######## uart_cmd_ctrl ########
uart_cmd_ctrl, routing congestion:
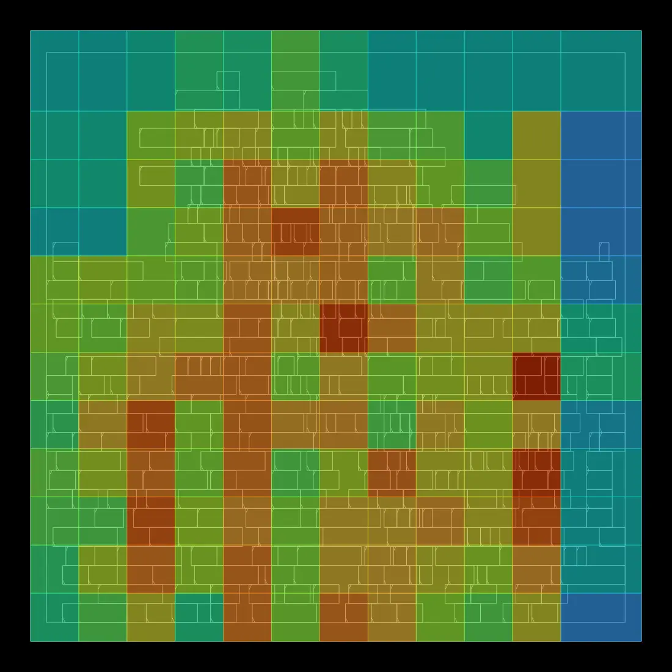
uart_cmd_ctrl, cells coloured by class:
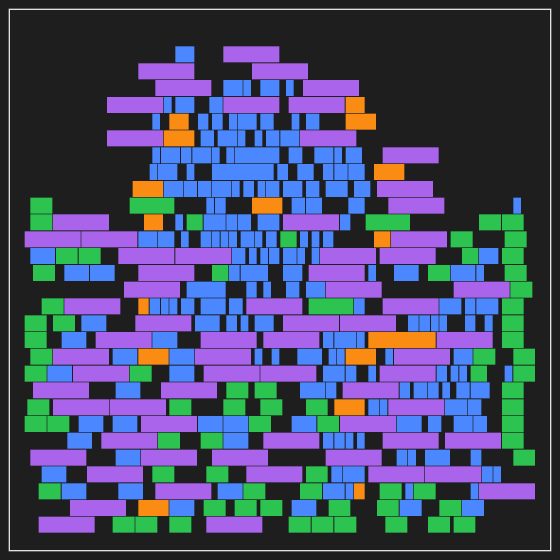
<file path="config.mk">
export PLATFORM = sky130hd
export DESIGN_NAME = uart_cmd_ctrl
export DESIGN_NICKNAME = d
export VERILOG_FILES = /design/src/rtl/uart_cmd_ctrl.sv
export SDC_FILE = /design/constraint.sdc
export NUM_CORES = 1
export LEC_CHECK = 0
export CAP_MARGIN = 20
export CORE_MARGIN = 2
export CORE_UTILIZATION = 45
export DETAILED_ROUTE_END_ITERATION = 10
export MAX_ROUTING_LAYER = met4
export PLACE_DENSITY = 0.81
export SYNTH_ARGS = -nofsm -noshare
export SYNTH_HDL_FRONTEND = slang
export SYNTH_SLANG_ARGS = --single-unit
export TNS_END_PERCENT = 1
</file>
<file path="constraint.sdc">
create_clock -name clk -period 2.2 [get_ports clk]
set_clock_uncertainty 0.05 [all_clocks]
set_input_delay 0.22 -clock clk [delete_from_list [all_inputs] [get_ports clk]]
set_output_delay 0.22 -clock clk [all_outputs]
set_load 0.005 [all_outputs]
</file>
<file path="src/rtl/uart_cmd_ctrl.sv">
// UART command sequencer: frames three received bytes into one command and
// serialises 1- or 2-byte responses onto the byte transmitter.
module uart_cmd_ctrl #(
    parameter int TIMEOUT_CYCLES = 1_000_000
) (
    input  logic        clk,
    input  logic        rst,
    input  logic        rx_rdy,
    input  logic [7:0]  rx_byte,
    output logic        clr_rx_rdy,
    output logic        trmt,
    output logic [7:0]  tx_byte,
    input  logic        tx_done,
    output logic        cmd_vld,
    output logic [7:0]  cmd_op,
    output logic [15:0] cmd_data,
    input  logic        cmd_ack,
    input  logic        resp_req,
    input  logic        resp_two,
    input  logic [15:0] resp_data,
    output logic        resp_busy,
    output logic        frm_err
);

    localparam int TW = $clog2(TIMEOUT_CYCLES);

    typedef enum logic [2:0] {
        TX_IDLE,
        TX_SEND_HI,
        TX_WAIT_HI,
        TX_SEND_LO,
        TX_WAIT_LO
    } tx_state_e;

    // ---------------- RX framing ----------------
    logic [1:0]    cnt_q, cnt_d;
    logic [TW-1:0] tmo_q, tmo_d;
    logic          clr_q, clr_d;
    logic          vld_q, vld_d;
    logic [7:0]    op_q, op_d;
    logic [15:0]   data_q, data_d;
    logic          frm_err_q, frm_err_d;
    logic          accept;

    // NOTE: every combinational output gets a default first, so no path leaves it unassigned (no latch).
    always_comb begin
        cnt_d     = cnt_q;
        tmo_d     = tmo_q;
        vld_d     = vld_q;
        op_d      = op_q;
        data_d    = data_q;
        clr_d     = 1'b0;
        frm_err_d = 1'b0;

        // clr_q doubles as the guard: the receiver still shows rdy while it sees clr_rdy.
        accept = rx_rdy && !vld_q && !clr_q;

        if (vld_q && cmd_ack) begin
            vld_d = 1'b0;
        end

        if (accept) begin
            clr_d = 1'b1;
            tmo_d = '0;
            case (cnt_q)
                2'd0: begin
                    op_d  = rx_byte;
                    cnt_d = 2'd1;
                end
                2'd1: begin
                    data_d[15:8] = rx_byte;
                    cnt_d        = 2'd2;
                end
                default: begin
                    data_d[7:0] = rx_byte;
                    vld_d       = 1'b1;
                    cnt_d       = 2'd0;
                end
            endcase
        end else if (cnt_q != 2'd0) begin
            if (tmo_q == TW'(TIMEOUT_CYCLES - 1)) begin
                cnt_d     = 2'd0;
                tmo_d     = '0;
                frm_err_d = 1'b1;
            end else begin
                tmo_d = tmo_q + 1'b1;
            end
        end
    end

    // NOTE: state registers use non-blocking assignments so all flops update together at the edge.
    always_ff @(posedge clk or posedge rst) begin
        if (rst) begin
            cnt_q     <= '0;
            tmo_q     <= '0;
            clr_q     <= 1'b0;
            vld_q     <= 1'b0;
            op_q      <= '0;
            data_q    <= '0;
            frm_err_q <= 1'b0;
        end else begin
            cnt_q     <= cnt_d;
            tmo_q     <= tmo_d;
            clr_q     <= clr_d;
            vld_q     <= vld_d;
            op_q      <= op_d;
            data_q    <= data_d;
            frm_err_q <= frm_err_d;
        end
    end

    assign clr_rx_rdy = clr_q;
    assign cmd_vld    = vld_q;
    assign cmd_op     = op_q;
    assign cmd_data   = data_q;
    assign frm_err    = frm_err_q;

    // ---------------- TX response FSM ----------------
    tx_state_e   state_q, state_d;
    logic        blank_q, blank_d;
    logic [7:0]  tx_byte_q, tx_byte_d;
    logic [7:0]  lo_q, lo_d;

    always_comb begin
        state_d   = state_q;
        blank_d   = blank_q;
        tx_byte_d = tx_byte_q;
        lo_d      = lo_q;
        trmt      = 1'b0;
        resp_busy = (state_q != TX_IDLE);

        case (state_q)
            TX_IDLE: begin
                if (resp_req) begin
                    lo_d = resp_data[7:0];
                    if (resp_two) begin
                        tx_byte_d = resp_data[15:8];
                        state_d   = TX_SEND_HI;
                    end else begin
                        tx_byte_d = resp_data[7:0];
                        state_d   = TX_SEND_LO;
                    end
                end
            end
            TX_SEND_HI: begin
                trmt    = 1'b1;
                blank_d = 1'b1;
                state_d = TX_WAIT_HI;
            end
            TX_WAIT_HI: begin
                // tx_done may still reflect the previous byte during the first wait cycle.
                if (blank_q) begin
                    blank_d = 1'b0;
                end else if (tx_done) begin
                    tx_byte_d = lo_q;
                    state_d   = TX_SEND_LO;
                end
            end
            TX_SEND_LO: begin
                trmt    = 1'b1;
                blank_d = 1'b1;
                state_d = TX_WAIT_LO;
            end
            TX_WAIT_LO: begin
                if (blank_q) begin
                    blank_d = 1'b0;
                end else if (tx_done) begin
                    state_d = TX_IDLE;
                end
            end
            default: begin
                state_d = TX_IDLE;
            end
        endcase
    end

    // NOTE: only control and output flops need reset; lo_q is reset too so outputs never show stale data.
    always_ff @(posedge clk or posedge rst) begin
        if (rst) begin
            state_q   <= TX_IDLE;
            blank_q   <= 1'b0;
            tx_byte_q <= '0;
            lo_q      <= '0;
        end else begin
            state_q   <= state_d;
            blank_q   <= blank_d;
            tx_byte_q <= tx_byte_d;
            lo_q      <= lo_d;
        end
    end

    assign tx_byte = tx_byte_q;

endmodule

</file>
==> impl_metrics.ini <==
; flow metrics
[drt]
avgViaCountPerCell = 5.43
routed-wl-met3_um = 317
num_vias = 2363
drt_wl_total_um = 6680

[pwr]
switching_power_mw = 1.66
max-vdd-ir-drop_mv = 0.745
seq-power_mw = 2.06
leakagePower_nw = 1.81
p_int_mw = 3.42
power_leader = registers

[die]
die_x_um = 87.4
taps = 80
initCoreUtil = 0.464

[outcome]
outcome = complete, no violations

[synthesis]
aoi_share = 0.0843
yosys-stat-area_um2 = 3130

[timing]
rsz0062_at_grt = false
period_used_share = 0.883
finalHoldViolCount = 0
tightest_slew_ns = 0.531
setup_slack_ns = 0.257

[worst_setup_path]
critPathBufInv = 1
arrival_ns = 1.67

[layout]
clkbuf_count = 9
n_sequential_cell = 69
nets = 382
signal_buffers = 75
comb_cells = 187
lay_top_count = dfrtp_1
dominant_cells = sequential cells
combGateArea_um2 = 1330
buffer_area_frac = 0.185
largest_reg_flops = 20

[global_route]
antenna_found_initial = 0
grt_overflow = 0
grt_max_degree = 35

[clock_tree]
cts_sinks = 69
cts_setup_buffers = 0

[place]
routabilityCongestion = 0.937
dp_cells = 419
Notes on 'routing congestion' of uart_cmd_ctrl above:
GR Util met2: 0.309
met3 GRT Util: 0.0455
GRT met1 Usage: 0.253
most crowded layer after global routing: met2
Final Util: 0.614

Notes on 'cells coloured by class' of uart_cmd_ctrl above:
[green] remaining buffers and delay cells | cells: 75 | share of their area: 19%
[purple] sequential cells | cells: 69 | share of their area: 43%
[blue] remaining logic cells | cells: 195 | share of their area: 34%
[orange] clock drivers and dummy loads | cells: 16 | share of their area: 4.9%


######## wb_port_arbiter_flat ########
wb_port_arbiter_flat, cells coloured by class:
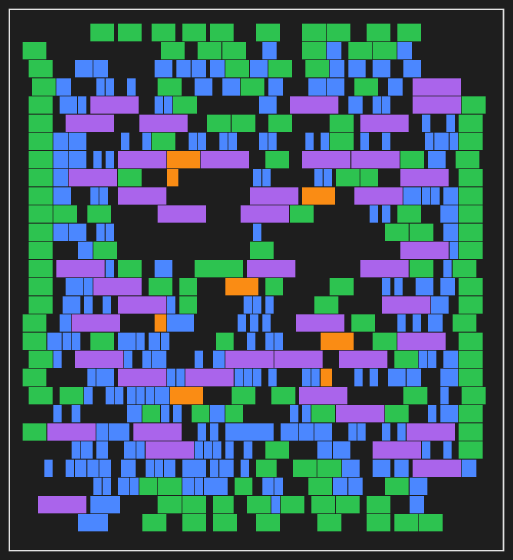
wb_port_arbiter_flat, cell area per tile:
Bar = 20 um. 7 x 8 tiles, from dark blue (low) to red (high), 0 to 100% covered.
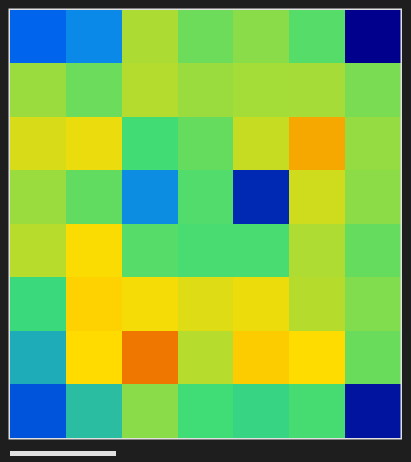
[src/rtl/wb_port_arbiter_if.sv]
// rtl/wb_port_arbiter_if.sv - requester/write-port bundle for the write-back arbiter
//
// Purpose: groups the policy controls, both requester channels and the
// registered register-file write port into one bundle.
//
// Signals:
//   mode            0 = round-robin, 1 = fixed priority A with aging for B
//   stall           register-file port busy; no grants while high
//   req_a/addr_a/data_a   requester A (ALU result path), held until granted
//   req_b/addr_b/data_b   requester B (load/memory path), held until granted
//   gnt_a/gnt_b     combinational one-hot grants
//   wr_en/wr_addr/wr_data registered register-file write
//   last_b          registered; 1 when the most recent grant went to B
//
// Modports: master = execute/memory side (drives requests, sees grants and
// the write port), slave = the arbiter.

interface wb_port_arbiter_if #(
   parameter int DATA_W = 32,
   parameter int ADDR_W = 5
);
   logic              mode;
   logic              stall;
   logic              req_a;
   logic [ADDR_W-1:0] addr_a;
   logic [DATA_W-1:0] data_a;
   logic              req_b;
   logic [ADDR_W-1:0] addr_b;
   logic [DATA_W-1:0] data_b;
   logic              gnt_a;
   logic              gnt_b;
   logic              wr_en;
   logic [ADDR_W-1:0] wr_addr;
   logic [DATA_W-1:0] wr_data;
   logic              last_b;

   modport master (
      output mode, stall,
      output req_a, addr_a, data_a,
      output req_b, addr_b, data_b,
      input  gnt_a, gnt_b,
      input  wr_en, wr_addr, wr_data, last_b
   );

   modport slave (
      input  mode, stall,
      input  req_a, addr_a, data_a,
      input  req_b, addr_b, data_b,
      output gnt_a, gnt_b,
      output wr_en, wr_addr, wr_data, last_b
   );
endinterface

[src/rtl/wb_port_arbiter.sv]
// rtl/wb_port_arbiter.sv - two-requester arbiter for the register-file write port
//
// Purpose: picks one of two write-back requesters (A = ALU result, B = load
// path) each cycle, steers the 2:1 write-data mux with the B grant and
// registers the winner into a one-cycle register-file write.
//
// Ports:
//   clk    rising-edge clock
//   rst_n  synchronous active-low reset
//   bus    wb_port_arbiter_if.slave: mode, stall, both request channels in;
//          combinational grants, registered wr_en/wr_addr/wr_data, last_b out
//
// Policies:
//   mode=0  round-robin; the pointer names the side that wins a tie and
//           moves to the losing side after every grant.
//   mode=1  A wins ties unless B has waited MAX_WAIT consecutive unstalled
//           cycles, in which case B is forced ahead.
// Pointer and aging counter keep running in both modes, so switching
// policy never resets either of them.

module wb_port_arbiter #(
   parameter int DATA_W   = 32,
   parameter int ADDR_W   = 5,
   parameter int MAX_WAIT = 4,
   parameter int WAIT_W   = 3
) (
   input  logic                  clk,
   input  logic                  rst_n,
   wb_port_arbiter_if.slave      bus
);

   localparam logic [WAIT_W-1:0] WAIT_SAT = WAIT_W'(MAX_WAIT);

   // Round-robin pointer: 0 names A, 1 names B.
   logic              rr_ptr_b;
   // Consecutive ungranted, unstalled cycles of req_b.
   logic [WAIT_W-1:0] wait_cnt;

   logic              pick_rr_b;
   logic              pick_fp_b;
   logic              pick_b;
   logic              gnt_a_c;
   logic              gnt_b_c;
   logic              any_gnt;
   logic              aged;

   logic [ADDR_W-1:0] mux_addr;
   logic [DATA_W-1:0] mux_data;

   logic              wr_en_q;
   logic [ADDR_W-1:0] wr_addr_q;
   logic [DATA_W-1:0] wr_data_q;
   logic              last_b_q;

   // ------------------------------------------------------------------
   // Grant selection
   // ------------------------------------------------------------------
   assign aged = (wait_cnt == WAIT_SAT);

   always_comb begin
      pick_rr_b = 1'b0;
      pick_fp_b = 1'b0;
      pick_b    = 1'b0;
      gnt_a_c   = 1'b0;
      gnt_b_c   = 1'b0;

      // B is chosen when it is the only requester, or on a tie when the
      // active policy favours it.
      pick_rr_b = bus.req_b & (~bus.req_a | rr_ptr_b);
      pick_fp_b = bus.req_b & (~bus.req_a | aged);
      pick_b    = bus.mode ? pick_fp_b : pick_rr_b;

      // Reset and stall gate both grants; the A grant is the complement of
      // the B pick so the pair can never be high together.
      if (rst_n && !bus.stall) begin
         gnt_b_c = pick_b;
         gnt_a_c = bus.req_a & ~pick_b;
      end
   end

   assign any_gnt   = gnt_a_c | gnt_b_c;
   assign bus.gnt_a = gnt_a_c;
   assign bus.gnt_b = gnt_b_c;

   // Write-data / address mux, selected by the B grant.
   assign mux_addr = gnt_b_c ? bus.addr_b : bus.addr_a;
   assign mux_data = gnt_b_c ? bus.data_b : bus.data_a;

   // ------------------------------------------------------------------
   // Round-robin pointer
   // ------------------------------------------------------------------
   always_ff @(posedge clk) begin
      if (!rst_n) begin
         rr_ptr_b <= 1'b0;
      end else if (any_gnt) begin
         // Point at the side that just lost (or was idle).
         rr_ptr_b <= gnt_a_c;
      end
   end

   // ------------------------------------------------------------------
   // Aging counter for B
   // ------------------------------------------------------------------
   always_ff @(posedge clk) begin
      if (!rst_n) begin
         wait_cnt <= '0;
      end else if (bus.stall) begin
         // Stalled cycles are not counted as waiting.
         wait_cnt <= wait_cnt;
      end else if (gnt_b_c || !bus.req_b) begin
         wait_cnt <= '0;
      end else if (!aged) begin
         wait_cnt <= wait_cnt + 1'b1;
      end
   end

   // ------------------------------------------------------------------
   // Registered write port
   // ------------------------------------------------------------------
   always_ff @(posedge clk) begin
      if (!rst_n) begin
         wr_en_q   <= 1'b0;
         wr_addr_q <= '0;
         wr_data_q <= '0;
         last_b_q  <= 1'b0;
      end else if (any_gnt) begin
         // Register 0 is hard-wired: the request is consumed but no write
         // strobe is produced.
         wr_en_q   <= (mux_addr != '0);
         wr_addr_q <= mux_addr;
         wr_data_q <= mux_data;
         last_b_q  <= gnt_b_c;
      end else begin
         wr_en_q   <= 1'b0;
      end
   end

   assign bus.wr_en   = wr_en_q;
   assign bus.wr_addr = wr_addr_q;
   assign bus.wr_data = wr_data_q;
   assign bus.last_b  = last_b_q;

endmodule

[src/flat_wrapper.sv]
// flat-port wrapper written by rule: the top's interface ports become plain ports
module wb_port_arbiter_flat 
#(
   parameter int DATA_W   = 32,
   parameter int ADDR_W   = 5,
   parameter int MAX_WAIT = 4,
   parameter int WAIT_W   = 3
)
  (clk, rst_n, bus_mode, bus_stall, bus_req_a, bus_addr_a, bus_data_a, bus_req_b, bus_addr_b, bus_data_b, bus_gnt_a, bus_gnt_b, bus_wr_en, bus_wr_addr, bus_wr_data, bus_last_b);
  wb_port_arbiter_if #(.DATA_W(DATA_W), .ADDR_W(ADDR_W)) bus_i ();
  input  logic clk;
  input  logic rst_n;
  input wire logic [$bits(bus_i.mode)-1:0] bus_mode;
  input wire logic [$bits(bus_i.stall)-1:0] bus_stall;
  input wire logic [$bits(bus_i.req_a)-1:0] bus_req_a;
  input wire logic [$bits(bus_i.addr_a)-1:0] bus_addr_a;
  input wire logic [$bits(bus_i.data_a)-1:0] bus_data_a;
  input wire logic [$bits(bus_i.req_b)-1:0] bus_req_b;
  input wire logic [$bits(bus_i.addr_b)-1:0] bus_addr_b;
  input wire logic [$bits(bus_i.data_b)-1:0] bus_data_b;
  output wire logic [$bits(bus_i.gnt_a)-1:0] bus_gnt_a;
  output wire logic [$bits(bus_i.gnt_b)-1:0] bus_gnt_b;
  output wire logic [$bits(bus_i.wr_en)-1:0] bus_wr_en;
  output wire logic [$bits(bus_i.wr_addr)-1:0] bus_wr_addr;
  output wire logic [$bits(bus_i.wr_data)-1:0] bus_wr_data;
  output wire logic [$bits(bus_i.last_b)-1:0] bus_last_b;
  assign bus_i.mode = bus_mode;
  assign bus_i.stall = bus_stall;
  assign bus_i.req_a = bus_req_a;
  assign bus_i.addr_a = bus_addr_a;
  assign bus_i.data_a = bus_data_a;
  assign bus_i.req_b = bus_req_b;
  assign bus_i.addr_b = bus_addr_b;
  assign bus_i.data_b = bus_data_b;
  assign bus_gnt_a = bus_i.gnt_a;
  assign bus_gnt_b = bus_i.gnt_b;
  assign bus_wr_en = bus_i.wr_en;
  assign bus_wr_addr = bus_i.wr_addr;
  assign bus_wr_data = bus_i.wr_data;
  assign bus_last_b = bus_i.last_b;
  wb_port_arbiter #(.DATA_W(DATA_W), .ADDR_W(ADDR_W), .MAX_WAIT(MAX_WAIT), .WAIT_W(WAIT_W)) u_core (.clk(clk), .rst_n(rst_n), .bus(bus_i));
endmodule
[config.mk]
export PLATFORM = sky130hd
export DESIGN_NAME = wb_port_arbiter_flat
export DESIGN_NICKNAME = d
export VERILOG_FILES = /design/src/rtl/wb_port_arbiter_if.sv /design/src/rtl/wb_port_arbiter.sv /design/src/flat_wrapper.sv
export SDC_FILE = /design/constraint.sdc
export NUM_CORES = 1
export LEC_CHECK = 0
export ABC_AREA = 1
export CAP_MARGIN = 10
export CORE_ASPECT_RATIO = 1.1
export CORE_MARGIN = 1.5
export CORE_UTILIZATION = 38
export CTS_CLUSTER_SIZE = 14
export DETAILED_ROUTE_END_ITERATION = 16
export PLACE_DENSITY = 0.8
export SLEW_MARGIN = 25
export SYNTH_ARGS = -nofsm -noshare
export SYNTH_HDL_FRONTEND = slang
export SYNTH_SLANG_ARGS = --single-unit
[constraint.sdc]
create_clock -name clk -period 2.1 [get_ports clk]
set_input_delay 0.315 -clock clk [delete_from_list [all_inputs] [get_ports clk]]
set_output_delay 0.315 -clock clk [all_outputs]
set_load 0.02 [all_outputs]
==> impl_metrics.ini <==
; flow metrics
[worst_setup_path]
worstSetupStartpoint = u_core.wait_cnt[0]
r2r_end = u_core.bus.wr_addr[1]
cpMostUsedCell = inv_1
reg2reg_depth = 11
crit_family = buffers and inverters
cpPeakStageDelay_ns = 0.36
cp.depth = 8
reg2reg_slack_ns = 0.23

[layout]
final-clk-cell-share = 0.0244
inv_count = 24
fillers = 501
diodes = 0
lay_top_cells = clkdlybuf4s50_1, nor2_1, dfxtp_1
signal_buffers = 131
area_growth_pct = 64.2
clkbuf_count = 5
dominant_cells = buffers
nets = 478

[die]
ios = 121
dieArea_um2 = 5970
taps = 75

[drt]
drc_errors = 0
met2RoutedLength_um = 2920
drt_wl_total_um = 5520
routed.top_layer = met4

[synthesis]
yosys-stat-area_um2 = 2100
synth_area_um2 = 2100
edf_count = 0
ys_seq_frac = 0.411
ys_cells = 276
ys.flops = 43
aoi_share = 0.135
async_flop_share = 0
yosys_warnings = 0
top_cell = nor2_1
flop_cell = dfxtp_1

[timing]
fmax_mhz = 516
clock_skew_ns = 0.00491
fin_worst_hold_slack_ns = 0.469
period_used_share = 0.922
rsz0062_at_grt = false
finalHoldViolCount = 0
tightest_slew_ns = 0.414
setup_slack_ns = 0.163

[global_route]
grt_use_met3 = 0.0571
first_global_vias = 2006
grt_use_met2 = 0.350
grtUsageTotal = 0.189

[outcome]
outcome = complete, no violations

[flow_run]
tool_warnings = 27

[pwr]
switching_power_uw = 540
pg_comb_uw = 540
seq-power_uw = 906
leakagePower_nw = 1.40
switching_share = 0.277
p_int_mw = 1.41
cellPowerDensity_nw_per_um2 = 566
power_leader = registers

[clock_tree]
cts_buffers = 5
cts_hold_buf = 0
cts_root_buffer = clkbuf_8
clk_latency_ns = 0.29
cts_buffer_depth = 2

[place]
routabilityCongestion = 0.732
place_hpwl_um = 4210
place_area_um2 = 3360
port_buffers = 120

[worst_hold_path]
worstHoldStart = u_core.bus.last_b
Notes on 'cells coloured by class' of wb_port_arbiter_flat above:
[orange] clock drivers and dummy loads | cells: 8 | share of their area: 2.5%
[blue] remaining logic cells | cells: 215 | share of their area: 33%
[purple] sequential cells | cells: 43 | share of their area: 26%
[green] remaining buffers and delay cells | cells: 131 | share of their area: 39%
FP Rows: 28
fin area: 3440 um2
core area: 5360 um2
fraction of area in registers: 0.250

Notes on 'cell area per tile' of wb_port_arbiter_flat above:
mean over tiles: 56%
nearly empty tiles: 1.8%
tiles over 75% full: 8.9%
fullest tile: 87%


######## serial_subtractor ########
serial_subtractor, routing congestion:
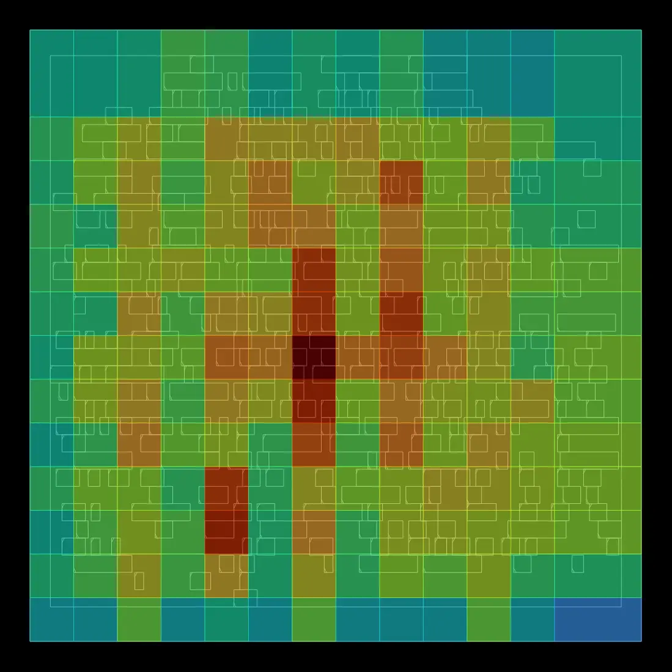
<file path="src/rtl/serial_sub_pkg.sv">
// rtl/serial_sub_pkg.sv - shared state encoding and counter sizing for serial_subtractor
package serial_sub_pkg;

  typedef enum logic [1:0] {
    IDLE  = 2'd0,
    SHIFT = 2'd1,
    DONE  = 2'd2
  } state_t;

  // Bit index counter width; never below one bit so WIDTH=2 still gets a register.
  function automatic int clog2(input int v);
    int r;
    r = 1;
    for (int i = 1; i < 32; i++) begin
      if ((1 << i) < v) r = i + 1;
    end
    return r;
  endfunction

endpackage

</file>
<file path="src/rtl/full_subtractor.sv">
// rtl/full_subtractor.sv - single-bit combinational full subtractor cell
module full_subtractor (
  input  logic x,
  input  logic y,
  input  logic bin,
  output logic d,
  output logic bout
);

  assign d    = x ^ y ^ bin;
  assign bout = (~x & y) | (~(x ^ y) & bin);

endmodule

</file>
<file path="src/rtl/serial_subtractor.sv">
// rtl/serial_subtractor.sv - bit-serial A-B, LSB first; SERIAL_SUB_SIGNED_OVF_EN adds Ovf
module serial_subtractor
  import serial_sub_pkg::*;
#(
  parameter int WIDTH = 4
) (
  input  logic             clk,
  input  logic             rst_n,
  input  logic             start,
  input  logic [WIDTH-1:0] A,
  input  logic [WIDTH-1:0] B,
  output logic             busy,
  output logic             done,
  output logic [WIDTH-1:0] Diff,
  output logic             Bout
`ifdef SERIAL_SUB_SIGNED_OVF_EN
  , output logic           Ovf
`endif
);

  localparam int CNT_W = clog2(WIDTH);
  localparam logic [CNT_W-1:0] LAST_BIT = CNT_W'(WIDTH - 1);

  state_t state_q, state_d;

  logic [WIDTH-1:0] a_sr, b_sr;
  // Only WIDTH-1 partial bits are kept; the final bit goes straight into Diff.
  logic [WIDTH-2:0] res_sr;
  logic             bw;
  logic [CNT_W-1:0] cnt;
  logic             d, bout_c, last_bit, accept;

`ifdef SERIAL_SUB_SIGNED_OVF_EN
  logic a_msb, b_msb;
`endif

  full_subtractor u_fs (
    .x    (a_sr[0]),
    .y    (b_sr[0]),
    .bin  (bw),
    .d    (d),
    .bout (bout_c)
  );

  assign last_bit = (cnt == LAST_BIT);
  assign accept   = (state_q == IDLE) && start;

  always_ff @(posedge clk or negedge rst_n) begin
    if (!rst_n) state_q <= IDLE;
    else        state_q <= state_d;
  end

  always_comb begin
    state_d = state_q;
    busy    = 1'b0;
    done    = 1'b0;
    case (state_q)
      IDLE:  if (start) state_d = SHIFT;
      SHIFT: begin
        busy = 1'b1;
        if (last_bit) state_d = DONE;
      end
      DONE: begin
        busy    = 1'b1;
        done    = 1'b1;
        state_d = IDLE;
      end
      default: state_d = IDLE;
    endcase
  end

  always_ff @(posedge clk or negedge rst_n) begin
    if (!rst_n) begin
      a_sr   <= '0;
      b_sr   <= '0;
      res_sr <= '0;
      bw     <= 1'b0;
      cnt    <= '0;
      Diff   <= '0;
      Bout   <= 1'b0;
`ifdef SERIAL_SUB_SIGNED_OVF_EN
      a_msb  <= 1'b0;
      b_msb  <= 1'b0;
      Ovf    <= 1'b0;
`endif
    end else if (accept) begin
      a_sr  <= A;
      b_sr  <= B;
      bw    <= 1'b0;
      cnt   <= '0;
`ifdef SERIAL_SUB_SIGNED_OVF_EN
      a_msb <= A[WIDTH-1];
      b_msb <= B[WIDTH-1];
`endif
    end else if (state_q == SHIFT) begin
      a_sr   <= a_sr >> 1;
      b_sr   <= b_sr >> 1;
      res_sr <= (res_sr >> 1) | ((WIDTH-1)'(d) << (WIDTH - 2));
      bw     <= bout_c;
      cnt    <= cnt + 1'b1;
      if (last_bit) begin
        Diff <= {d, res_sr};
        Bout <= bout_c;
`ifdef SERIAL_SUB_SIGNED_OVF_EN
        Ovf  <= (a_msb ^ b_msb) & (a_msb ^ d);
`endif
      end
    end
  end

endmodule
</file>
<file path="config.mk">
export PLATFORM = sky130hd
export DESIGN_NAME = serial_subtractor
export DESIGN_NICKNAME = d
export VERILOG_FILES = /design/src/rtl/serial_sub_pkg.sv /design/src/rtl/full_subtractor.sv /design/src/rtl/serial_subtractor.sv
export SDC_FILE = /design/constraint.sdc
export NUM_CORES = 1
export LEC_CHECK = 0
export ABC_CLOCK_PERIOD_IN_PS = 2000
export CAP_MARGIN = 10
export CELL_PAD_IN_SITES_DETAIL_PLACEMENT = 1
export CELL_PAD_IN_SITES_GLOBAL_PLACEMENT = 2
export CORE_MARGIN = 3
export CORE_UTILIZATION = 34
export CTS_CLUSTER_SIZE = 16
export DETAILED_ROUTE_END_ITERATION = 7
export PLACE_DENSITY = 0.73
export RECOVER_POWER = 25
export SYNTH_ARGS = -nofsm -noshare
export SYNTH_HDL_FRONTEND = slang
export SYNTH_HIERARCHICAL = 1
export SYNTH_SLANG_ARGS = --single-unit
</file>
<file path="constraint.sdc">
create_clock -name clk -period 2 [get_ports clk]
set_clock_uncertainty 0.1 [all_clocks]
set_input_delay 0.2 -clock clk [delete_from_list [all_inputs] [get_ports clk]]
set_output_delay 0.2 -clock clk [all_outputs]
set_load 0.02 [all_outputs]
</file>
==> impl_metrics.ini <==
; flow metrics
[place]
port_buffers = 17
place_area_um2 = 3410
routabilityCongestion = 0.795
dp_cells = 432

[drt]
routed-wl-met3_um = 290
drc_errors = 0
avgViaCountPerCell = 5.43
firstDrtPassIters = 4
wl_met1_um = 3370
drtIter0Drc = 62

[layout]
signal_buffers = 75
fin_cells = 446
combGateArea_um2 = 1450
nets = 360
drive_gt1_frac = 0.273
clkbuf_count = 5

[die]
dieArea_um2 = 9320
die_h_um = 96.5
core_um2 = 7850

[synthesis]
avgSynthCellArea_um2 = 9.99
synth_area_um2 = 2790
synthesis.nets = 296
synthSimpleGateAreaFrac = 0.264
async_flop_share = 1.00
ys_seq_frac = 0.458
syn-instance-count = 279
ys_sh_adder = 0.0296
top_cell = dfrtp_1
aoi_share = 0.0808

[pwr]
switching_share = 0.218
powerClk_uw = 747
p_int_mw = 1.42
cellPowerDensity_nw_per_um2 = 503
pg_comb_uw = 41.3
clockPowerShare = 0.411
power_leader = registers

[clock_tree]
cts_root_buffer = clkbuf_8
cts_setup_buffers = 1
h-tree-depth = 2
cts_sinks = 51
cts-resized-gates = 7

[worst_setup_path]
cpMaxStageDelayCell = or4b_1
worstSetupStartpoint = cnt[10]
reg2reg_slack_ns = 0.03
critPathKind = flop to flop
r2r_end = state_q[0]
cp_max_fo = 3
cp_cell_sequence = nor4_1 -> nand4_1 -> buf_4 -> buf_4 -> or4b_1 -> nand3_1
cp-end-kind = flop
cpMostUsedCell = buf_4
arrival_ns = 2.11

[timing]
fin_crit_ns = 1.97
slew_viol_final = 0
setup_tns_ns = 0
tightest_slew_ns = 1.33
finalHoldViolCount = 0
period_used_share = 0.983

[global_route]
top_usage_layer = met2
grtUsageTotal = 0.168
first_global_vias = 2406
grt_max_degree = 52

[worst_hold_path]
hold_end = b_sr[3]
min_path_type = input pin to flop

[outcome]
outcome = complete, no violations
## Picture notes: 'routing congestion' of serial_subtractor
WL/cell: 16.7 um
met3 GRT Util: 0.0310


######## pc_run_control ########
pc_run_control, routing congestion:
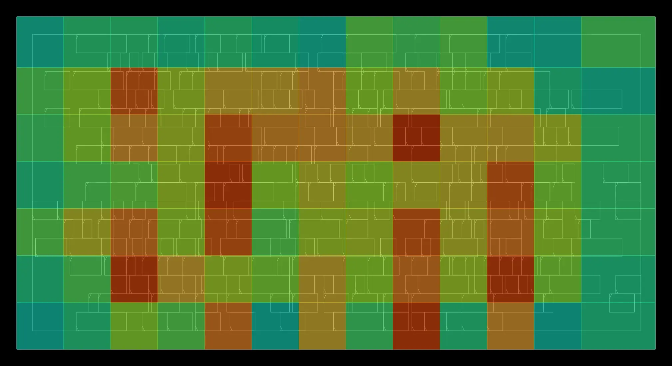
==> src/rtl/pc_run_control_pkg.sv <==
// Shared codes for the PC run-control block: command codes, FSM state codes
// and the default counter/command widths.
package pc_run_control_pkg;

  localparam int CYCLE_COUNTER_SIZE_DEF = 32;
  localparam int CMD_SIZE_DEF           = 2;

  localparam int CMD_RUN   = 0;
  localparam int CMD_STEP  = 1;
  localparam int CMD_STOP  = 2;
  localparam int CMD_CLEAR = 3;

  typedef enum logic [1:0] {
    ST_IDLE   = 2'd0,
    ST_RUN    = 2'd1,
    ST_PAUSED = 2'd2,
    ST_HALTED = 2'd3
  } state_t;

endpackage

==> src/rtl/pc_run_control_cycle_counter.sv <==
// Saturating executed-cycle counter: counts enabled cycles, clears synchronously,
// and holds at all-ones instead of wrapping.
module pc_run_control_cycle_counter #(
  parameter int WIDTH = 32
) (
  input  logic             i_clk,
  input  logic             i_clear,
  input  logic             i_enable,
  output logic [WIDTH-1:0] o_count
);

  logic [WIDTH-1:0] r_count;

  always_ff @(posedge i_clk) begin
    if (i_clear) begin
      r_count <= '0;
    end else if (i_enable && (r_count != {WIDTH{1'b1}})) begin
      r_count <= r_count + WIDTH'(1);
    end
  end

  assign o_count = r_count;

endmodule

==> src/rtl/pc_run_control.sv <==
// Debug run-control FSM for the PC/pipeline: RUN/STEP/STOP/CLEAR commands,
// halt detection and an executed-cycle counter. All outputs are registered.
module pc_run_control
  import pc_run_control_pkg::*;
#(
  parameter int CYCLE_COUNTER_SIZE = CYCLE_COUNTER_SIZE_DEF,
  parameter int CMD_SIZE           = CMD_SIZE_DEF
) (
  input  logic                          i_clk,
  input  logic                          i_reset,
  input  logic                          i_cmd_valid,
  input  logic [CMD_SIZE-1:0]           i_cmd,
  output logic                          o_cmd_ready,
  input  logic                          i_halt_detected,
  output logic                          o_pc_start,
  output logic                          o_pc_enable,
  output logic                          o_pc_halt,
  output logic                          o_done,
  output logic [CYCLE_COUNTER_SIZE-1:0] o_cycle_count,
  output logic [1:0]                    o_state
);

  state_t r_state, w_state_next;
  logic   r_start, w_start_next;
  logic   r_enable, w_enable_next;
  logic   r_halt, w_halt_next;
  logic   r_done, w_done_next;
  logic   r_step, w_step_next;
  logic   r_ready;

  logic w_cmd_acc, w_is_run, w_is_step, w_is_stop, w_is_clear, w_count_clear;

  assign w_cmd_acc  = i_cmd_valid && r_ready;
  assign w_is_run   = w_cmd_acc && (i_cmd == CMD_SIZE'(CMD_RUN));
  assign w_is_step  = w_cmd_acc && (i_cmd == CMD_SIZE'(CMD_STEP));
  assign w_is_stop  = w_cmd_acc && (i_cmd == CMD_SIZE'(CMD_STOP));
  assign w_is_clear = w_cmd_acc && (i_cmd == CMD_SIZE'(CMD_CLEAR));

  always_comb begin
    w_state_next  = r_state;
    w_start_next  = 1'b0;
    w_enable_next = 1'b0;
    w_halt_next   = 1'b0;
    w_done_next   = 1'b0;
    w_step_next   = 1'b0;
    if (w_is_clear) begin
      w_state_next = ST_IDLE;
    end else begin
      unique case (r_state)
        ST_IDLE: begin
          if (w_is_run) begin
            w_state_next  = ST_RUN;
            w_start_next  = 1'b1;
            w_enable_next = 1'b1;
          end else if (w_is_step) begin
            w_state_next  = ST_PAUSED;
            w_start_next  = 1'b1;
            w_enable_next = 1'b1;
            w_step_next   = 1'b1;
          end
        end
        ST_RUN: begin
          // Halt takes priority over a STOP arriving in the same cycle.
          if (i_halt_detected) begin
            w_state_next = ST_HALTED;
            w_halt_next  = 1'b1;
            w_done_next  = 1'b1;
          end else if (w_is_stop) begin
            w_state_next = ST_PAUSED;
          end else begin
            w_enable_next = 1'b1;
          end
        end
        ST_PAUSED: begin
          // r_step marks the single step-enable cycle; commands are blocked then.
          if (r_step) begin
            if (i_halt_detected) begin
              w_state_next = ST_HALTED;
              w_halt_next  = 1'b1;
              w_done_next  = 1'b1;
            end
          end else if (w_is_run) begin
            w_state_next  = ST_RUN;
            w_enable_next = 1'b1;
          end else if (w_is_step) begin
            w_enable_next = 1'b1;
            w_step_next   = 1'b1;
          end
        end
        default: ;
      endcase
    end
  end

  always_ff @(posedge i_clk) begin
    if (i_reset) begin
      r_state  <= ST_IDLE;
      r_start  <= 1'b0;
      r_enable <= 1'b0;
      r_halt   <= 1'b0;
      r_done   <= 1'b0;
      r_step   <= 1'b0;
      r_ready  <= 1'b1;
    end else begin
      r_state  <= w_state_next;
      r_start  <= w_start_next;
      r_enable <= w_enable_next;
      r_halt   <= w_halt_next;
      r_done   <= w_done_next;
      r_step   <= w_step_next;
      r_ready  <= !w_step_next;
    end
  end

  assign w_count_clear = i_reset || w_is_clear;

  pc_run_control_cycle_counter #(
    .WIDTH(CYCLE_COUNTER_SIZE)
  ) u_cycle_counter (
    .i_clk   (i_clk),
    .i_clear (w_count_clear),
    .i_enable(r_enable),
    .o_count (o_cycle_count)
  );

  assign o_cmd_ready = r_ready;
  assign o_pc_start  = r_start;
  assign o_pc_enable = r_enable;
  assign o_pc_halt   = r_halt;
  assign o_done      = r_done;
  assign o_state     = r_state;

endmodule

==> config.mk <==
export PLATFORM = sky130hd
export DESIGN_NAME = pc_run_control
export DESIGN_NICKNAME = d
export VERILOG_FILES = /design/src/rtl/pc_run_control_pkg.sv /design/src/rtl/pc_run_control_cycle_counter.sv /design/src/rtl/pc_run_control.sv
export SDC_FILE = /design/constraint.sdc
export NUM_CORES = 1
export LEC_CHECK = 0
export CORE_ASPECT_RATIO = 0.5
export CORE_MARGIN = 2
export CORE_UTILIZATION = 50
export DETAILED_ROUTE_END_ITERATION = 10
export GPL_TIMING_DRIVEN = 0
export PLACE_DENSITY = 0.83
export SYNTH_ARGS = -nofsm -noshare
export SYNTH_HDL_FRONTEND = slang
export SYNTH_SLANG_ARGS = --single-unit
==> constraint.sdc <==
create_clock -name i_clk -period 2.6 [get_ports i_clk]
set_input_delay 0.26 -clock i_clk [delete_from_list [all_inputs] [get_ports i_clk]]
set_output_delay 0.26 -clock i_clk [all_outputs]
set_load 0.01 [all_outputs]
==> impl_metrics.ini <==
; flow metrics
[drt]
wl_met1_um = 2390
drc_errors = 0
num_vias = 2009
drt_wl_total_um = 5060
routed.top_layer = met4
routed-wl-met3_um = 210
met2RoutedLength_um = 2440

[global_route]
grtUsageTotal = 0.223
grt_use_met3 = 0.0495
grt_use_met2 = 0.365
antenna_found_initial = 0
grt_pass1_wl_um = 8100

[place]
post-place-ws_ns = 0.194
dp_cells = 332
place_area_um2 = 2520

[layout]
final-clk-cell-share = 0.0312
clkbuf_count = 7
nets = 296
lay_top_count = clkdlybuf4s50_1
sh_seq_area = 0.300
lay_top_cells = clkdlybuf4s50_1, dfxtp_1, a21oi_1
fin_util = 0.671
area_growth_pct = 29.6
comb_share = 0.443
dominant_cells = combinational gates

[worst_setup_path]
cp_cell_sequence = nand4_1 -> or3_1 -> clkbuf_1 -> o21ai_2 -> buf_4 -> or3_1 -> a21oi_1
cp-end-kind = flop
endpoint = u_cycle_counter.o_count[20]
cpMostUsedCell = or3_1
cp.required_ns = 2.76
cpMaxStageDelayCell = dfxtp_1
reg2reg_slack_ns = 0.27
reg2reg_depth = 7
critPathBufInv = 2
r2r_end = u_cycle_counter.o_count[20]

[synthesis]
ys_sh_adder = 0.0311
common_cells = dfxtp_1, a21oi_1, or3_1, nor2_1, o21ai_1
synth_top_cell_by_area = dfxtp_1
ys_cells = 234
yosys-stat-area_um2 = 2010
synthesis.nets = 245
xor_area_frac = 0.0261
ys.flops = 39
ys_seq_frac = 0.388
flop_cell = dfxtp_1
synth.distinct_cells = 44
edf_count = 0
synth_area_um2 = 2010
avgSynthCellArea_um2 = 8.59

[outcome]
outcome = complete, no violations

[die]
rows = 16
dieArea_um2 = 4580
core_um2 = 3880
initCoreUtil = 0.518

[pwr]
p_int_uw = 823
p_comb_frac = 0.067
seq-power_uw = 610
leakagePower_nw = 0.810
p_total_mw = 1.07

[worst_hold_path]
whs_path_depth = 2
hold_end = u_cycle_counter.o_count[31]

[timing]
fin_crit_ns = 2.33
timing.slew.headroom = 0.482
setup_tns_ns = 0

[flow_run]
tool_warnings = 29
maxCapViolCount = 0

[clock_tree]
clk_latency_ns = 0.29
cts_tree = yes
About 'routing congestion' of pc_run_control:
most crowded layer after global routing: met2
GRT met1 Usage: 0.303


######## ex_stage_flat ########
ex_stage_flat, routing congestion:
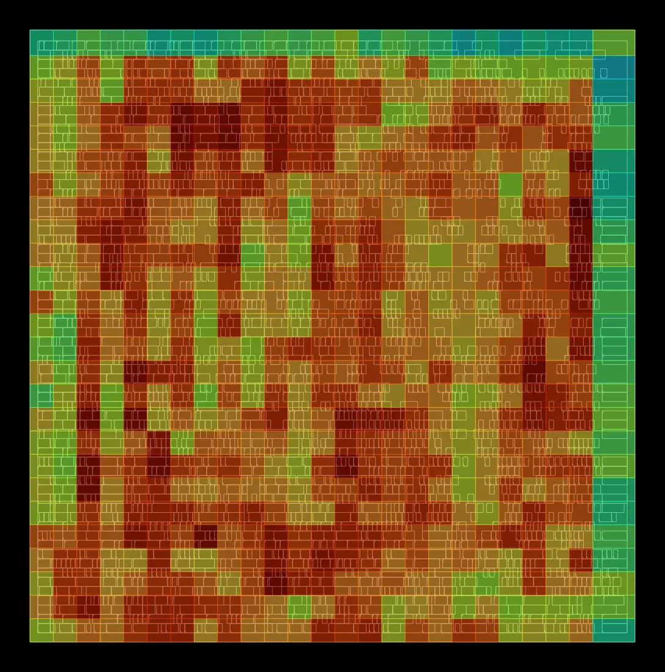
ex_stage_flat, cell sizes after repair:
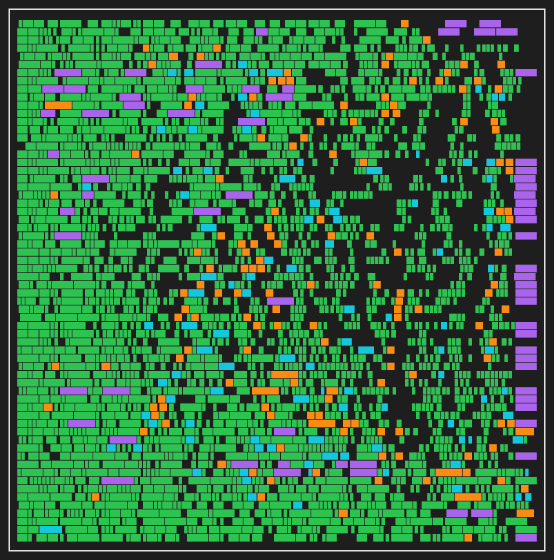
## src/rtl/ex_stage_if.sv

```systemverilog
// ID/EX boundary bundle: decoded instruction fields in, EX results and hazard-visible fields out.
interface ex_stage_if;
  logic        FlushE;
  logic [31:0] RD1D, RD2D, PCD, PCplus4D, ImmExtD;
  logic [4:0]  Rs1D, Rs2D, RdD;
  logic [1:0]  ResultSrcD;
  logic [2:0]  ALUControlD;
  logic        RegWriteD, MemWriteD, BranchD, JumpD, ALUSrcD;
  logic [1:0]  ForwardAE, ForwardBE;
  logic [31:0] ResultW, ALUResultM;

  logic [31:0] ALUResultE, WriteDataE, PCTargetE, PCplus4E;
  logic        PCSrcE;
  logic [4:0]  RdE, Rs1E, Rs2E;
  logic [1:0]  ResultSrcE;
  logic        RegWriteE, MemWriteE;

  modport master (
    output FlushE, RD1D, RD2D, PCD, PCplus4D, ImmExtD, Rs1D, Rs2D, RdD,
           ResultSrcD, ALUControlD, RegWriteD, MemWriteD, BranchD, JumpD, ALUSrcD,
           ForwardAE, ForwardBE, ResultW, ALUResultM,
    input  ALUResultE, WriteDataE, PCTargetE, PCplus4E, PCSrcE, RdE, Rs1E, Rs2E,
           ResultSrcE, RegWriteE, MemWriteE
  );

  modport slave (
    input  FlushE, RD1D, RD2D, PCD, PCplus4D, ImmExtD, Rs1D, Rs2D, RdD,
           ResultSrcD, ALUControlD, RegWriteD, MemWriteD, BranchD, JumpD, ALUSrcD,
           ForwardAE, ForwardBE, ResultW, ALUResultM,
    output ALUResultE, WriteDataE, PCTargetE, PCplus4E, PCSrcE, RdE, Rs1E, Rs2E,
           ResultSrcE, RegWriteE, MemWriteE
  );
endinterface

```

## src/rtl/ex_stage.sv

```systemverilog
// RV32I execute stage: flushable ID/EX register, operand forwarding, ALU and branch/jump resolution.
module ex_stage #(
  parameter int XLEN = 32
) (
  input logic         clk,
  input logic         reset,
  ex_stage_if.slave   bus
);

  logic [XLEN-1:0] rd1_e, rd2_e, pc_e, pc_plus4_e, imm_ext_e;
  logic [4:0]      rs1_e, rs2_e, rd_e;
  logic [1:0]      result_src_e;
  logic [2:0]      alu_control_e;
  logic            reg_write_e, mem_write_e, branch_e, jump_e, alu_src_e;

  logic [XLEN-1:0] src_a, src_b, write_data, alu_result;
  logic            zero;

  // Reset and flush both load an all-zero bubble; a bubble decodes as a harmless add with no side effects.
  always_ff @(posedge clk) begin
    if (reset || bus.FlushE) begin
      rd1_e         <= '0;
      rd2_e         <= '0;
      pc_e          <= '0;
      pc_plus4_e    <= '0;
      imm_ext_e     <= '0;
      rs1_e         <= '0;
      rs2_e         <= '0;
      rd_e          <= '0;
      result_src_e  <= '0;
      alu_control_e <= '0;
      reg_write_e   <= 1'b0;
      mem_write_e   <= 1'b0;
      branch_e      <= 1'b0;
      jump_e        <= 1'b0;
      alu_src_e     <= 1'b0;
    end else begin
      rd1_e         <= bus.RD1D;
      rd2_e         <= bus.RD2D;
      pc_e          <= bus.PCD;
      pc_plus4_e    <= bus.PCplus4D;
      imm_ext_e     <= bus.ImmExtD;
      rs1_e         <= bus.Rs1D;
      rs2_e         <= bus.Rs2D;
      rd_e          <= bus.RdD;
      result_src_e  <= bus.ResultSrcD;
      alu_control_e <= bus.ALUControlD;
      reg_write_e   <= bus.RegWriteD;
      mem_write_e   <= bus.MemWriteD;
      branch_e      <= bus.BranchD;
      jump_e        <= bus.JumpD;
      alu_src_e     <= bus.ALUSrcD;
    end
  end

  // Select code 11 is unused by the hazard unit and falls back to the register value.
  always_comb begin
    case (bus.ForwardAE)
      2'b01:   src_a = bus.ResultW;
      2'b10:   src_a = bus.ALUResultM;
      default: src_a = rd1_e;
    endcase
    case (bus.ForwardBE)
      2'b01:   write_data = bus.ResultW;
      2'b10:   write_data = bus.ALUResultM;
      default: write_data = rd2_e;
    endcase
    src_b = alu_src_e ? imm_ext_e : write_data;
  end

  always_comb begin
    case (alu_control_e)
      3'b001:  alu_result = src_a - src_b;
      3'b010:  alu_result = src_a & src_b;
      3'b011:  alu_result = src_a | src_b;
      3'b100:  alu_result = src_a ^ src_b;
      3'b101:  alu_result = {{(XLEN-1){1'b0}}, ($signed(src_a) < $signed(src_b))};
      3'b110:  alu_result = {{(XLEN-1){1'b0}}, (src_a < src_b)};
      default: alu_result = src_a + src_b;
    endcase
  end

  assign zero = (alu_result == '0);

  assign bus.ALUResultE = alu_result;
  assign bus.WriteDataE = write_data;
  assign bus.PCTargetE  = pc_e + imm_ext_e;
  assign bus.PCSrcE     = (branch_e & zero) | jump_e;
  assign bus.PCplus4E   = pc_plus4_e;
  assign bus.RdE        = rd_e;
  assign bus.Rs1E       = rs1_e;
  assign bus.Rs2E       = rs2_e;
  assign bus.ResultSrcE = result_src_e;
  assign bus.RegWriteE  = reg_write_e;
  assign bus.MemWriteE  = mem_write_e;

endmodule

```

## src/flat_wrapper.sv

```systemverilog
// flat-port wrapper written by rule: the top's interface ports become plain ports
module ex_stage_flat 
#(
  parameter int XLEN = 32
)
  (clk, reset, bus_FlushE, bus_RD1D, bus_RD2D, bus_PCD, bus_PCplus4D, bus_ImmExtD, bus_Rs1D, bus_Rs2D, bus_RdD, bus_ResultSrcD, bus_ALUControlD, bus_RegWriteD, bus_MemWriteD, bus_BranchD, bus_JumpD, bus_ALUSrcD, bus_ForwardAE, bus_ForwardBE, bus_ResultW, bus_ALUResultM, bus_ALUResultE, bus_WriteDataE, bus_PCTargetE, bus_PCplus4E, bus_PCSrcE, bus_RdE, bus_Rs1E, bus_Rs2E, bus_ResultSrcE, bus_RegWriteE, bus_MemWriteE);
  ex_stage_if bus_i ();
  input logic clk;
  input logic reset;
  input wire logic [$bits(bus_i.FlushE)-1:0] bus_FlushE;
  input wire logic [$bits(bus_i.RD1D)-1:0] bus_RD1D;
  input wire logic [$bits(bus_i.RD2D)-1:0] bus_RD2D;
  input wire logic [$bits(bus_i.PCD)-1:0] bus_PCD;
  input wire logic [$bits(bus_i.PCplus4D)-1:0] bus_PCplus4D;
  input wire logic [$bits(bus_i.ImmExtD)-1:0] bus_ImmExtD;
  input wire logic [$bits(bus_i.Rs1D)-1:0] bus_Rs1D;
  input wire logic [$bits(bus_i.Rs2D)-1:0] bus_Rs2D;
  input wire logic [$bits(bus_i.RdD)-1:0] bus_RdD;
  input wire logic [$bits(bus_i.ResultSrcD)-1:0] bus_ResultSrcD;
  input wire logic [$bits(bus_i.ALUControlD)-1:0] bus_ALUControlD;
  input wire logic [$bits(bus_i.RegWriteD)-1:0] bus_RegWriteD;
  input wire logic [$bits(bus_i.MemWriteD)-1:0] bus_MemWriteD;
  input wire logic [$bits(bus_i.BranchD)-1:0] bus_BranchD;
  input wire logic [$bits(bus_i.JumpD)-1:0] bus_JumpD;
  input wire logic [$bits(bus_i.ALUSrcD)-1:0] bus_ALUSrcD;
  input wire logic [$bits(bus_i.ForwardAE)-1:0] bus_ForwardAE;
  input wire logic [$bits(bus_i.ForwardBE)-1:0] bus_ForwardBE;
  input wire logic [$bits(bus_i.ResultW)-1:0] bus_ResultW;
  input wire logic [$bits(bus_i.ALUResultM)-1:0] bus_ALUResultM;
  output wire logic [$bits(bus_i.ALUResultE)-1:0] bus_ALUResultE;
  output wire logic [$bits(bus_i.WriteDataE)-1:0] bus_WriteDataE;
  output wire logic [$bits(bus_i.PCTargetE)-1:0] bus_PCTargetE;
  output wire logic [$bits(bus_i.PCplus4E)-1:0] bus_PCplus4E;
  output wire logic [$bits(bus_i.PCSrcE)-1:0] bus_PCSrcE;
  output wire logic [$bits(bus_i.RdE)-1:0] bus_RdE;
  output wire logic [$bits(bus_i.Rs1E)-1:0] bus_Rs1E;
  output wire logic [$bits(bus_i.Rs2E)-1:0] bus_Rs2E;
  output wire logic [$bits(bus_i.ResultSrcE)-1:0] bus_ResultSrcE;
  output wire logic [$bits(bus_i.RegWriteE)-1:0] bus_RegWriteE;
  output wire logic [$bits(bus_i.MemWriteE)-1:0] bus_MemWriteE;
  assign bus_i.FlushE = bus_FlushE;
  assign bus_i.RD1D = bus_RD1D;
  assign bus_i.RD2D = bus_RD2D;
  assign bus_i.PCD = bus_PCD;
  assign bus_i.PCplus4D = bus_PCplus4D;
  assign bus_i.ImmExtD = bus_ImmExtD;
  assign bus_i.Rs1D = bus_Rs1D;
  assign bus_i.Rs2D = bus_Rs2D;
  assign bus_i.RdD = bus_RdD;
  assign bus_i.ResultSrcD = bus_ResultSrcD;
  assign bus_i.ALUControlD = bus_ALUControlD;
  assign bus_i.RegWriteD = bus_RegWriteD;
  assign bus_i.MemWriteD = bus_MemWriteD;
  assign bus_i.BranchD = bus_BranchD;
  assign bus_i.JumpD = bus_JumpD;
  assign bus_i.ALUSrcD = bus_ALUSrcD;
  assign bus_i.ForwardAE = bus_ForwardAE;
  assign bus_i.ForwardBE = bus_ForwardBE;
  assign bus_i.ResultW = bus_ResultW;
  assign bus_i.ALUResultM = bus_ALUResultM;
  assign bus_ALUResultE = bus_i.ALUResultE;
  assign bus_WriteDataE = bus_i.WriteDataE;
  assign bus_PCTargetE = bus_i.PCTargetE;
  assign bus_PCplus4E = bus_i.PCplus4E;
  assign bus_PCSrcE = bus_i.PCSrcE;
  assign bus_RdE = bus_i.RdE;
  assign bus_Rs1E = bus_i.Rs1E;
  assign bus_Rs2E = bus_i.Rs2E;
  assign bus_ResultSrcE = bus_i.ResultSrcE;
  assign bus_RegWriteE = bus_i.RegWriteE;
  assign bus_MemWriteE = bus_i.MemWriteE;
  ex_stage #(.XLEN(XLEN)) u_core (.clk(clk), .reset(reset), .bus(bus_i));
endmodule
```

## config.mk

```make
export PLATFORM = sky130hd
export DESIGN_NAME = ex_stage_flat
export DESIGN_NICKNAME = d
export VERILOG_FILES = /design/src/rtl/ex_stage_if.sv /design/src/rtl/ex_stage.sv /design/src/flat_wrapper.sv
export SDC_FILE = /design/constraint.sdc
export NUM_CORES = 1
export LEC_CHECK = 0
export ABC_AREA = 1
export CAP_MARGIN = 25
export CORE_AREA = 2 2 176 178
export CTS_BUF_LIST = sky130_fd_sc_hd__clkbuf_4 sky130_fd_sc_hd__clkbuf_8 sky130_fd_sc_hd__clkbuf_16
export CTS_CLUSTER_DIAMETER = 150
export DETAILED_ROUTE_END_ITERATION = 10
export DIE_AREA = 0 0 178 180
export HOLD_SLACK_MARGIN = 0.02
export PLACE_DENSITY_LB_ADDON = 0.2
export SETUP_SLACK_MARGIN = 0.02
export SYNTH_ARGS = -nofsm -noshare
export SYNTH_HDL_FRONTEND = slang
export SYNTH_SLANG_ARGS = --single-unit
```

## constraint.sdc

```tcl
create_clock -name clk -period 7.2 [get_ports clk]
set_input_delay 1.44 -clock clk [delete_from_list [all_inputs] [get_ports clk]]
set_output_delay 1.44 -clock clk [all_outputs]
set_load 0.05 [all_outputs]
```

==> impl_metrics.ini <==
; flow metrics
[synthesis]
ys_seq_frac = 0.248
ys_cells = 2442
async_flop_share = 0
aoi_share = 0.160
area_leaders = dfxtp_1, inv_1, nand2_1, ha_1, nor2_1
ys_sh_adder = 0.114
common_cells = inv_1, nand2_1, nor2_1, dfxtp_1, a21oi_1
mux_share = 0
topCombFamilyByArea = simple AND/OR/NAND/NOR gates
synth.distinct_cells = 47

[clock_tree]
cts.clk_slew.worst_paths_ns = 0.08
cts-resized-gates = 9
cts_setup_buffers = 0
cts_root_buffer = clkbuf_16
cts_buffer_depth = 2

[place]
post-place-ws_ns = -0.221
place_area_um2 = 20500
port_buffers = 403

[global_route]
antenna_found_initial = 4
first_global_vias = 18200
grt_pass1_wl_um = 101000
grt_max_degree = 73

[drt]
drc_errors = 0
drt_wl_total_um = 68100
drtIter0Drc = 2396
routed.top_layer = met5
wl_per_cell_um = 20.4

[pwr]
powerClk_mw = 1.00
p_int_mw = 2.67
clockPowerShare = 0.204
max-vdd-ir-drop_mv = 0.209
power_leader = combinational logic
p_comb_frac = 0.575

[timing]
fin_worst_hold_slack_ns = 1.50
setup_slack_ns = 0.146
period_used_share = 0.980
timing.slew.headroom = 0.331
fmax_mhz = 142
slew_viol_final = 0
fin_crit_ns = 7.05

[layout]
fillers = 2337
lay_top_count = inv_1
nets = 3307
final-clk-cell-share = 0.0286
clkbuf_count = 20
sh_seq_area = 0.173
fin_cells = 3328
layout.area.seq_um2 = 3700
combGateArea_um2 = 9110
dominant_cells = combinational gates
n_sequential_cell = 185
buffer_area_frac = 0.259

[worst_setup_path]
cp-end-kind = primary output
cp_max_fo = 14
crit_family = simple AND/OR/NAND/NOR gates
critPathBufInv = 6
cpMostUsedCell = nand2_1
cp.required_ns = 5.76
cpMaxStageDelayCell = clkdlybuf4s50_1

[worst_hold_path]
hold_end = u_core.bus.ResultSrcE[0]

[die]
initCoreUtil = 0.494

[outcome]
outcome = complete, no violations
Notes on 'routing congestion' of ex_stage_flat above:
most crowded layer after global routing: met2
GR Util met2: 0.671
GRT met1 Usage: 0.509
GR Util All Layers: 0.412

Notes on 'cell sizes after repair' of ex_stage_flat above:
[purple] x6 and larger | cells: 69
[cyan] x2 | cells: 103
[orange] x3 and x4 | cells: 151
[green] x1 and smaller | cells: 2607
Layout area overhead: 43.8%
non-clock buffer count: 547
fin area: 21400 um2


######## rs_multi ########
rs_multi, cell area per tile:
Bar = 100 um. 32 x 17 tiles, from dark blue (low) to red (high), 0 to 100% covered.
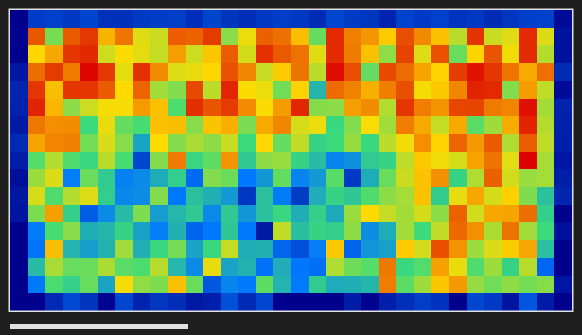
rs_multi, cells coloured by class:
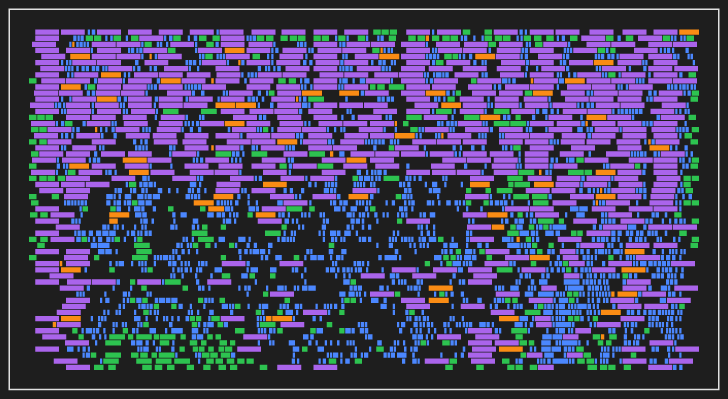
--- src/rtl/rs_multi_pkg.sv ---
// Shared core widths, FU-select encoding and the reservation-station entry type.
package rs_multi_pkg;

    localparam int PRF_IDX_W = 6;
    localparam int ROB_IDX_W = 5;
    localparam int BR_MASK_W = 4;
    localparam int FU_SEL_W  = 3;

    localparam logic [FU_SEL_W-1:0] FU_SEL_NONE = 3'b111;

    typedef struct packed {
        logic                 valid;
        logic [PRF_IDX_W-1:0] opa_tag;
        logic                 opa_rdy;
        logic [PRF_IDX_W-1:0] opb_tag;
        logic                 opb_rdy;
        logic [PRF_IDX_W-1:0] dest_tag;
        logic [FU_SEL_W-1:0]  fu_sel;
        logic [31:0]          ir;
        logic [ROB_IDX_W-1:0] rob_idx;
        logic [BR_MASK_W-1:0] br_mask;
    } rs_entry_t;

endpackage

--- src/rtl/rs_psel.sv ---
// One-hot issue selector: oldest requester when RS_AGE_SEL_EN is defined,
// otherwise the lowest-index requester.
module rs_psel #(
    parameter int N = 8
) (
    input  logic [N-1:0]         req_i,
`ifdef RS_AGE_SEL_EN
    input  logic [N-1:0][N-1:0]  older_i,
`endif
    output logic [N-1:0]         gnt_o
);

`ifdef RS_AGE_SEL_EN
    logic [N-1:0] blocked;

    // older_i[j][k] means entry j was dispatched before entry k.
    always_comb begin
        // NOTE: every combinational output gets a default first so no path infers a latch.
        gnt_o   = '0;
        blocked = '0;
        for (int k = 0; k < N; k++) begin
            for (int j = 0; j < N; j++) begin
                blocked[k] = blocked[k] | (req_i[j] & older_i[j][k]);
            end
            gnt_o[k] = req_i[k] & ~blocked[k];
        end
    end
`else
    logic found;

    always_comb begin
        gnt_o = '0;
        found = 1'b0;
        for (int k = 0; k < N; k++) begin
            if (req_i[k] && !found) begin
                gnt_o[k] = 1'b1;
                found    = 1'b1;
            end
        end
    end
`endif

endmodule

--- src/rtl/rs_multi.sv ---
// Multi-entry reservation station with CDB bypass wakeup and branch-mask squash.
// Define RS_AGE_SEL_EN for oldest-first select; default is lowest-index select.
module rs_multi
    import rs_multi_pkg::*;
#(
    parameter int RS_DEPTH = 8,
    parameter int CDB_NUM  = 2
) (
    input  logic                            clk,
    input  logic                            rst,
    input  logic                            rs_dp_en_i,
    input  logic [PRF_IDX_W-1:0]            rs_dp_opa_tag_i,
    input  logic [PRF_IDX_W-1:0]            rs_dp_opb_tag_i,
    input  logic                            rs_dp_opa_rdy_i,
    input  logic                            rs_dp_opb_rdy_i,
    input  logic [PRF_IDX_W-1:0]            rs_dp_dest_tag_i,
    input  logic [FU_SEL_W-1:0]             rs_dp_fu_sel_i,
    input  logic [31:0]                     rs_dp_IR_i,
    input  logic [ROB_IDX_W-1:0]            rs_dp_rob_idx_i,
    input  logic [BR_MASK_W-1:0]            rs_dp_br_mask_i,
    input  logic [CDB_NUM-1:0]              rs_cdb_vld_i,
    input  logic [CDB_NUM*PRF_IDX_W-1:0]    rs_cdb_tag_i,
    input  logic                            rs_br_pred_correct_i,
    input  logic                            rs_br_recovery_i,
    input  logic [BR_MASK_W-1:0]            rs_br_tag_fix_i,
    input  logic                            rs_iss_rdy_i,
    output logic                            rs_iss_vld_o,
    output logic [PRF_IDX_W-1:0]            rs_iss_opa_tag_o,
    output logic [PRF_IDX_W-1:0]            rs_iss_opb_tag_o,
    output logic [PRF_IDX_W-1:0]            rs_iss_dest_tag_o,
    output logic [FU_SEL_W-1:0]             rs_iss_fu_sel_o,
    output logic [31:0]                     rs_iss_IR_o,
    output logic [ROB_IDX_W-1:0]            rs_iss_rob_idx_o,
    output logic [BR_MASK_W-1:0]            rs_iss_br_mask_o,
    output logic                            rs_full_o,
    output logic [$clog2(RS_DEPTH):0]       rs_cnt_o
);

    localparam int IDX_W = $clog2(RS_DEPTH);
    localparam int CNT_W = IDX_W + 1;

    function automatic logic cdb_hit(input logic [PRF_IDX_W-1:0]         tag,
                                     input logic [CDB_NUM-1:0]           vld,
                                     input logic [CDB_NUM*PRF_IDX_W-1:0] tags);
        logic hit = 1'b0;
        for (int p = 0; p < CDB_NUM; p++) begin
            hit = hit | (vld[p] & (tags[p*PRF_IDX_W +: PRF_IDX_W] == tag));
        end
        return hit;
    endfunction

    rs_entry_t           entries_q [RS_DEPTH];
    rs_entry_t           entries_d [RS_DEPTH];
    logic [CNT_W-1:0]    cnt_q, cnt_d;
    logic [RS_DEPTH-1:0] req, squash, gnt;
    logic [IDX_W-1:0]    free_idx;
    logic [BR_MASK_W-1:0] clear_mask;
    rs_entry_t           iss_e, dp_e;
    logic                dp_wr, issue_fire;

    assign clear_mask = rs_br_pred_correct_i ? rs_br_tag_fix_i : '0;
    assign rs_full_o  = (cnt_q == CNT_W'(RS_DEPTH));
    assign rs_cnt_o   = cnt_q;

    // Ready includes same-cycle CDB matches; squashed entries never request.
    always_comb begin
        req    = '0;
        squash = '0;
        for (int i = 0; i < RS_DEPTH; i++) begin
            squash[i] = entries_q[i].valid & rs_br_recovery_i &
                        (|(entries_q[i].br_mask & rs_br_tag_fix_i));
            req[i]    = entries_q[i].valid & ~squash[i] & ~rst &
                        (entries_q[i].opa_rdy | cdb_hit(entries_q[i].opa_tag, rs_cdb_vld_i, rs_cdb_tag_i)) &
                        (entries_q[i].opb_rdy | cdb_hit(entries_q[i].opb_tag, rs_cdb_vld_i, rs_cdb_tag_i));
        end
    end

`ifdef RS_AGE_SEL_EN
    logic [RS_DEPTH-1:0][RS_DEPTH-1:0] older_q, older_d;

    rs_psel #(.N(RS_DEPTH)) u_psel (.req_i(req), .older_i(older_q), .gnt_o(gnt));
`else
    rs_psel #(.N(RS_DEPTH)) u_psel (.req_i(req), .gnt_o(gnt));
`endif

    always_comb begin
        iss_e = '0;
        for (int i = 0; i < RS_DEPTH; i++) begin
            if (gnt[i]) iss_e = iss_e | entries_q[i];
        end
    end

    assign rs_iss_vld_o      = |gnt;
    assign issue_fire        = rs_iss_vld_o & rs_iss_rdy_i;
    assign rs_iss_opa_tag_o  = iss_e.opa_tag;
    assign rs_iss_opb_tag_o  = iss_e.opb_tag;
    assign rs_iss_dest_tag_o = iss_e.dest_tag;
    assign rs_iss_fu_sel_o   = rs_iss_vld_o ? iss_e.fu_sel : FU_SEL_NONE;
    assign rs_iss_IR_o       = iss_e.ir;
    assign rs_iss_rob_idx_o  = iss_e.rob_idx;
    assign rs_iss_br_mask_o  = iss_e.br_mask & ~clear_mask;

    always_comb begin
        free_idx = '0;
        for (int i = RS_DEPTH - 1; i >= 0; i--) begin
            if (!entries_q[i].valid) free_idx = IDX_W'(i);
        end
    end

    assign dp_wr = rs_dp_en_i & ~rs_full_o &
                   ~(rs_br_recovery_i & (|(rs_dp_br_mask_i & rs_br_tag_fix_i)));

    always_comb begin
        dp_e          = '0;
        dp_e.valid    = 1'b1;
        dp_e.opa_tag  = rs_dp_opa_tag_i;
        dp_e.opa_rdy  = rs_dp_opa_rdy_i | cdb_hit(rs_dp_opa_tag_i, rs_cdb_vld_i, rs_cdb_tag_i);
        dp_e.opb_tag  = rs_dp_opb_tag_i;
        dp_e.opb_rdy  = rs_dp_opb_rdy_i | cdb_hit(rs_dp_opb_tag_i, rs_cdb_vld_i, rs_cdb_tag_i);
        dp_e.dest_tag = rs_dp_dest_tag_i;
        dp_e.fu_sel   = rs_dp_fu_sel_i;
        dp_e.ir       = rs_dp_IR_i;
        dp_e.rob_idx  = rs_dp_rob_idx_i;
        dp_e.br_mask  = rs_dp_br_mask_i & ~clear_mask;
    end

    always_comb begin
        for (int i = 0; i < RS_DEPTH; i++) begin
            entries_d[i] = entries_q[i];
            if (entries_q[i].valid) begin
                entries_d[i].opa_rdy = entries_q[i].opa_rdy | cdb_hit(entries_q[i].opa_tag, rs_cdb_vld_i, rs_cdb_tag_i);
                entries_d[i].opb_rdy = entries_q[i].opb_rdy | cdb_hit(entries_q[i].opb_tag, rs_cdb_vld_i, rs_cdb_tag_i);
                entries_d[i].br_mask = entries_q[i].br_mask & ~clear_mask;
                if (squash[i] || (issue_fire && gnt[i])) entries_d[i].valid = 1'b0;
            end
            if (dp_wr && free_idx == IDX_W'(i)) entries_d[i] = dp_e;
        end
    end

    assign cnt_d = cnt_q + CNT_W'(dp_wr) - CNT_W'(issue_fire) - CNT_W'($countones(squash));

    always_ff @(posedge clk) begin
        // NOTE: state uses non-blocking assignments so every register sees pre-edge values.
        if (rst) begin
            cnt_q <= '0;
            // NOTE: only the valid bits are reset; payload is don't-care while invalid.
            for (int i = 0; i < RS_DEPTH; i++) entries_q[i].valid <= 1'b0;
        end else begin
            cnt_q <= cnt_d;
            for (int i = 0; i < RS_DEPTH; i++) entries_q[i] <= entries_d[i];
        end
    end

`ifdef RS_AGE_SEL_EN
    // New entry k is younger than every live entry and older than none.
    always_comb begin
        older_d = older_q;
        if (dp_wr) begin
            for (int j = 0; j < RS_DEPTH; j++) begin
                older_d[free_idx][j] = 1'b0;
                older_d[j][free_idx] = entries_q[j].valid;
            end
        end
    end

    always_ff @(posedge clk) begin
        if (rst) older_q <= '0;
        else     older_q <= older_d;
    end
`endif

    dp_when_full_a: assert property (@(posedge clk) disable iff (rst) !(rs_dp_en_i && rs_full_o));

endmodule
--- config.mk ---
export PLATFORM = sky130hd
export DESIGN_NAME = rs_multi
export DESIGN_NICKNAME = d
export VERILOG_FILES = /design/src/rtl/rs_multi_pkg.sv /design/src/rtl/rs_psel.sv /design/src/rtl/rs_multi.sv
export SDC_FILE = /design/constraint.sdc
export NUM_CORES = 1
export LEC_CHECK = 0
export ABC_AREA = 1
export ABC_CLOCK_PERIOD_IN_PS = 5500
export CORE_AREA = 8 8 308 161
export DETAILED_ROUTE_END_ITERATION = 10
export DIE_AREA = 0 0 316 169
export PLACE_DENSITY = 0.75
export SKIP_LAST_GASP = 1
export SYNTH_ARGS = -nofsm -noshare
export SYNTH_HDL_FRONTEND = slang
export SYNTH_SLANG_ARGS = --single-unit
--- constraint.sdc ---
create_clock -name clk -period 5.5 [get_ports clk]
set_input_delay 0.825 -clock clk [delete_from_list [all_inputs] [get_ports clk]]
set_output_delay 0.825 -clock clk [all_outputs]
set_load 0.01 [all_outputs]
==> impl_metrics.ini <==
; flow metrics
[pwr]
switching_share = 0.236
powerClk_mw = 3.23
pg_comb_uw = 876
leakagePower_nw = 11.5
p_int_mw = 6.58
switching_power_mw = 2.03

[timing]
setup_slack_ns = 0.118
tightest_slew_ns = 1.32
timing.slew.headroom = 0.120
period_used_share = 0.979
finalHoldViolCount = 0
fin_worst_hold_slack_ns = 0.590
setup_tns_ns = 0

[synthesis]
common_cells = nand2_1, edfxtp_1, nand3_1, nor2_1, inv_1
syn-instance-count = 2399
topCombFamilyByArea = simple AND/OR/NAND/NOR gates
yosys_warnings = 0
ys_cells = 2399
ys_seq_frac = 0.638
avgSynthCellArea_um2 = 10.2
ys_sh_adder = 0.00950
area_leaders = edfxtp_1, nand2_1, nand3_1, nor2_1, inv_1
async_flop_share = 0
top_cell = nand2_1

[layout]
clkbuf_count = 56
fin_util = 0.651
final-clk-cell-share = 0.0489
n_sequential_cell = 524
layout.area.seq_um2 = 15600
combGateArea_um2 = 7520
buffer_area_frac = 0.119
largest_reg_flops = 520
comb_share = 0.253

[drt]
routed.top_layer = met5
num_vias = 19800
wl_per_cell_um = 25.9
drtIter0Drc = 2969

[flow_run]
tool_warnings = 26
maxCapViolCount = 0

[clock_tree]
cts_hold_buf = 0
cts_root_buffer = clkbuf_16
cts_tree = yes
cts_buffer_depth = 3
cts_sinks = 524

[worst_setup_path]
critPathBufInv = 7
cp_max_fo = 21
cp-end-kind = primary output
worstSetupStartpoint = rs_cdb_tag_i[6]
endpoint = rs_iss_opa_tag_o[3]
r2r_start = entries_q[0][507]
cpMaxStageDelayCell = clkdlybuf4s50_1

[die]
ios = 156
initCoreUtil = 0.537
taps = 609

[global_route]
grt_pass1_wl_um = 126000
first_global_vias = 18800
grtUsageTotal = 0.320
grtUsageMet1 = 0.508

[outcome]
outcome = complete, no violations
## Picture notes: 'cell area per tile' of rs_multi
mean over tiles: 54%
nearly empty tiles: 3.7%
fullest tile: 100%
tiles over 75% full: 29%

## Picture notes: 'cells coloured by class' of rs_multi
[green] remaining buffers and delay cells | cells: 338 | share of their area: 12%
[orange] clock drivers and dummy loads | cells: 78 | share of their area: 5.0%
[blue] remaining logic cells | cells: 1768 | share of their area: 29%
[purple] sequential cells | cells: 524 | share of their area: 54%


######## merge_run_feeder ########
merge_run_feeder, routing congestion:
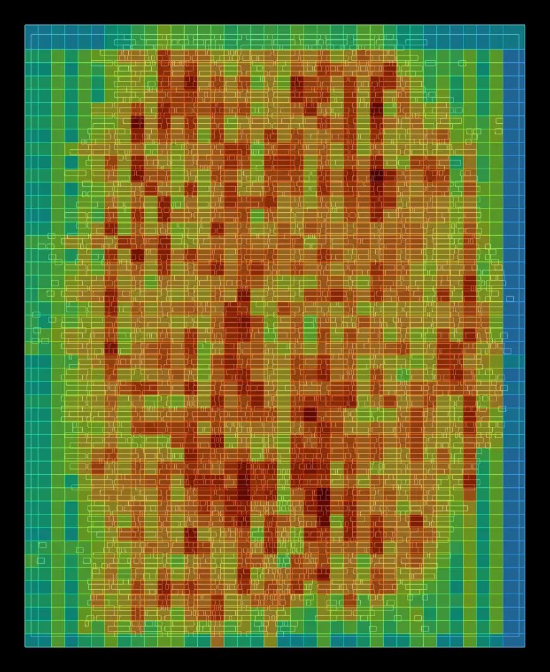
merge_run_feeder, wire density map:
Bar = 100 um. 26 x 32 tiles, from dark blue (low) to red (high), scaled to the fullest tile. Values are wire area over tile area, all layers added.
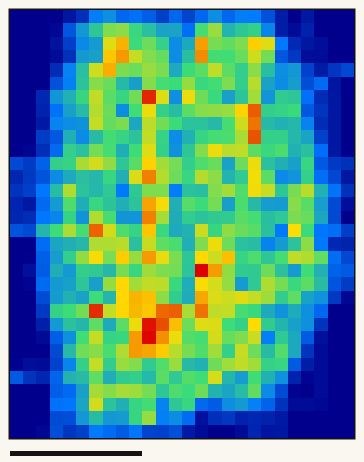
merge_run_feeder, cell sizes after repair:
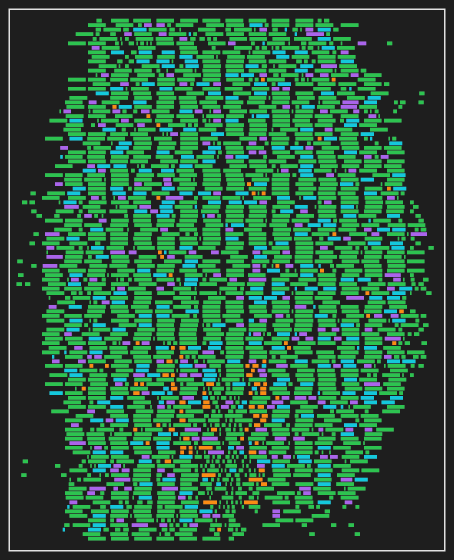
`config.mk`:
```
export PLATFORM = sky130hd
export DESIGN_NAME = merge_run_feeder
export DESIGN_NICKNAME = d
export VERILOG_FILES = /design/src/rtl/merge_pkg.sv /design/src/rtl/dist_ram_dp.sv /design/src/rtl/merge_run_feeder.sv
export SDC_FILE = /design/constraint.sdc
export NUM_CORES = 1
export LEC_CHECK = 0
export CAP_MARGIN = 25
export CELL_PAD_IN_SITES_DETAIL_PLACEMENT = 1
export CELL_PAD_IN_SITES_GLOBAL_PLACEMENT = 1
export CORE_ASPECT_RATIO = 1.25
export CORE_MARGIN = 3
export CORE_UTILIZATION = 50
export CTS_BUF_LIST = sky130_fd_sc_hd__clkbuf_8
export DETAILED_ROUTE_END_ITERATION = 6
export GPL_TIMING_DRIVEN = 1
export PLACE_DENSITY = 0.85
export SYNTH_ARGS = -nofsm -noshare
export SYNTH_HDL_FRONTEND = slang
export SYNTH_HIERARCHICAL = 1
export SYNTH_SLANG_ARGS = --single-unit
```
`constraint.sdc`:
```
create_clock -name clk -period 5.09 [get_ports clk]
set_input_delay 0.509 -clock clk [delete_from_list [all_inputs] [get_ports clk]]
set_output_delay 0.509 -clock clk [all_outputs]
set_load 0.01 [all_outputs]
```
`src/rtl/merge_pkg.sv`:
```
// Shared constants and FSM encoding for the merge tree front-end.
package merge_pkg;

  localparam int DATA_WIDTH_DEF = 32;
  localparam logic [DATA_WIDTH_DEF-1:0] SENTINEL = {DATA_WIDTH_DEF{1'b1}};

  // One-hot feeder states
  typedef enum logic [2:0] {
    IDLE  = 3'b001,
    START = 3'b010,
    FEED  = 3'b100
  } feed_state_t;

endpackage

```
`src/rtl/dist_ram_dp.sv`:
```
// Simple dual-port distributed RAM: synchronous write, asynchronous read.
module dist_ram_dp #(
  parameter int DATA_WIDTH = 32,
  parameter int ADDR_W     = 4
) (
  input  logic                  clk,
  input  logic                  we,
  input  logic [ADDR_W-1:0]     waddr,
  input  logic [DATA_WIDTH-1:0] wdata,
  input  logic [ADDR_W-1:0]     raddr,
  output logic [DATA_WIDTH-1:0] rdata
);

  logic [DATA_WIDTH-1:0] mem [2**ADDR_W];

  always_ff @(posedge clk) begin
    if (we) mem[waddr] <= wdata;
  end

  assign rdata = mem[raddr];

endmodule

```
`src/rtl/merge_run_feeder.sv`:
```
// Double-buffers sorted (A,B) run pairs in ping-pong banks and streams their heads
// into the first serial merge node, padding exhausted runs with an all-ones sentinel.
module merge_run_feeder
  import merge_pkg::*;
#(
  parameter int DATA_WIDTH = DATA_WIDTH_DEF,
  parameter int RUN_LEN    = 8,
  parameter int ADDR_W     = $clog2(RUN_LEN)
) (
  input  logic                  clk,
  input  logic                  rst,
  input  logic [DATA_WIDTH-1:0] in_data,
  input  logic                  in_valid,
  output logic                  in_ready,
  input  logic                  merge_sel,
  output logic [DATA_WIDTH-1:0] feed_A,
  output logic [DATA_WIDTH-1:0] feed_B,
  output logic                  start_merge,
  output logic                  feeding,
  output logic                  pair_done
);

  localparam int CNT_W = ADDR_W + 1;
  localparam logic [CNT_W-1:0] LAST_WORD = CNT_W'(2*RUN_LEN-1);
  localparam logic [CNT_W-1:0] RUN_END   = CNT_W'(RUN_LEN);

  feed_state_t state;

  logic             rst_q;
  logic [1:0]       bank_full;
  logic             wbank;
  logic             rbank;
  logic [CNT_W-1:0] wcnt;
  logic [CNT_W-1:0] fcnt;
  logic [CNT_W-1:0] ptr_a;
  logic [CNT_W-1:0] ptr_b;

  logic                  load_fire;
  logic                  load_last;
  logic                  feed_last;
  logic                  a_done;
  logic                  b_done;
  logic                  take_b;
  logic                  we_a;
  logic                  we_b;
  logic [CNT_W-1:0]      waddr;
  logic [CNT_W-1:0]      raddr_a;
  logic [CNT_W-1:0]      raddr_b;
  logic [DATA_WIDTH-1:0] rd_a;
  logic [DATA_WIDTH-1:0] rd_b;

  // Holding in_ready low through reset and the cycle after keeps the load side quiet
  // until every flag and counter has settled.
  assign in_ready  = !rst && !rst_q && !bank_full[wbank];
  assign load_fire = in_valid && in_ready;
  assign load_last = load_fire && (wcnt == LAST_WORD);
  assign feed_last = (state == FEED) && (fcnt == LAST_WORD);

  assign waddr = {wbank, wcnt[ADDR_W-1:0]};
  assign we_a  = load_fire && !wcnt[ADDR_W];
  assign we_b  = load_fire &&  wcnt[ADDR_W];

  always_ff @(posedge clk) begin
    if (rst) begin
      rst_q     <= 1'b1;
      wcnt      <= '0;
      wbank     <= 1'b0;
      bank_full <= 2'b00;
    end else begin
      rst_q <= 1'b0;
      if (load_fire) wcnt <= wcnt + CNT_W'(1);
      if (load_last) begin
        wbank            <= ~wbank;
        bank_full[wbank] <= 1'b1;
      end
      // Loading only targets an empty bank and feeding only drains a full one,
      // so these two updates always land on different bits.
      if (feed_last) bank_full[rbank] <= 1'b0;
    end
  end

  assign a_done = (ptr_a == RUN_END);
  assign b_done = (ptr_b == RUN_END);
  // A sentinel tie can point the node at an exhausted side; drain the other one then.
  assign take_b = merge_sel ? !b_done : a_done;

  always_ff @(posedge clk) begin
    if (rst) begin
      state       <= IDLE;
      rbank       <= 1'b0;
      ptr_a       <= '0;
      ptr_b       <= '0;
      fcnt        <= '0;
      start_merge <= 1'b0;
      feeding     <= 1'b0;
      pair_done   <= 1'b0;
    end else begin
      start_merge <= 1'b0;
      pair_done   <= 1'b0;
      unique case (state)
        IDLE: begin
          if (bank_full[rbank]) begin
            state       <= START;
            start_merge <= 1'b1;
          end
        end
        START: begin
          ptr_a   <= '0;
          ptr_b   <= '0;
          fcnt    <= '0;
          state   <= FEED;
          feeding <= 1'b1;
        end
        FEED: begin
          fcnt <= fcnt + CNT_W'(1);
          if (take_b) begin
            if (!b_done) ptr_b <= ptr_b + CNT_W'(1);
          end else if (!a_done) begin
            ptr_a <= ptr_a + CNT_W'(1);
          end
          if (fcnt == LAST_WORD) begin
            rbank     <= ~rbank;
            pair_done <= 1'b1;
            feeding   <= 1'b0;
            if (bank_full[~rbank]) begin
              state       <= START;
              start_merge <= 1'b1;
            end else begin
              state <= IDLE;
            end
          end
        end
        default: begin
          state   <= IDLE;
          feeding <= 1'b0;
        end
      endcase
    end
  end

  assign raddr_a = {rbank, ptr_a[ADDR_W-1:0]};
  assign raddr_b = {rbank, ptr_b[ADDR_W-1:0]};

  dist_ram_dp #(
    .DATA_WIDTH (DATA_WIDTH),
    .ADDR_W     (CNT_W)
  ) u_store_a (
    .clk   (clk),
    .we    (we_a),
    .waddr (waddr),
    .wdata (in_data),
    .raddr (raddr_a),
    .rdata (rd_a)
  );

  dist_ram_dp #(
    .DATA_WIDTH (DATA_WIDTH),
    .ADDR_W     (CNT_W)
  ) u_store_b (
    .clk   (clk),
    .we    (we_b),
    .waddr (waddr),
    .wdata (in_data),
    .raddr (raddr_b),
    .rdata (rd_b)
  );

  // Heads read combinationally from the registered pointers; forced to 0 outside FEED.
  assign feed_A = !feeding ? '0 : (a_done ? {DATA_WIDTH{1'b1}} : rd_a);
  assign feed_B = !feeding ? '0 : (b_done ? {DATA_WIDTH{1'b1}} : rd_b);

endmodule

```
==> impl_metrics.ini <==
; flow metrics
[timing]
slew_viol_final = 0
fin_crit_ns = 4.47
fmax_mhz = 224
finalHoldViolCount = 0
tightest_slew_ns = 1.08

[worst_setup_path]
cpPeakStageDelay_ns = 0.91
reg2reg_slack_ns = 1.47
critPathBufInv = 2
cp.depth = 6
endpoint = feed_A[12]
cp.required_ns = 4.58

[synthesis]
syn-instance-count = 1841
top_cell = edfxtp_1
synth_top_cell_by_area = edfxtp_1
synth.distinct_cells = 44
yosys_warnings = 6
synthesis.nets = 1883
aoi_share = 0.0411
flop_cell = edfxtp_1
common_cells = edfxtp_1, mux4_2, a22oi_1, nand2_1, o21a_1
yosys-stat-area_um2 = 40200
ys.flops = 1051
xor_area_frac = 0.00109

[flow_run]
maxCapViolCount = 0

[die]
initCoreUtil = 0.508
taps = 1053
die_h_um = 323
rows = 115
dieArea_um2 = 84000
die_x_um = 260

[layout]
final-clk-cell-share = 0.0600
inv_count = 7
clkbuf_count = 159
lay_top_count = edfxtp_1
fin_cells = 3252
sh_seq_area = 0.674
drive_gt1_frac = 0.271
n_sequential_cell = 1051

[outcome]
outcome = complete, no violations

[clock_tree]
cts_setup_buffers = 0
cts_buffer_depth = 3
cts_buffers = 150

[pwr]
p_comb_frac = 0.016
clockPowerShare = 0.397
p_total_mw = 16.2

[global_route]
grt_max_degree = 67
grt_use_met3 = 0.0506
top_usage_layer = met2

[worst_hold_path]
hold_end = u_store_b/mem[1][16]

[drt]
firstDrtPassIters = 5
routed.top_layer = met4
About 'routing congestion' of merge_run_feeder:
GRT met1 Usage: 0.340
GR Util met2: 0.451

About 'wire density map' of merge_run_feeder:
emptiest ninth of the die: lower right
fullest tile: 0.59
tiles over half the peak: 33%
WL/cell: 34.0 um
drt total wl: 111000 um
vias after detailed routing: 21100
GR Util All Layers: 0.266

About 'cell sizes after repair' of merge_run_feeder:
[cyan] x2 | cells: 297
[green] x1 and smaller | cells: 1602
[purple] x6 and larger | cells: 213
[orange] x3 and x4 | cells: 85


######## fetch_stage_flat ########
File: src/rtl/fetch_stage_if.sv
`default_nettype none
// ============================================================================
// Module      : fetch_stage_if
// Description : Control, instruction-memory and IF/ID signals of the fetch
//               stage, bundled with modports for the stage (slave) and its
//               surroundings (master).
// Revision    : 1.0 - initial release
// ============================================================================
interface fetch_stage_if;
    logic        stall_i;
    logic        flush_i;
    logic        redirect_i;
    logic [63:0] redirect_pc_i;
    logic [63:0] imem_addr_o;
    logic [31:0] imem_rdata_i;
    logic [63:0] if_id_pc_o;
    logic [63:0] if_id_pc4_o;
    logic [31:0] if_id_instr_o;
    logic        if_id_valid_o;
    logic [63:0] fetch_count_o;

    // Viewpoint of the fetch stage itself
    modport slave (
        input  stall_i, flush_i, redirect_i, redirect_pc_i, imem_rdata_i,
        output imem_addr_o, if_id_pc_o, if_id_pc4_o, if_id_instr_o,
        output if_id_valid_o, fetch_count_o
    );

    // Viewpoint of hazard unit, execute stage, memory and decode
    modport master (
        output stall_i, flush_i, redirect_i, redirect_pc_i, imem_rdata_i,
        input  imem_addr_o, if_id_pc_o, if_id_pc4_o, if_id_instr_o,
        input  if_id_valid_o, fetch_count_o
    );
endinterface
`default_nettype wire

File: src/rtl/fetch_stage.sv
`default_nettype none
// ============================================================================
// Module      : fetch_stage
// Description : Instruction fetch stage. Owns the PC, addresses a zero-latency
//               instruction memory and loads the IF/ID register, honouring
//               redirect > flush > stall priority.
// Revision    : 1.0 - initial release
// ============================================================================
module fetch_stage #(
    parameter logic [63:0] RESET_PC  = 64'h0000_0000_0000_0000,
    parameter logic [31:0] NOP_INSTR = 32'h0000_0013
) (
    input  wire logic      clk,
    input  wire logic      rst,
    fetch_stage_if.slave   bus
);

    logic [63:0] r_pc;
    logic [63:0] r_if_id_pc;
    logic [63:0] r_if_id_pc4;
    logic [31:0] r_if_id_instr;
    logic        r_if_id_valid;
    logic [63:0] r_fetch_count;
    logic [63:0] w_pc_plus4;

    // Sequential PC; wraps modulo 2^64 naturally
    assign w_pc_plus4 = r_pc + 64'd4;

    // PC and IF/ID update: reset, then redirect > flush > stall > advance
    always_ff @(posedge clk) begin
        if (rst) begin
            r_pc          <= RESET_PC;
            r_if_id_pc    <= 64'd0;
            r_if_id_pc4   <= 64'd0;
            r_if_id_instr <= NOP_INSTR;
            r_if_id_valid <= 1'b0;
            r_fetch_count <= 64'd0;
        end else if (bus.redirect_i) begin
            // Target is forced word-aligned; the slot being fetched is squashed
            r_pc          <= {bus.redirect_pc_i[63:2], 2'b00};
            r_if_id_instr <= NOP_INSTR;
            r_if_id_valid <= 1'b0;
        end else if (bus.flush_i) begin
            // PC holds so the current word is fetched again next cycle
            r_if_id_instr <= NOP_INSTR;
            r_if_id_valid <= 1'b0;
        end else if (!bus.stall_i) begin
            r_pc          <= w_pc_plus4;
            r_if_id_pc    <= r_pc;
            r_if_id_pc4   <= w_pc_plus4;
            r_if_id_instr <= bus.imem_rdata_i;
            r_if_id_valid <= 1'b1;
            r_fetch_count <= r_fetch_count + 64'd1;
        end
    end

    assign bus.imem_addr_o   = r_pc;
    assign bus.if_id_pc_o    = r_if_id_pc;
    assign bus.if_id_pc4_o   = r_if_id_pc4;
    assign bus.if_id_instr_o = r_if_id_instr;
    assign bus.if_id_valid_o = r_if_id_valid;
    assign bus.fetch_count_o = r_fetch_count;

endmodule
`default_nettype wire

File: src/flat_wrapper.sv
// flat-port wrapper written by rule: the top's interface ports become plain ports
module fetch_stage_flat 
#(
    parameter logic [63:0] RESET_PC  = 64'h0000_0000_0000_0000,
    parameter logic [31:0] NOP_INSTR = 32'h0000_0013
)
  (clk, rst, bus_stall_i, bus_flush_i, bus_redirect_i, bus_redirect_pc_i, bus_imem_rdata_i, bus_imem_addr_o, bus_if_id_pc_o, bus_if_id_pc4_o, bus_if_id_instr_o, bus_if_id_valid_o, bus_fetch_count_o);
  fetch_stage_if bus_i ();
  input  wire logic clk;
  input  wire logic rst;
  input wire logic [$bits(bus_i.stall_i)-1:0] bus_stall_i;
  input wire logic [$bits(bus_i.flush_i)-1:0] bus_flush_i;
  input wire logic [$bits(bus_i.redirect_i)-1:0] bus_redirect_i;
  input wire logic [$bits(bus_i.redirect_pc_i)-1:0] bus_redirect_pc_i;
  input wire logic [$bits(bus_i.imem_rdata_i)-1:0] bus_imem_rdata_i;
  output wire logic [$bits(bus_i.imem_addr_o)-1:0] bus_imem_addr_o;
  output wire logic [$bits(bus_i.if_id_pc_o)-1:0] bus_if_id_pc_o;
  output wire logic [$bits(bus_i.if_id_pc4_o)-1:0] bus_if_id_pc4_o;
  output wire logic [$bits(bus_i.if_id_instr_o)-1:0] bus_if_id_instr_o;
  output wire logic [$bits(bus_i.if_id_valid_o)-1:0] bus_if_id_valid_o;
  output wire logic [$bits(bus_i.fetch_count_o)-1:0] bus_fetch_count_o;
  assign bus_i.stall_i = bus_stall_i;
  assign bus_i.flush_i = bus_flush_i;
  assign bus_i.redirect_i = bus_redirect_i;
  assign bus_i.redirect_pc_i = bus_redirect_pc_i;
  assign bus_i.imem_rdata_i = bus_imem_rdata_i;
  assign bus_imem_addr_o = bus_i.imem_addr_o;
  assign bus_if_id_pc_o = bus_i.if_id_pc_o;
  assign bus_if_id_pc4_o = bus_i.if_id_pc4_o;
  assign bus_if_id_instr_o = bus_i.if_id_instr_o;
  assign bus_if_id_valid_o = bus_i.if_id_valid_o;
  assign bus_fetch_count_o = bus_i.fetch_count_o;
  fetch_stage #(.RESET_PC(RESET_PC), .NOP_INSTR(NOP_INSTR)) u_core (.clk(clk), .rst(rst), .bus(bus_i));
endmodule
File: config.mk
export PLATFORM = sky130hd
export DESIGN_NAME = fetch_stage_flat
export DESIGN_NICKNAME = d
export VERILOG_FILES = /design/src/rtl/fetch_stage_if.sv /design/src/rtl/fetch_stage.sv /design/src/flat_wrapper.sv
export SDC_FILE = /design/constraint.sdc
export NUM_CORES = 1
export LEC_CHECK = 0
export CORE_ASPECT_RATIO = 0.6
export CORE_MARGIN = 2
export CORE_UTILIZATION = 52
export DETAILED_ROUTE_END_ITERATION = 10
export GPL_TIMING_DRIVEN = 0
export PLACE_DENSITY = 0.87
export SYNTH_ARGS = -nofsm -noshare
export SYNTH_HDL_FRONTEND = slang
export SYNTH_SLANG_ARGS = --single-unit
File: constraint.sdc
create_clock -name clk -period 5.05 [get_ports clk]
set_input_delay 1.01 -clock clk [delete_from_list [all_inputs] [get_ports clk]]
set_output_delay 1.01 -clock clk [all_outputs]
set_load 0.01 [all_outputs]
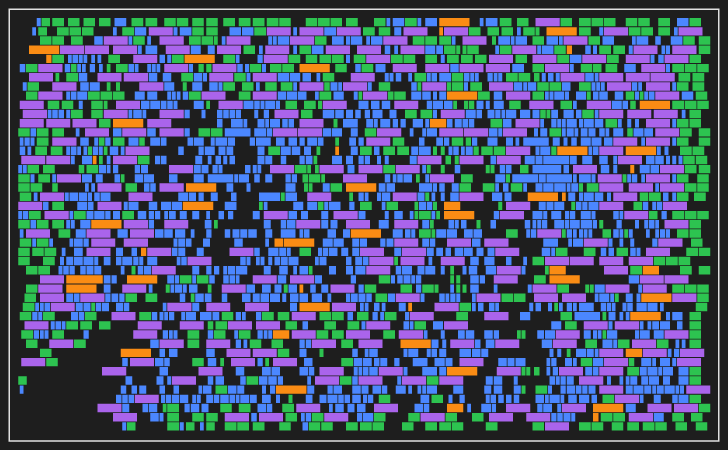
fetch_stage_flat: cells coloured by class
[green] remaining buffers and delay cells | cells: 511 | share of their area: 24%
[purple] sequential cells | cells: 283 | share of their area: 32%
[orange] clock drivers and dummy loads | cells: 49 | share of their area: 5.1%
[blue] remaining logic cells | cells: 1190 | share of their area: 39%
core area: 25100 um2
Final Util: 0.730
fraction of area in registers: 0.309
FP Rows: 45
fin area: 18300 um2

==> impl_metrics.ini <==
; flow metrics
[outcome]
outcome = complete, no violations

[synthesis]
synth_area_um2 = 13200
async_flop_share = 0
ys_sh_adder = 0.00190
avgSynthCellArea_um2 = 8.25
area_leaders = dfxtp_1, nand2_1, a21oi_1, nor2_1, xor2_1
syn-instance-count = 1598
synthSimpleGateAreaFrac = 0.267
top_cell = dfxtp_1
synth_top_cell_by_area = dfxtp_1
aoi_share = 0.163

[worst_setup_path]
cp-end-kind = flop
r2r_end = u_core.bus.if_id_pc4_o[48]
cp_max_fo = 10
endpoint = u_core.bus.if_id_pc4_o[44]
r2r_start = u_core.bus.imem_addr_o[3]
cpPeakStageDelay_ns = 0.76
cpMaxStageDelayCell = buf_1

[die]
ios = 390
initCoreUtil = 0.525
die_x_um = 210
dieArea_um2 = 26700

[global_route]
antenna_found_initial = 1
first_global_vias = 13300
grt_overflow = 0
grtUsageMet1 = 0.569
grtUsageTotal = 0.386

[worst_hold_path]
min_path_type = flop to flop
worstHoldStart = u_core.bus.if_id_valid_o

[timing]
fmax_mhz = 276
fin_worst_hold_slack_ns = 0.449
fin_crit_ns = 3.62

[drt]
wl_met1_um = 23600
drc_errors = 0
drt_wl_total_um = 54100

[layout]
drive_gt1_frac = 0.0521
buffer_area_frac = 0.239
nets = 2117

[pwr]
p_comb_frac = 0.125
switching_share = 0.261
pg_comb_uw = 640
cellPowerDensity_nw_per_um2 = 280
seqPwrFrac = 0.464

[place]
post-place-ws_ns = 1.06
dp_cells = 2313
port_buffers = 381

[clock_tree]
h-tree-depth = 1

######## dmux4x32_reg ########
$ cat config.mk
export PLATFORM = sky130hd
export DESIGN_NAME = dmux4x32_reg
export DESIGN_NICKNAME = d
export VERILOG_FILES = /design/src/rtl/dmux4x32_pkg.sv /design/src/rtl/dmux4x32_reg_slot.sv /design/src/rtl/dmux4x32_reg.sv
export SDC_FILE = /design/constraint.sdc
export NUM_CORES = 1
export LEC_CHECK = 0
export CAP_MARGIN = 15
export CORE_MARGIN = 3
export CORE_UTILIZATION = 43
export DETAILED_ROUTE_END_ITERATION = 10
export GPL_TIMING_DRIVEN = 0
export PLACE_DENSITY = 0.9
export SETUP_SLACK_MARGIN = 0.5
export SLEW_MARGIN = 20
export SYNTH_ARGS = -nofsm -noshare
export SYNTH_HDL_FRONTEND = slang
export SYNTH_SLANG_ARGS = --single-unit
$ cat constraint.sdc
create_clock -name clk -period 1.45 [get_ports clk]
set_input_delay 0.29 -clock clk [delete_from_list [all_inputs] [get_ports clk]]
set_output_delay 0.29 -clock clk [all_outputs]
set_load 0.005 [all_outputs]
$ cat src/rtl/dmux4x32_pkg.sv
// Shared definitions for the registered 1-to-4 word demultiplexer.
// Optional per-channel delivery counters are enabled with DMUX_COUNT_EN.
package dmux4x32_pkg;

    localparam int NUM_CH = 4;
    localparam int SEL_W  = 2;

    typedef logic [SEL_W-1:0] sel_t;

    localparam logic [31:0] DATA_RST = '0;

endpackage

$ cat src/rtl/dmux4x32_reg_slot.sv
// One-entry output holding register with optional delivery counter.
// The counter is built only when DMUX_COUNT_EN is defined.
module dmux_slot
    import dmux4x32_pkg::*;
#(
    parameter int WIDTH = 32,
    parameter int CNT_W = 16
) (
    input  logic             clk,
    input  logic             rst,
    input  logic             fill,
    input  logic             drain,
    input  logic [WIDTH-1:0] d,
    output logic             valid,
    output logic [WIDTH-1:0] q,
    output logic [CNT_W-1:0] cnt
);

    // Fill wins over drain so a simultaneous drain+fill keeps the slot full with no bubble.
    always_ff @(posedge clk) begin
        if (rst) begin
            valid <= 1'b0;
            q     <= WIDTH'(DATA_RST);
        end else if (fill) begin
            valid <= 1'b1;
            q     <= d;
        end else if (drain) begin
            valid <= 1'b0;
        end
    end

`ifdef DMUX_COUNT_EN
    always_ff @(posedge clk) begin
        if (rst) begin
            cnt <= '0;
        end else if (drain) begin
            cnt <= cnt + CNT_W'(1);
        end
    end
`else
    assign cnt = '0;
`endif

endmodule

$ cat src/rtl/dmux4x32_reg.sv
// Registered 1-to-4 demultiplexer: routes each accepted word to the slot chosen by in_sel.
// Define DMUX_COUNT_EN to enable the per-channel delivered-word counters on out_cnt.
module dmux4x32_reg
    import dmux4x32_pkg::*;
#(
    parameter int WIDTH = 32,
    parameter int CNT_W = 16
) (
    input  logic                    clk,
    input  logic                    rst,
    input  logic                    in_valid,
    output logic                    in_ready,
    input  logic [WIDTH-1:0]        in_data,
    input  sel_t                    in_sel,
    output logic [NUM_CH-1:0]       out_valid,
    input  logic [NUM_CH-1:0]       out_ready,
    output logic [NUM_CH*WIDTH-1:0] out_data,
    output logic [NUM_CH*CNT_W-1:0] out_cnt
);

    logic              accept;
    logic [NUM_CH-1:0] fill;
    logic [NUM_CH-1:0] drain;

    // Only the addressed channel can stall the producer.
    assign in_ready = ~out_valid[in_sel] | out_ready[in_sel];
    assign accept   = in_valid & in_ready;
    assign drain    = out_valid & out_ready;

    for (genvar i = 0; i < NUM_CH; i++) begin : g_ch
        assign fill[i] = accept & (in_sel == sel_t'(i));

        dmux_slot #(
            .WIDTH (WIDTH),
            .CNT_W (CNT_W)
        ) u_slot (
            .clk   (clk),
            .rst   (rst),
            .fill  (fill[i]),
            .drain (drain[i]),
            .d     (in_data),
            .valid (out_valid[i]),
            .q     (out_data[i*WIDTH +: WIDTH]),
            .cnt   (out_cnt[i*CNT_W +: CNT_W])
        );
    end

endmodule

==> impl_metrics.ini <==
; flow metrics
[outcome]
outcome = finished, violations left
violations = negative setup slack

[synthesis]
edf_count = 0
avgSynthCellArea_um2 = 10.6
aoi_share = 0.00348
yosys-stat-area_um2 = 5750
topCombFamilyByArea = multiplexers
synth_area_um2 = 5750

[timing]
finalSetupViolCount = 5
slew_viol_final = 0
clock_skew_ns = 0.00572
setup_slack_ns = -0.282
fin_worst_hold_slack_ns = 0.366

[global_route]
grt_pass1_wl_um = 26400
first_global_vias = 4906

[worst_hold_path]
min_path_type = input pin to flop
worstHoldStart = out_ready[0]

[worst_setup_path]
endpoint = in_ready
arrival_ns = 1.44
r2r_end = g_ch[0].u_slot.q[4]
cp_max_fo = 3
cpPeakStageDelay_ns = 0.47
cp.required_ns = 1.16

[pwr]
power_leader = clock
clockPowerShare = 0.471
p_comb_frac = 0.134
powerClk_mw = 4.63

[layout]
comb_share = 0.280
combGateArea_um2 = 2760
area_growth_pct = 71.5
final-clk-cell-share = 0.0644

[clock_tree]
cts-resized-gates = 766
cts_hold_buf = 0
clk_latency_ns = 0.42
cts_sinks = 132

[place]
place_hpwl_um = 11000
place_area_um2 = 8060
post-place-ws_ns = -0.768

[flow_run]
maxCapViolCount = 0

[drt]
routed-wl-met3_um = 1510
routed.top_layer = met5

[die]
die_h_um = 122
core_um2 = 12800
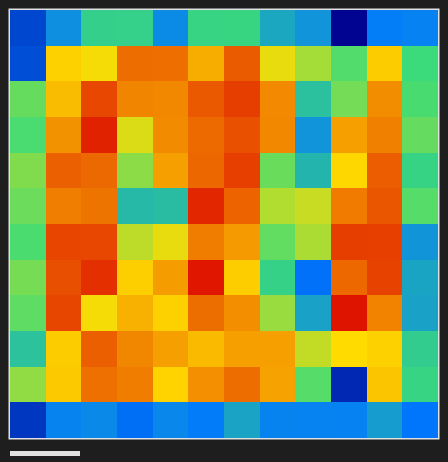
dmux4x32_reg: cell area per tile
Bar = 20 um. 12 x 12 tiles, from dark blue (low) to red (high), 0 to 100% covered.
nearly empty tiles: 0.70%
fullest tile: 98%
tiles over 75% full: 51%
mean over tiles: 65%

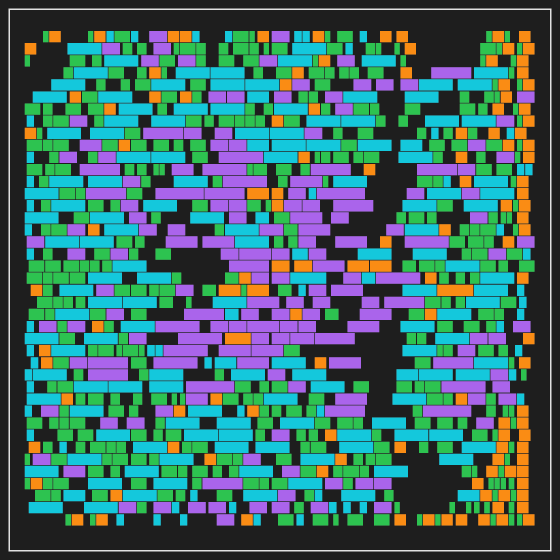
dmux4x32_reg: cell sizes after repair
[cyan] x2 | cells: 199
[purple] x6 and larger | cells: 166
[green] x1 and smaller | cells: 400
[orange] x3 and x4 | cells: 122


######## mcycle_alu ########
$ cat src/rtl/mcycle_pkg.sv
`default_nettype none
// ============================================================================
//  Module      : mcycle_pkg
//  Description : Shared definitions for the multi-cycle multiply/divide unit:
//                MCycleOp field encodings, FSM state type and the ALUFlags
//                bit positions common with the single-cycle ALU.
//  Revision    : 1.0 - initial release
// ============================================================================
package mcycle_pkg;

    // MCycleOp fields: bit 1 picks the operation, bit 0 picks signedness
    localparam int   OP_TYPE_BIT   = 1;
    localparam int   OP_SIGNED_BIT = 0;
    localparam logic OP_MUL        = 1'b0;
    localparam logic OP_DIV        = 1'b1;

    // Iteration control states
    typedef enum logic [1:0] {
        IDLE    = 2'd0,
        COMPUTE = 2'd1,
        DONE    = 2'd2
    } mcycle_state_t;

    // ALUFlags layout {N, Z, C, V}; this unit reports DivByZero in the V slot
    localparam int FLAG_N   = 3;
    localparam int FLAG_Z   = 2;
    localparam int FLAG_C   = 1;
    localparam int FLAG_DBZ = 0;

endpackage
`default_nettype wire

$ cat src/rtl/mcycle_negate.sv
`default_nettype none
// ============================================================================
//  Module      : mcycle_negate
//  Description : Conditional two's-complement negation of a WIDTH-bit value.
//                Used for operand absolute values and result sign fix-up.
//  Revision    : 1.0 - initial release
// ============================================================================
module mcycle_negate
    import mcycle_pkg::*;
#(
    parameter int WIDTH = 32
) (
    input  logic             i_en,
    input  logic [WIDTH-1:0] i_data,
    output logic [WIDTH-1:0] o_data
);

    localparam logic [WIDTH-1:0] c_one = WIDTH'(1);

    assign o_data = i_en ? (~i_data + c_one) : i_data;

endmodule
`default_nettype wire

$ cat src/rtl/mcycle_alu.sv
`default_nettype none
// ============================================================================
//  Module      : mcycle_alu
//  Description : Multi-cycle multiply (2*WIDTH product) and divide (quotient
//                and remainder), one bit per cycle, WIDTH+1 cycle latency.
//                Signed support is built only when MCYCLE_SIGNED_EN is
//                defined; otherwise MCycleOp[0] is ignored.
//  Revision    : 1.0 - initial release
// ============================================================================
module mcycle_alu
    import mcycle_pkg::*;
#(
    parameter int WIDTH = 32
) (
    input  logic             CLK,
    input  logic             nRESET,
    input  logic             Start,
    input  logic [1:0]       MCycleOp,
    input  logic [WIDTH-1:0] Operand1,
    input  logic [WIDTH-1:0] Operand2,
    output logic [WIDTH-1:0] Result1,
    output logic [WIDTH-1:0] Result2,
    output logic             Busy,
    output logic             Done,
    output logic [3:0]       ALUFlags
);

    localparam int               CNT_W     = $clog2(WIDTH) + 1;
    localparam logic [CNT_W-1:0] c_last    = CNT_W'(WIDTH - 1);
    localparam logic [CNT_W-1:0] c_cnt_one = CNT_W'(1);

    mcycle_state_t      r_state;
    logic [CNT_W-1:0]   r_count;
    logic               r_busy;
    logic               r_done;
    logic [WIDTH-1:0]   r_result1;
    logic [WIDTH-1:0]   r_result2;
    logic [3:0]         r_flags;

    // Working registers: r_hi:r_lo is the product accumulator for multiply,
    // remainder:dividend-shifting-into-quotient for divide.
    logic               r_is_div;
    logic               r_div0;
    logic [WIDTH-1:0]   r_a;
    logic [WIDTH-1:0]   r_b;
    logic [WIDTH-1:0]   r_hi;
    logic [WIDTH-1:0]   r_lo;
    logic [WIDTH-1:0]   r_dvd_raw;

    logic               w_accept;
    logic [WIDTH-1:0]   w_abs1;
    logic [WIDTH-1:0]   w_abs2;
    logic [WIDTH:0]     w_mul_sum;
    logic [WIDTH:0]     w_shift;
    logic               w_ge;
    logic [WIDTH-1:0]   w_diff;
    logic [WIDTH-1:0]   w_hi_n;
    logic [WIDTH-1:0]   w_lo_n;
    logic [2*WIDTH-1:0] w_prod_fix;
    logic [WIDTH-1:0]   w_quo_fix;
    logic [WIDTH-1:0]   w_rem_fix;
    logic [WIDTH-1:0]   w_res1;
    logic [WIDTH-1:0]   w_res2;
    logic [3:0]         w_flags;

    // A request is taken in IDLE or DONE; Start during COMPUTE is dropped
    assign w_accept = Start && (r_state != COMPUTE);

`ifdef MCYCLE_SIGNED_EN
    logic w_is_signed;
    logic r_neg_res;
    logic r_neg_rem;

    assign w_is_signed = MCycleOp[OP_SIGNED_BIT];

    // Remember which results need negating once the magnitudes are done
    always_ff @(posedge CLK) begin
        if (w_accept) begin
            r_neg_res <= w_is_signed & (Operand1[WIDTH-1] ^ Operand2[WIDTH-1]);
            r_neg_rem <= w_is_signed & Operand1[WIDTH-1];
        end
    end

    mcycle_negate #(.WIDTH(WIDTH)) u_abs1 (
        .i_en   (w_is_signed & Operand1[WIDTH-1]),
        .i_data (Operand1),
        .o_data (w_abs1)
    );

    mcycle_negate #(.WIDTH(WIDTH)) u_abs2 (
        .i_en   (w_is_signed & Operand2[WIDTH-1]),
        .i_data (Operand2),
        .o_data (w_abs2)
    );

    mcycle_negate #(.WIDTH(2*WIDTH)) u_fix_prod (
        .i_en   (r_neg_res),
        .i_data ({w_hi_n, w_lo_n}),
        .o_data (w_prod_fix)
    );

    mcycle_negate #(.WIDTH(WIDTH)) u_fix_quo (
        .i_en   (r_neg_res),
        .i_data (w_lo_n),
        .o_data (w_quo_fix)
    );

    mcycle_negate #(.WIDTH(WIDTH)) u_fix_rem (
        .i_en   (r_neg_rem),
        .i_data (w_hi_n),
        .o_data (w_rem_fix)
    );
`else
    logic w_unused_sign;

    assign w_unused_sign = MCycleOp[OP_SIGNED_BIT];
    assign w_abs1        = Operand1;
    assign w_abs2        = Operand2;
    assign w_prod_fix    = {w_hi_n, w_lo_n};
    assign w_quo_fix     = w_lo_n;
    assign w_rem_fix     = w_hi_n;
`endif

    // One shift-add (multiply) or restoring-subtract (divide) step
    always_comb begin
        w_mul_sum = {1'b0, r_hi} + (r_lo[0] ? {1'b0, r_a} : '0);
        w_shift   = {r_hi, r_lo[WIDTH-1]};
        w_ge      = (w_shift >= {1'b0, r_b});
        w_diff    = w_shift[WIDTH-1:0] - r_b;
        if (r_is_div) begin
            w_hi_n = w_ge ? w_diff : w_shift[WIDTH-1:0];
            w_lo_n = {r_lo[WIDTH-2:0], w_ge};
        end else begin
            w_hi_n = w_mul_sum[WIDTH:1];
            w_lo_n = {w_mul_sum[0], r_lo[WIDTH-1:1]};
        end
    end

    // Final result selection, including divide-by-zero override, and flags
    always_comb begin
        if (r_is_div) begin
            w_res1 = r_div0 ? '1        : w_quo_fix;
            w_res2 = r_div0 ? r_dvd_raw : w_rem_fix;
        end else begin
            w_res1 = w_prod_fix[WIDTH-1:0];
            w_res2 = w_prod_fix[2*WIDTH-1:WIDTH];
        end
        w_flags           = '0;
        w_flags[FLAG_N]   = w_res1[WIDTH-1];
        w_flags[FLAG_Z]   = (w_res1 == '0) && (w_res2 == '0);
        w_flags[FLAG_DBZ] = r_is_div & r_div0;
    end

    // Operand capture on an accepted request, then one step per COMPUTE cycle
    always_ff @(posedge CLK) begin
        if (w_accept) begin
            r_is_div  <= (MCycleOp[OP_TYPE_BIT] == OP_DIV);
            r_div0    <= (Operand2 == '0);
            r_dvd_raw <= Operand1;
            r_a       <= w_abs1;
            r_b       <= w_abs2;
            r_hi      <= '0;
            r_lo      <= (MCycleOp[OP_TYPE_BIT] == OP_DIV) ? w_abs1 : w_abs2;
        end else if (r_state == COMPUTE) begin
            r_hi <= w_hi_n;
            r_lo <= w_lo_n;
        end
    end

    // Control FSM with registered Busy/Done/results/flags
    always_ff @(posedge CLK) begin
        if (!nRESET) begin
            r_state   <= IDLE;
            r_count   <= '0;
            r_busy    <= 1'b0;
            r_done    <= 1'b0;
            r_result1 <= '0;
            r_result2 <= '0;
            r_flags   <= '0;
        end else begin
            r_done <= 1'b0;
            case (r_state)
                IDLE, DONE: begin
                    if (Start) begin
                        r_state <= COMPUTE;
                        r_count <= '0;
                        r_busy  <= 1'b1;
                    end else begin
                        r_state <= IDLE;
                    end
                end
                COMPUTE: begin
                    r_count <= r_count + c_cnt_one;
                    if (r_count == c_last) begin
                        r_state   <= DONE;
                        r_busy    <= 1'b0;
                        r_done    <= 1'b1;
                        r_result1 <= w_res1;
                        r_result2 <= w_res2;
                        r_flags   <= w_flags;
                    end
                end
                default: begin
                    r_state <= IDLE;
                    r_busy  <= 1'b0;
                end
            endcase
        end
    end

    assign Result1  = r_result1;
    assign Result2  = r_result2;
    assign Busy     = r_busy;
    assign Done     = r_done;
    assign ALUFlags = r_flags;

endmodule
`default_nettype wire
$ cat config.mk
export PLATFORM = sky130hd
export DESIGN_NAME = mcycle_alu
export DESIGN_NICKNAME = d
export VERILOG_FILES = /design/src/rtl/mcycle_pkg.sv /design/src/rtl/mcycle_negate.sv /design/src/rtl/mcycle_alu.sv
export SDC_FILE = /design/constraint.sdc
export NUM_CORES = 1
export LEC_CHECK = 0
export ABC_AREA = 0
export CORE_AREA = 8 8 175 177
export CTS_BUF_LIST = sky130_fd_sc_hd__clkbuf_8 sky130_fd_sc_hd__clkbuf_16
export DETAILED_ROUTE_END_ITERATION = 16
export DIE_AREA = 0 0 183 185
export HOLD_SLACK_MARGIN = 0.05
export PLACE_DENSITY = 0.71
export RECOVER_POWER = 50
export SKIP_CTS_REPAIR_TIMING = 1
export SYNTH_ARGS = -nofsm -noshare
export SYNTH_HDL_FRONTEND = slang
export SYNTH_SLANG_ARGS = --single-unit
$ cat constraint.sdc
create_clock -name CLK -period 8.3 [get_ports CLK]
set_input_delay 0.83 -clock CLK [delete_from_list [all_inputs] [get_ports CLK]]
set_output_delay 0.83 -clock CLK [all_outputs]
set_load 0.01 [all_outputs]
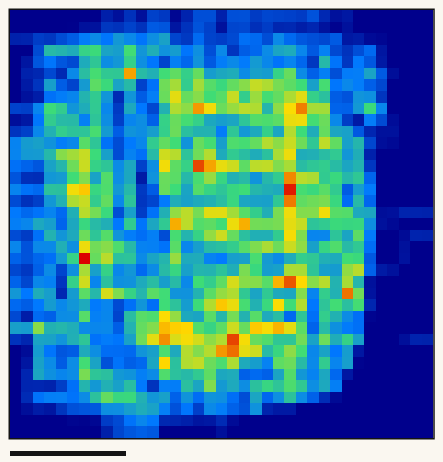
mcycle_alu: wire density map
Bar = 50 um. 37 x 37 tiles, from dark blue (low) to red (high), scaled to the fullest tile. Values are wire area over tile area, all layers added.
densest ninth of the die: centre
tiles over half the peak: 20%
mean over tiles: 0.24
emptiest ninth of the die: lower right
fullest tile: 0.81
WL/cell: 24.0 um
drt total wl: 49100 um
GR Util All Layers: 0.283
vias after detailed routing: 13000

==> impl_metrics.ini <==
; flow metrics
[outcome]
outcome = finished, violations left
violations = max-capacitance violations, max-slew violations

[die]
ios = 139
rows = 62
dieArea_um2 = 33900

[layout]
final-clk-cell-share = 0.0496
fillers = 2560
clkbuf_count = 27
fin_util = 0.570
inv_count = 46

[place]
post-place-ws_ns = 3.31
port_buffers = 136

[pwr]
cellPowerDensity_nw_per_um2 = 212
max-vdd-ir-drop_mv = 0.149
switching_power_mw = 1.24
clockPowerShare = 0.312
pg_comb_mw = 1.09
leakagePower_nw = 6.34

[flow_run]
maxCapViolCount = 4

[worst_hold_path]
min_path_type = flop to flop

[clock_tree]
cts_root_buffer = clkbuf_16
h-tree-depth = 1

[worst_setup_path]
r2r_start = r_hi[1]
crit_family = AND-OR/OR-AND gates
crit_path_start_kind = flop
cp-end-kind = flop

[global_route]
grt_pass1_wl_um = 74600

[drt]
drt.antenna.violating_nets = 0

[timing]
finalHoldViolCount = 0
slew_viol_final = 227

######## seq_count_ctrl ########
seq_count_ctrl, cell sizes after repair:
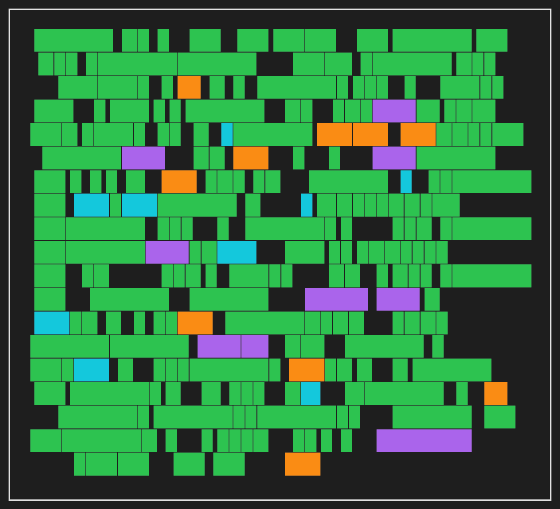
seq_count_ctrl, cell area per tile:
Bar = 20 um. 6 x 6 tiles, from dark blue (low) to red (high), 0 to 100% covered.
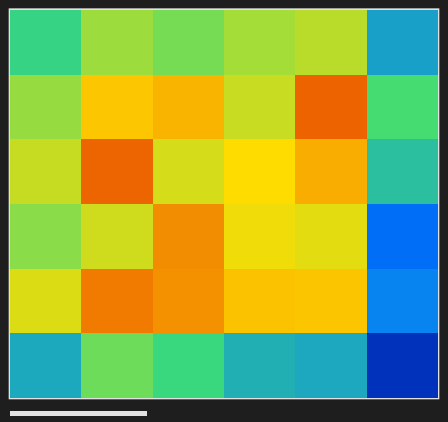
<file path="src/rtl/seq_count_ctrl.sv">
// seq_count_ctrl: start/done job controller around a 3-symbol overlapping
// pattern counter. It streams exactly len symbols from a valid/ready source
// and reports a saturating match count with a sticky overflow flag.
module seq_count_ctrl #(
    parameter int CNT_W = 4,
    parameter int LEN_W = 8
) (
    input  logic             clk,
    input  logic             reset,
    input  logic             start,
    input  logic [2:0]       pattern,
    input  logic [LEN_W-1:0] len,
    input  logic             sym_valid,
    input  logic             sym,
    output logic             sym_ready,
    output logic             busy,
    output logic             done,
    output logic [CNT_W-1:0] count,
    output logic             overflow
);

    typedef enum logic [1:0] {
        IDLE = 2'd0,
        LOAD = 2'd1,
        RUN  = 2'd2,
        DONE = 2'd3
    } state_t;

    localparam logic [CNT_W-1:0] CNT_MAX = {CNT_W{1'b1}};

    state_t           state;
    logic [2:0]       pat_q;
    logic [LEN_W-1:0] len_q;
    logic [LEN_W-1:0] remaining;
    // Only the two most recent symbols are kept; the oldest history symbol
    // would fall out on the very shift that could use it.
    logic [1:0]       hist;
    logic [1:0]       fill;
    logic             xfer;
    logic             match;

    // Transfer and match are judged on the incoming symbol in the same cycle.
    always_comb begin
        xfer  = (state == RUN) && sym_valid;
        match = xfer && (fill >= 2'd2) && ({hist, sym} == pat_q);
    end

    // Job FSM with registered handshake/status outputs and the match counter.
    always_ff @(posedge clk or negedge reset) begin
        if (!reset) begin
            state     <= IDLE;
            pat_q     <= '0;
            len_q     <= '0;
            remaining <= '0;
            hist      <= '0;
            fill      <= '0;
            sym_ready <= 1'b0;
            busy      <= 1'b0;
            done      <= 1'b0;
            count     <= '0;
            overflow  <= 1'b0;
        end else begin
            done <= 1'b0;
            case (state)
                IDLE: begin
                    if (start) begin
                        pat_q <= pattern;
                        len_q <= len;
                        busy  <= 1'b1;
                        state <= LOAD;
                    end
                end
                LOAD: begin
                    count     <= '0;
                    overflow  <= 1'b0;
                    hist      <= '0;
                    fill      <= '0;
                    remaining <= len_q;
                    if (len_q == '0) begin
                        busy  <= 1'b0;
                        done  <= 1'b1;
                        state <= DONE;
                    end else begin
                        sym_ready <= 1'b1;
                        state     <= RUN;
                    end
                end
                RUN: begin
                    if (xfer) begin
                        hist      <= {hist[0], sym};
                        fill      <= (fill == 2'd3) ? 2'd3 : fill + 2'd1;
                        remaining <= remaining - 1'b1;
                        if (match) begin
                            if (count == CNT_MAX) overflow <= 1'b1;
                            else                  count    <= count + 1'b1;
                        end
                        // Last symbol of the job: its match lands with done.
                        if (remaining == {{(LEN_W-1){1'b0}}, 1'b1}) begin
                            sym_ready <= 1'b0;
                            busy      <= 1'b0;
                            done      <= 1'b1;
                            state     <= DONE;
                        end
                    end
                end
                DONE: begin
                    state <= IDLE;
                end
                default: begin
                    sym_ready <= 1'b0;
                    busy      <= 1'b0;
                    state     <= IDLE;
                end
            endcase
        end
    end

endmodule

</file>
<file path="config.mk">
export PLATFORM = sky130hd
export DESIGN_NAME = seq_count_ctrl
export DESIGN_NICKNAME = d
export VERILOG_FILES = /design/src/rtl/seq_count_ctrl.sv
export SDC_FILE = /design/constraint.sdc
export NUM_CORES = 1
export LEC_CHECK = 0
export ABC_AREA = 1
export CAP_MARGIN = 30
export CORE_ASPECT_RATIO = 0.9
export CORE_MARGIN = 2
export CORE_UTILIZATION = 60
export CTS_BUF_LIST = sky130_fd_sc_hd__clkbuf_8
export CTS_CLUSTER_DIAMETER = 80
export DETAILED_ROUTE_END_ITERATION = 12
export PLACE_DENSITY_LB_ADDON = 0.2
export SKIP_LAST_GASP = 1
export SLEW_MARGIN = 20
export SYNTH_ARGS = -nofsm -noshare
export SYNTH_HDL_FRONTEND = slang
export SYNTH_SLANG_ARGS = --single-unit
</file>
<file path="constraint.sdc">
create_clock -name clk -period 3.5 [get_ports clk]
set_input_delay 0.525 -clock clk [delete_from_list [all_inputs] [get_ports clk]]
set_output_delay 0.525 -clock clk [all_outputs]
set_load 0.1 [all_outputs]
</file>
==> impl_metrics.ini <==
; flow metrics
[outcome]
outcome = complete, no violations

[place]
place_area_um2 = 2110
dp_cells = 287

[drt]
met2RoutedLength_um = 1600
routed-wl-met3_um = 152

[synthesis]
xor_area_frac = 0.00952
flop_cell = dfrtp_1

[pwr]
power_leader = combinational logic

[global_route]
antenna_found_initial = 0

[worst_setup_path]
crit_path_start_kind = flop
cp-end-kind = primary output
reg2reg_depth = 10

[layout]
comb_cells = 161
fillers = 246
combGateArea_um2 = 880

[flow_run]
maxCapViolCount = 0
## Picture notes: 'cell sizes after repair' of seq_count_ctrl
[green] x1 and smaller | cells: 225
[orange] x3 and x4 | cells: 10
[purple] x6 and larger | cells: 9
[cyan] x2 | cells: 9
Layout area overhead: 20.7%
non-clock buffer count: 25
fin worst setup slack: 1.12 ns
fin area: 2220 um2

## Picture notes: 'cell area per tile' of seq_count_ctrl
tiles over 75% full: 31%
emptiest ninth of the die: lower right
mean over tiles: 62%
fullest tile: 89%
Final Util: 0.742
core area: 3000 um2
FP Core Util: 0.614



==> layout pictures side by side <==
Cell sizes after repair.
(a)
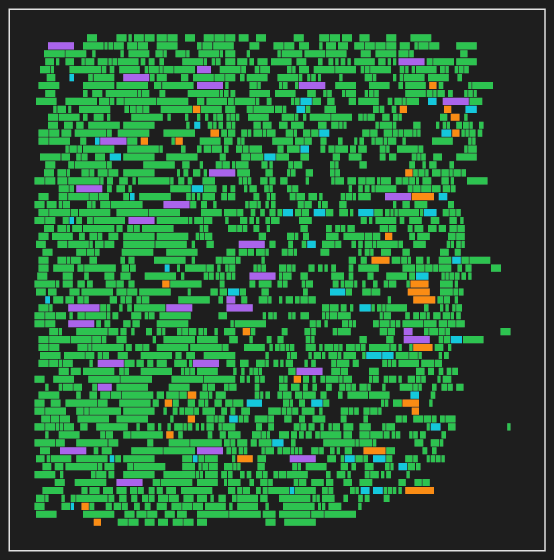
(b)
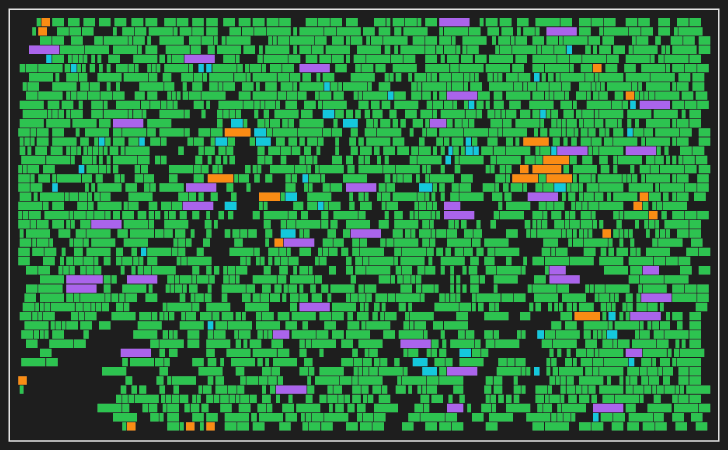
(c)
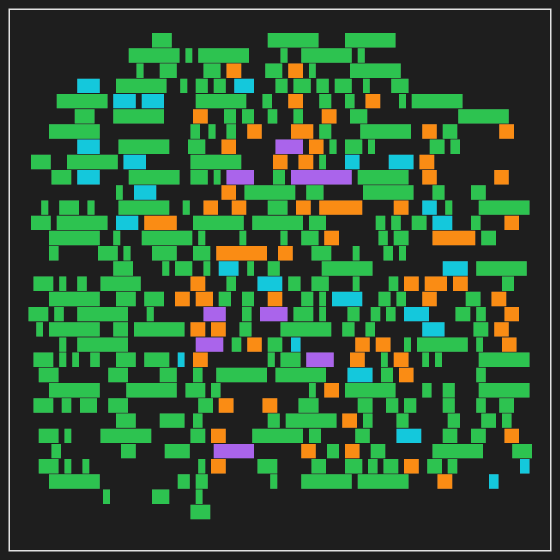
(d)
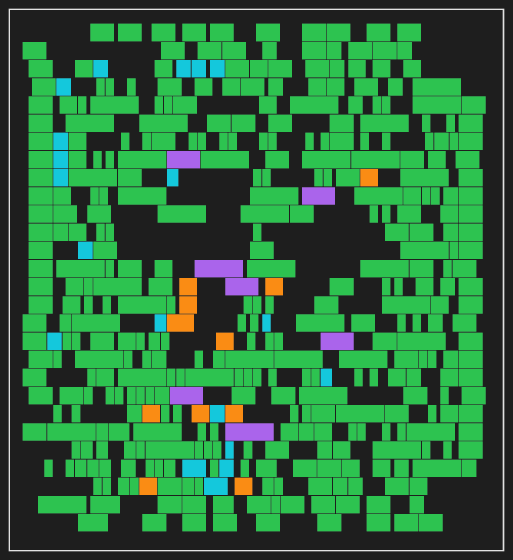
(e)
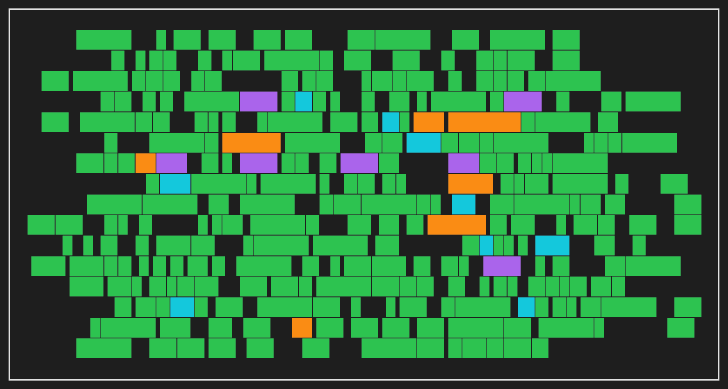
(f)
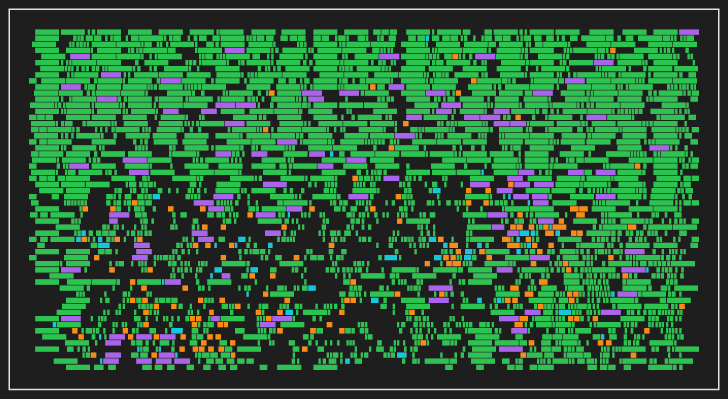
rs_multi: (f)
mcycle_alu: (a)
pc_run_control: (e)
wb_port_arbiter_flat: (d)
fetch_stage_flat: (b)
serial_subtractor: (c)
- fewest cells: (e)
- most cells: (f)


==> layout pictures side by side <==
Wire density map.
shot_01.png
Bar = 20 um. 15 x 16 tiles, from dark blue (low) to red (high), scaled to the fullest tile. Values are wire area over tile area, all layers added.
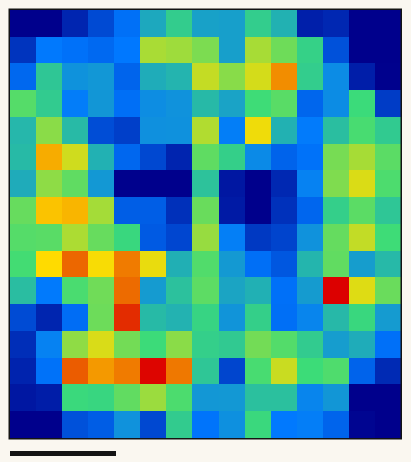
shot_02.png
Bar = 50 um. 21 x 13 tiles, from dark blue (low) to red (high), scaled to the fullest tile. Values are wire area over tile area, all layers added.
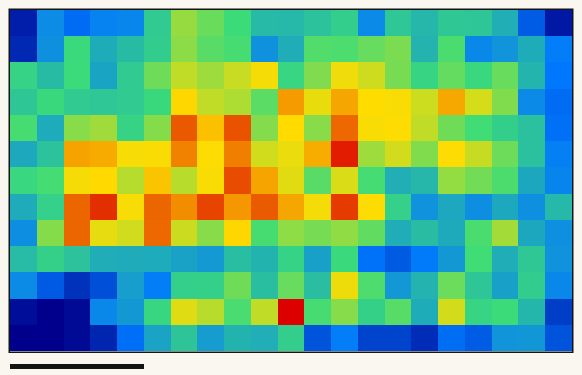
shot_03.png
Bar = 50 um. 36 x 36 tiles, from dark blue (low) to red (high), scaled to the fullest tile. Values are wire area over tile area, all layers added.
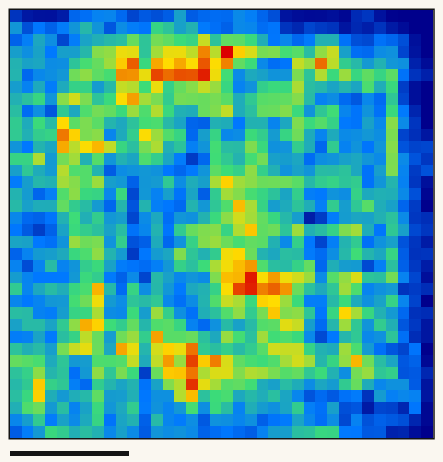
shot_04.png
Bar = 20 um. 24 x 24 tiles, from dark blue (low) to red (high), scaled to the fullest tile. Values are wire area over tile area, all layers added.
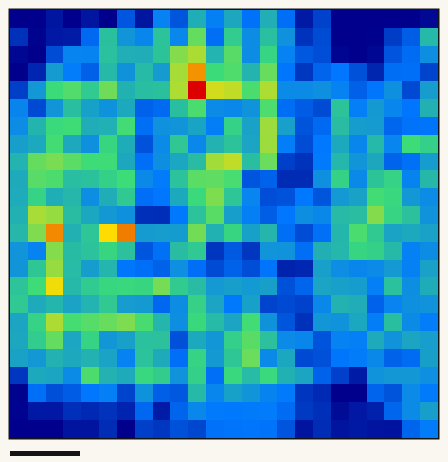
shot_05.png
Bar = 20 um. 17 x 17 tiles, from dark blue (low) to red (high), scaled to the fullest tile. Values are wire area over tile area, all layers added.
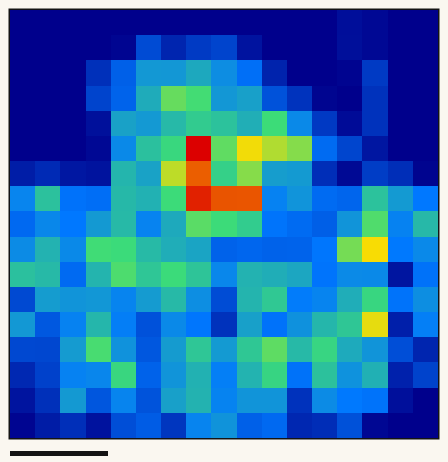
shot_06.png
Bar = 20 um. 19 x 19 tiles, from dark blue (low) to red (high), scaled to the fullest tile. Values are wire area over tile area, all layers added.
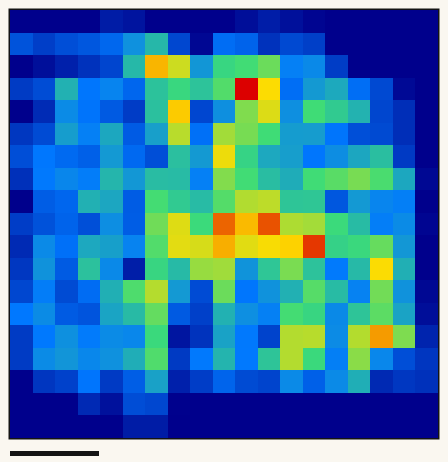
- smallest die: shot_01.png
- largest die: shot_03.png
| picture | from |
|---|---|
| shot_05.png | uart_cmd_ctrl |
| shot_04.png | dmux4x32_reg |
| shot_02.png | fetch_stage_flat |
| shot_06.png | serial_subtractor |
| shot_01.png | wb_port_arbiter_flat |
| shot_03.png | ex_stage_flat |

Key to shot_03.png:
mean over tiles: 0.37
nearly empty tiles: 1.6%
fullest tile: 0.93
tiles over half the peak: 27%

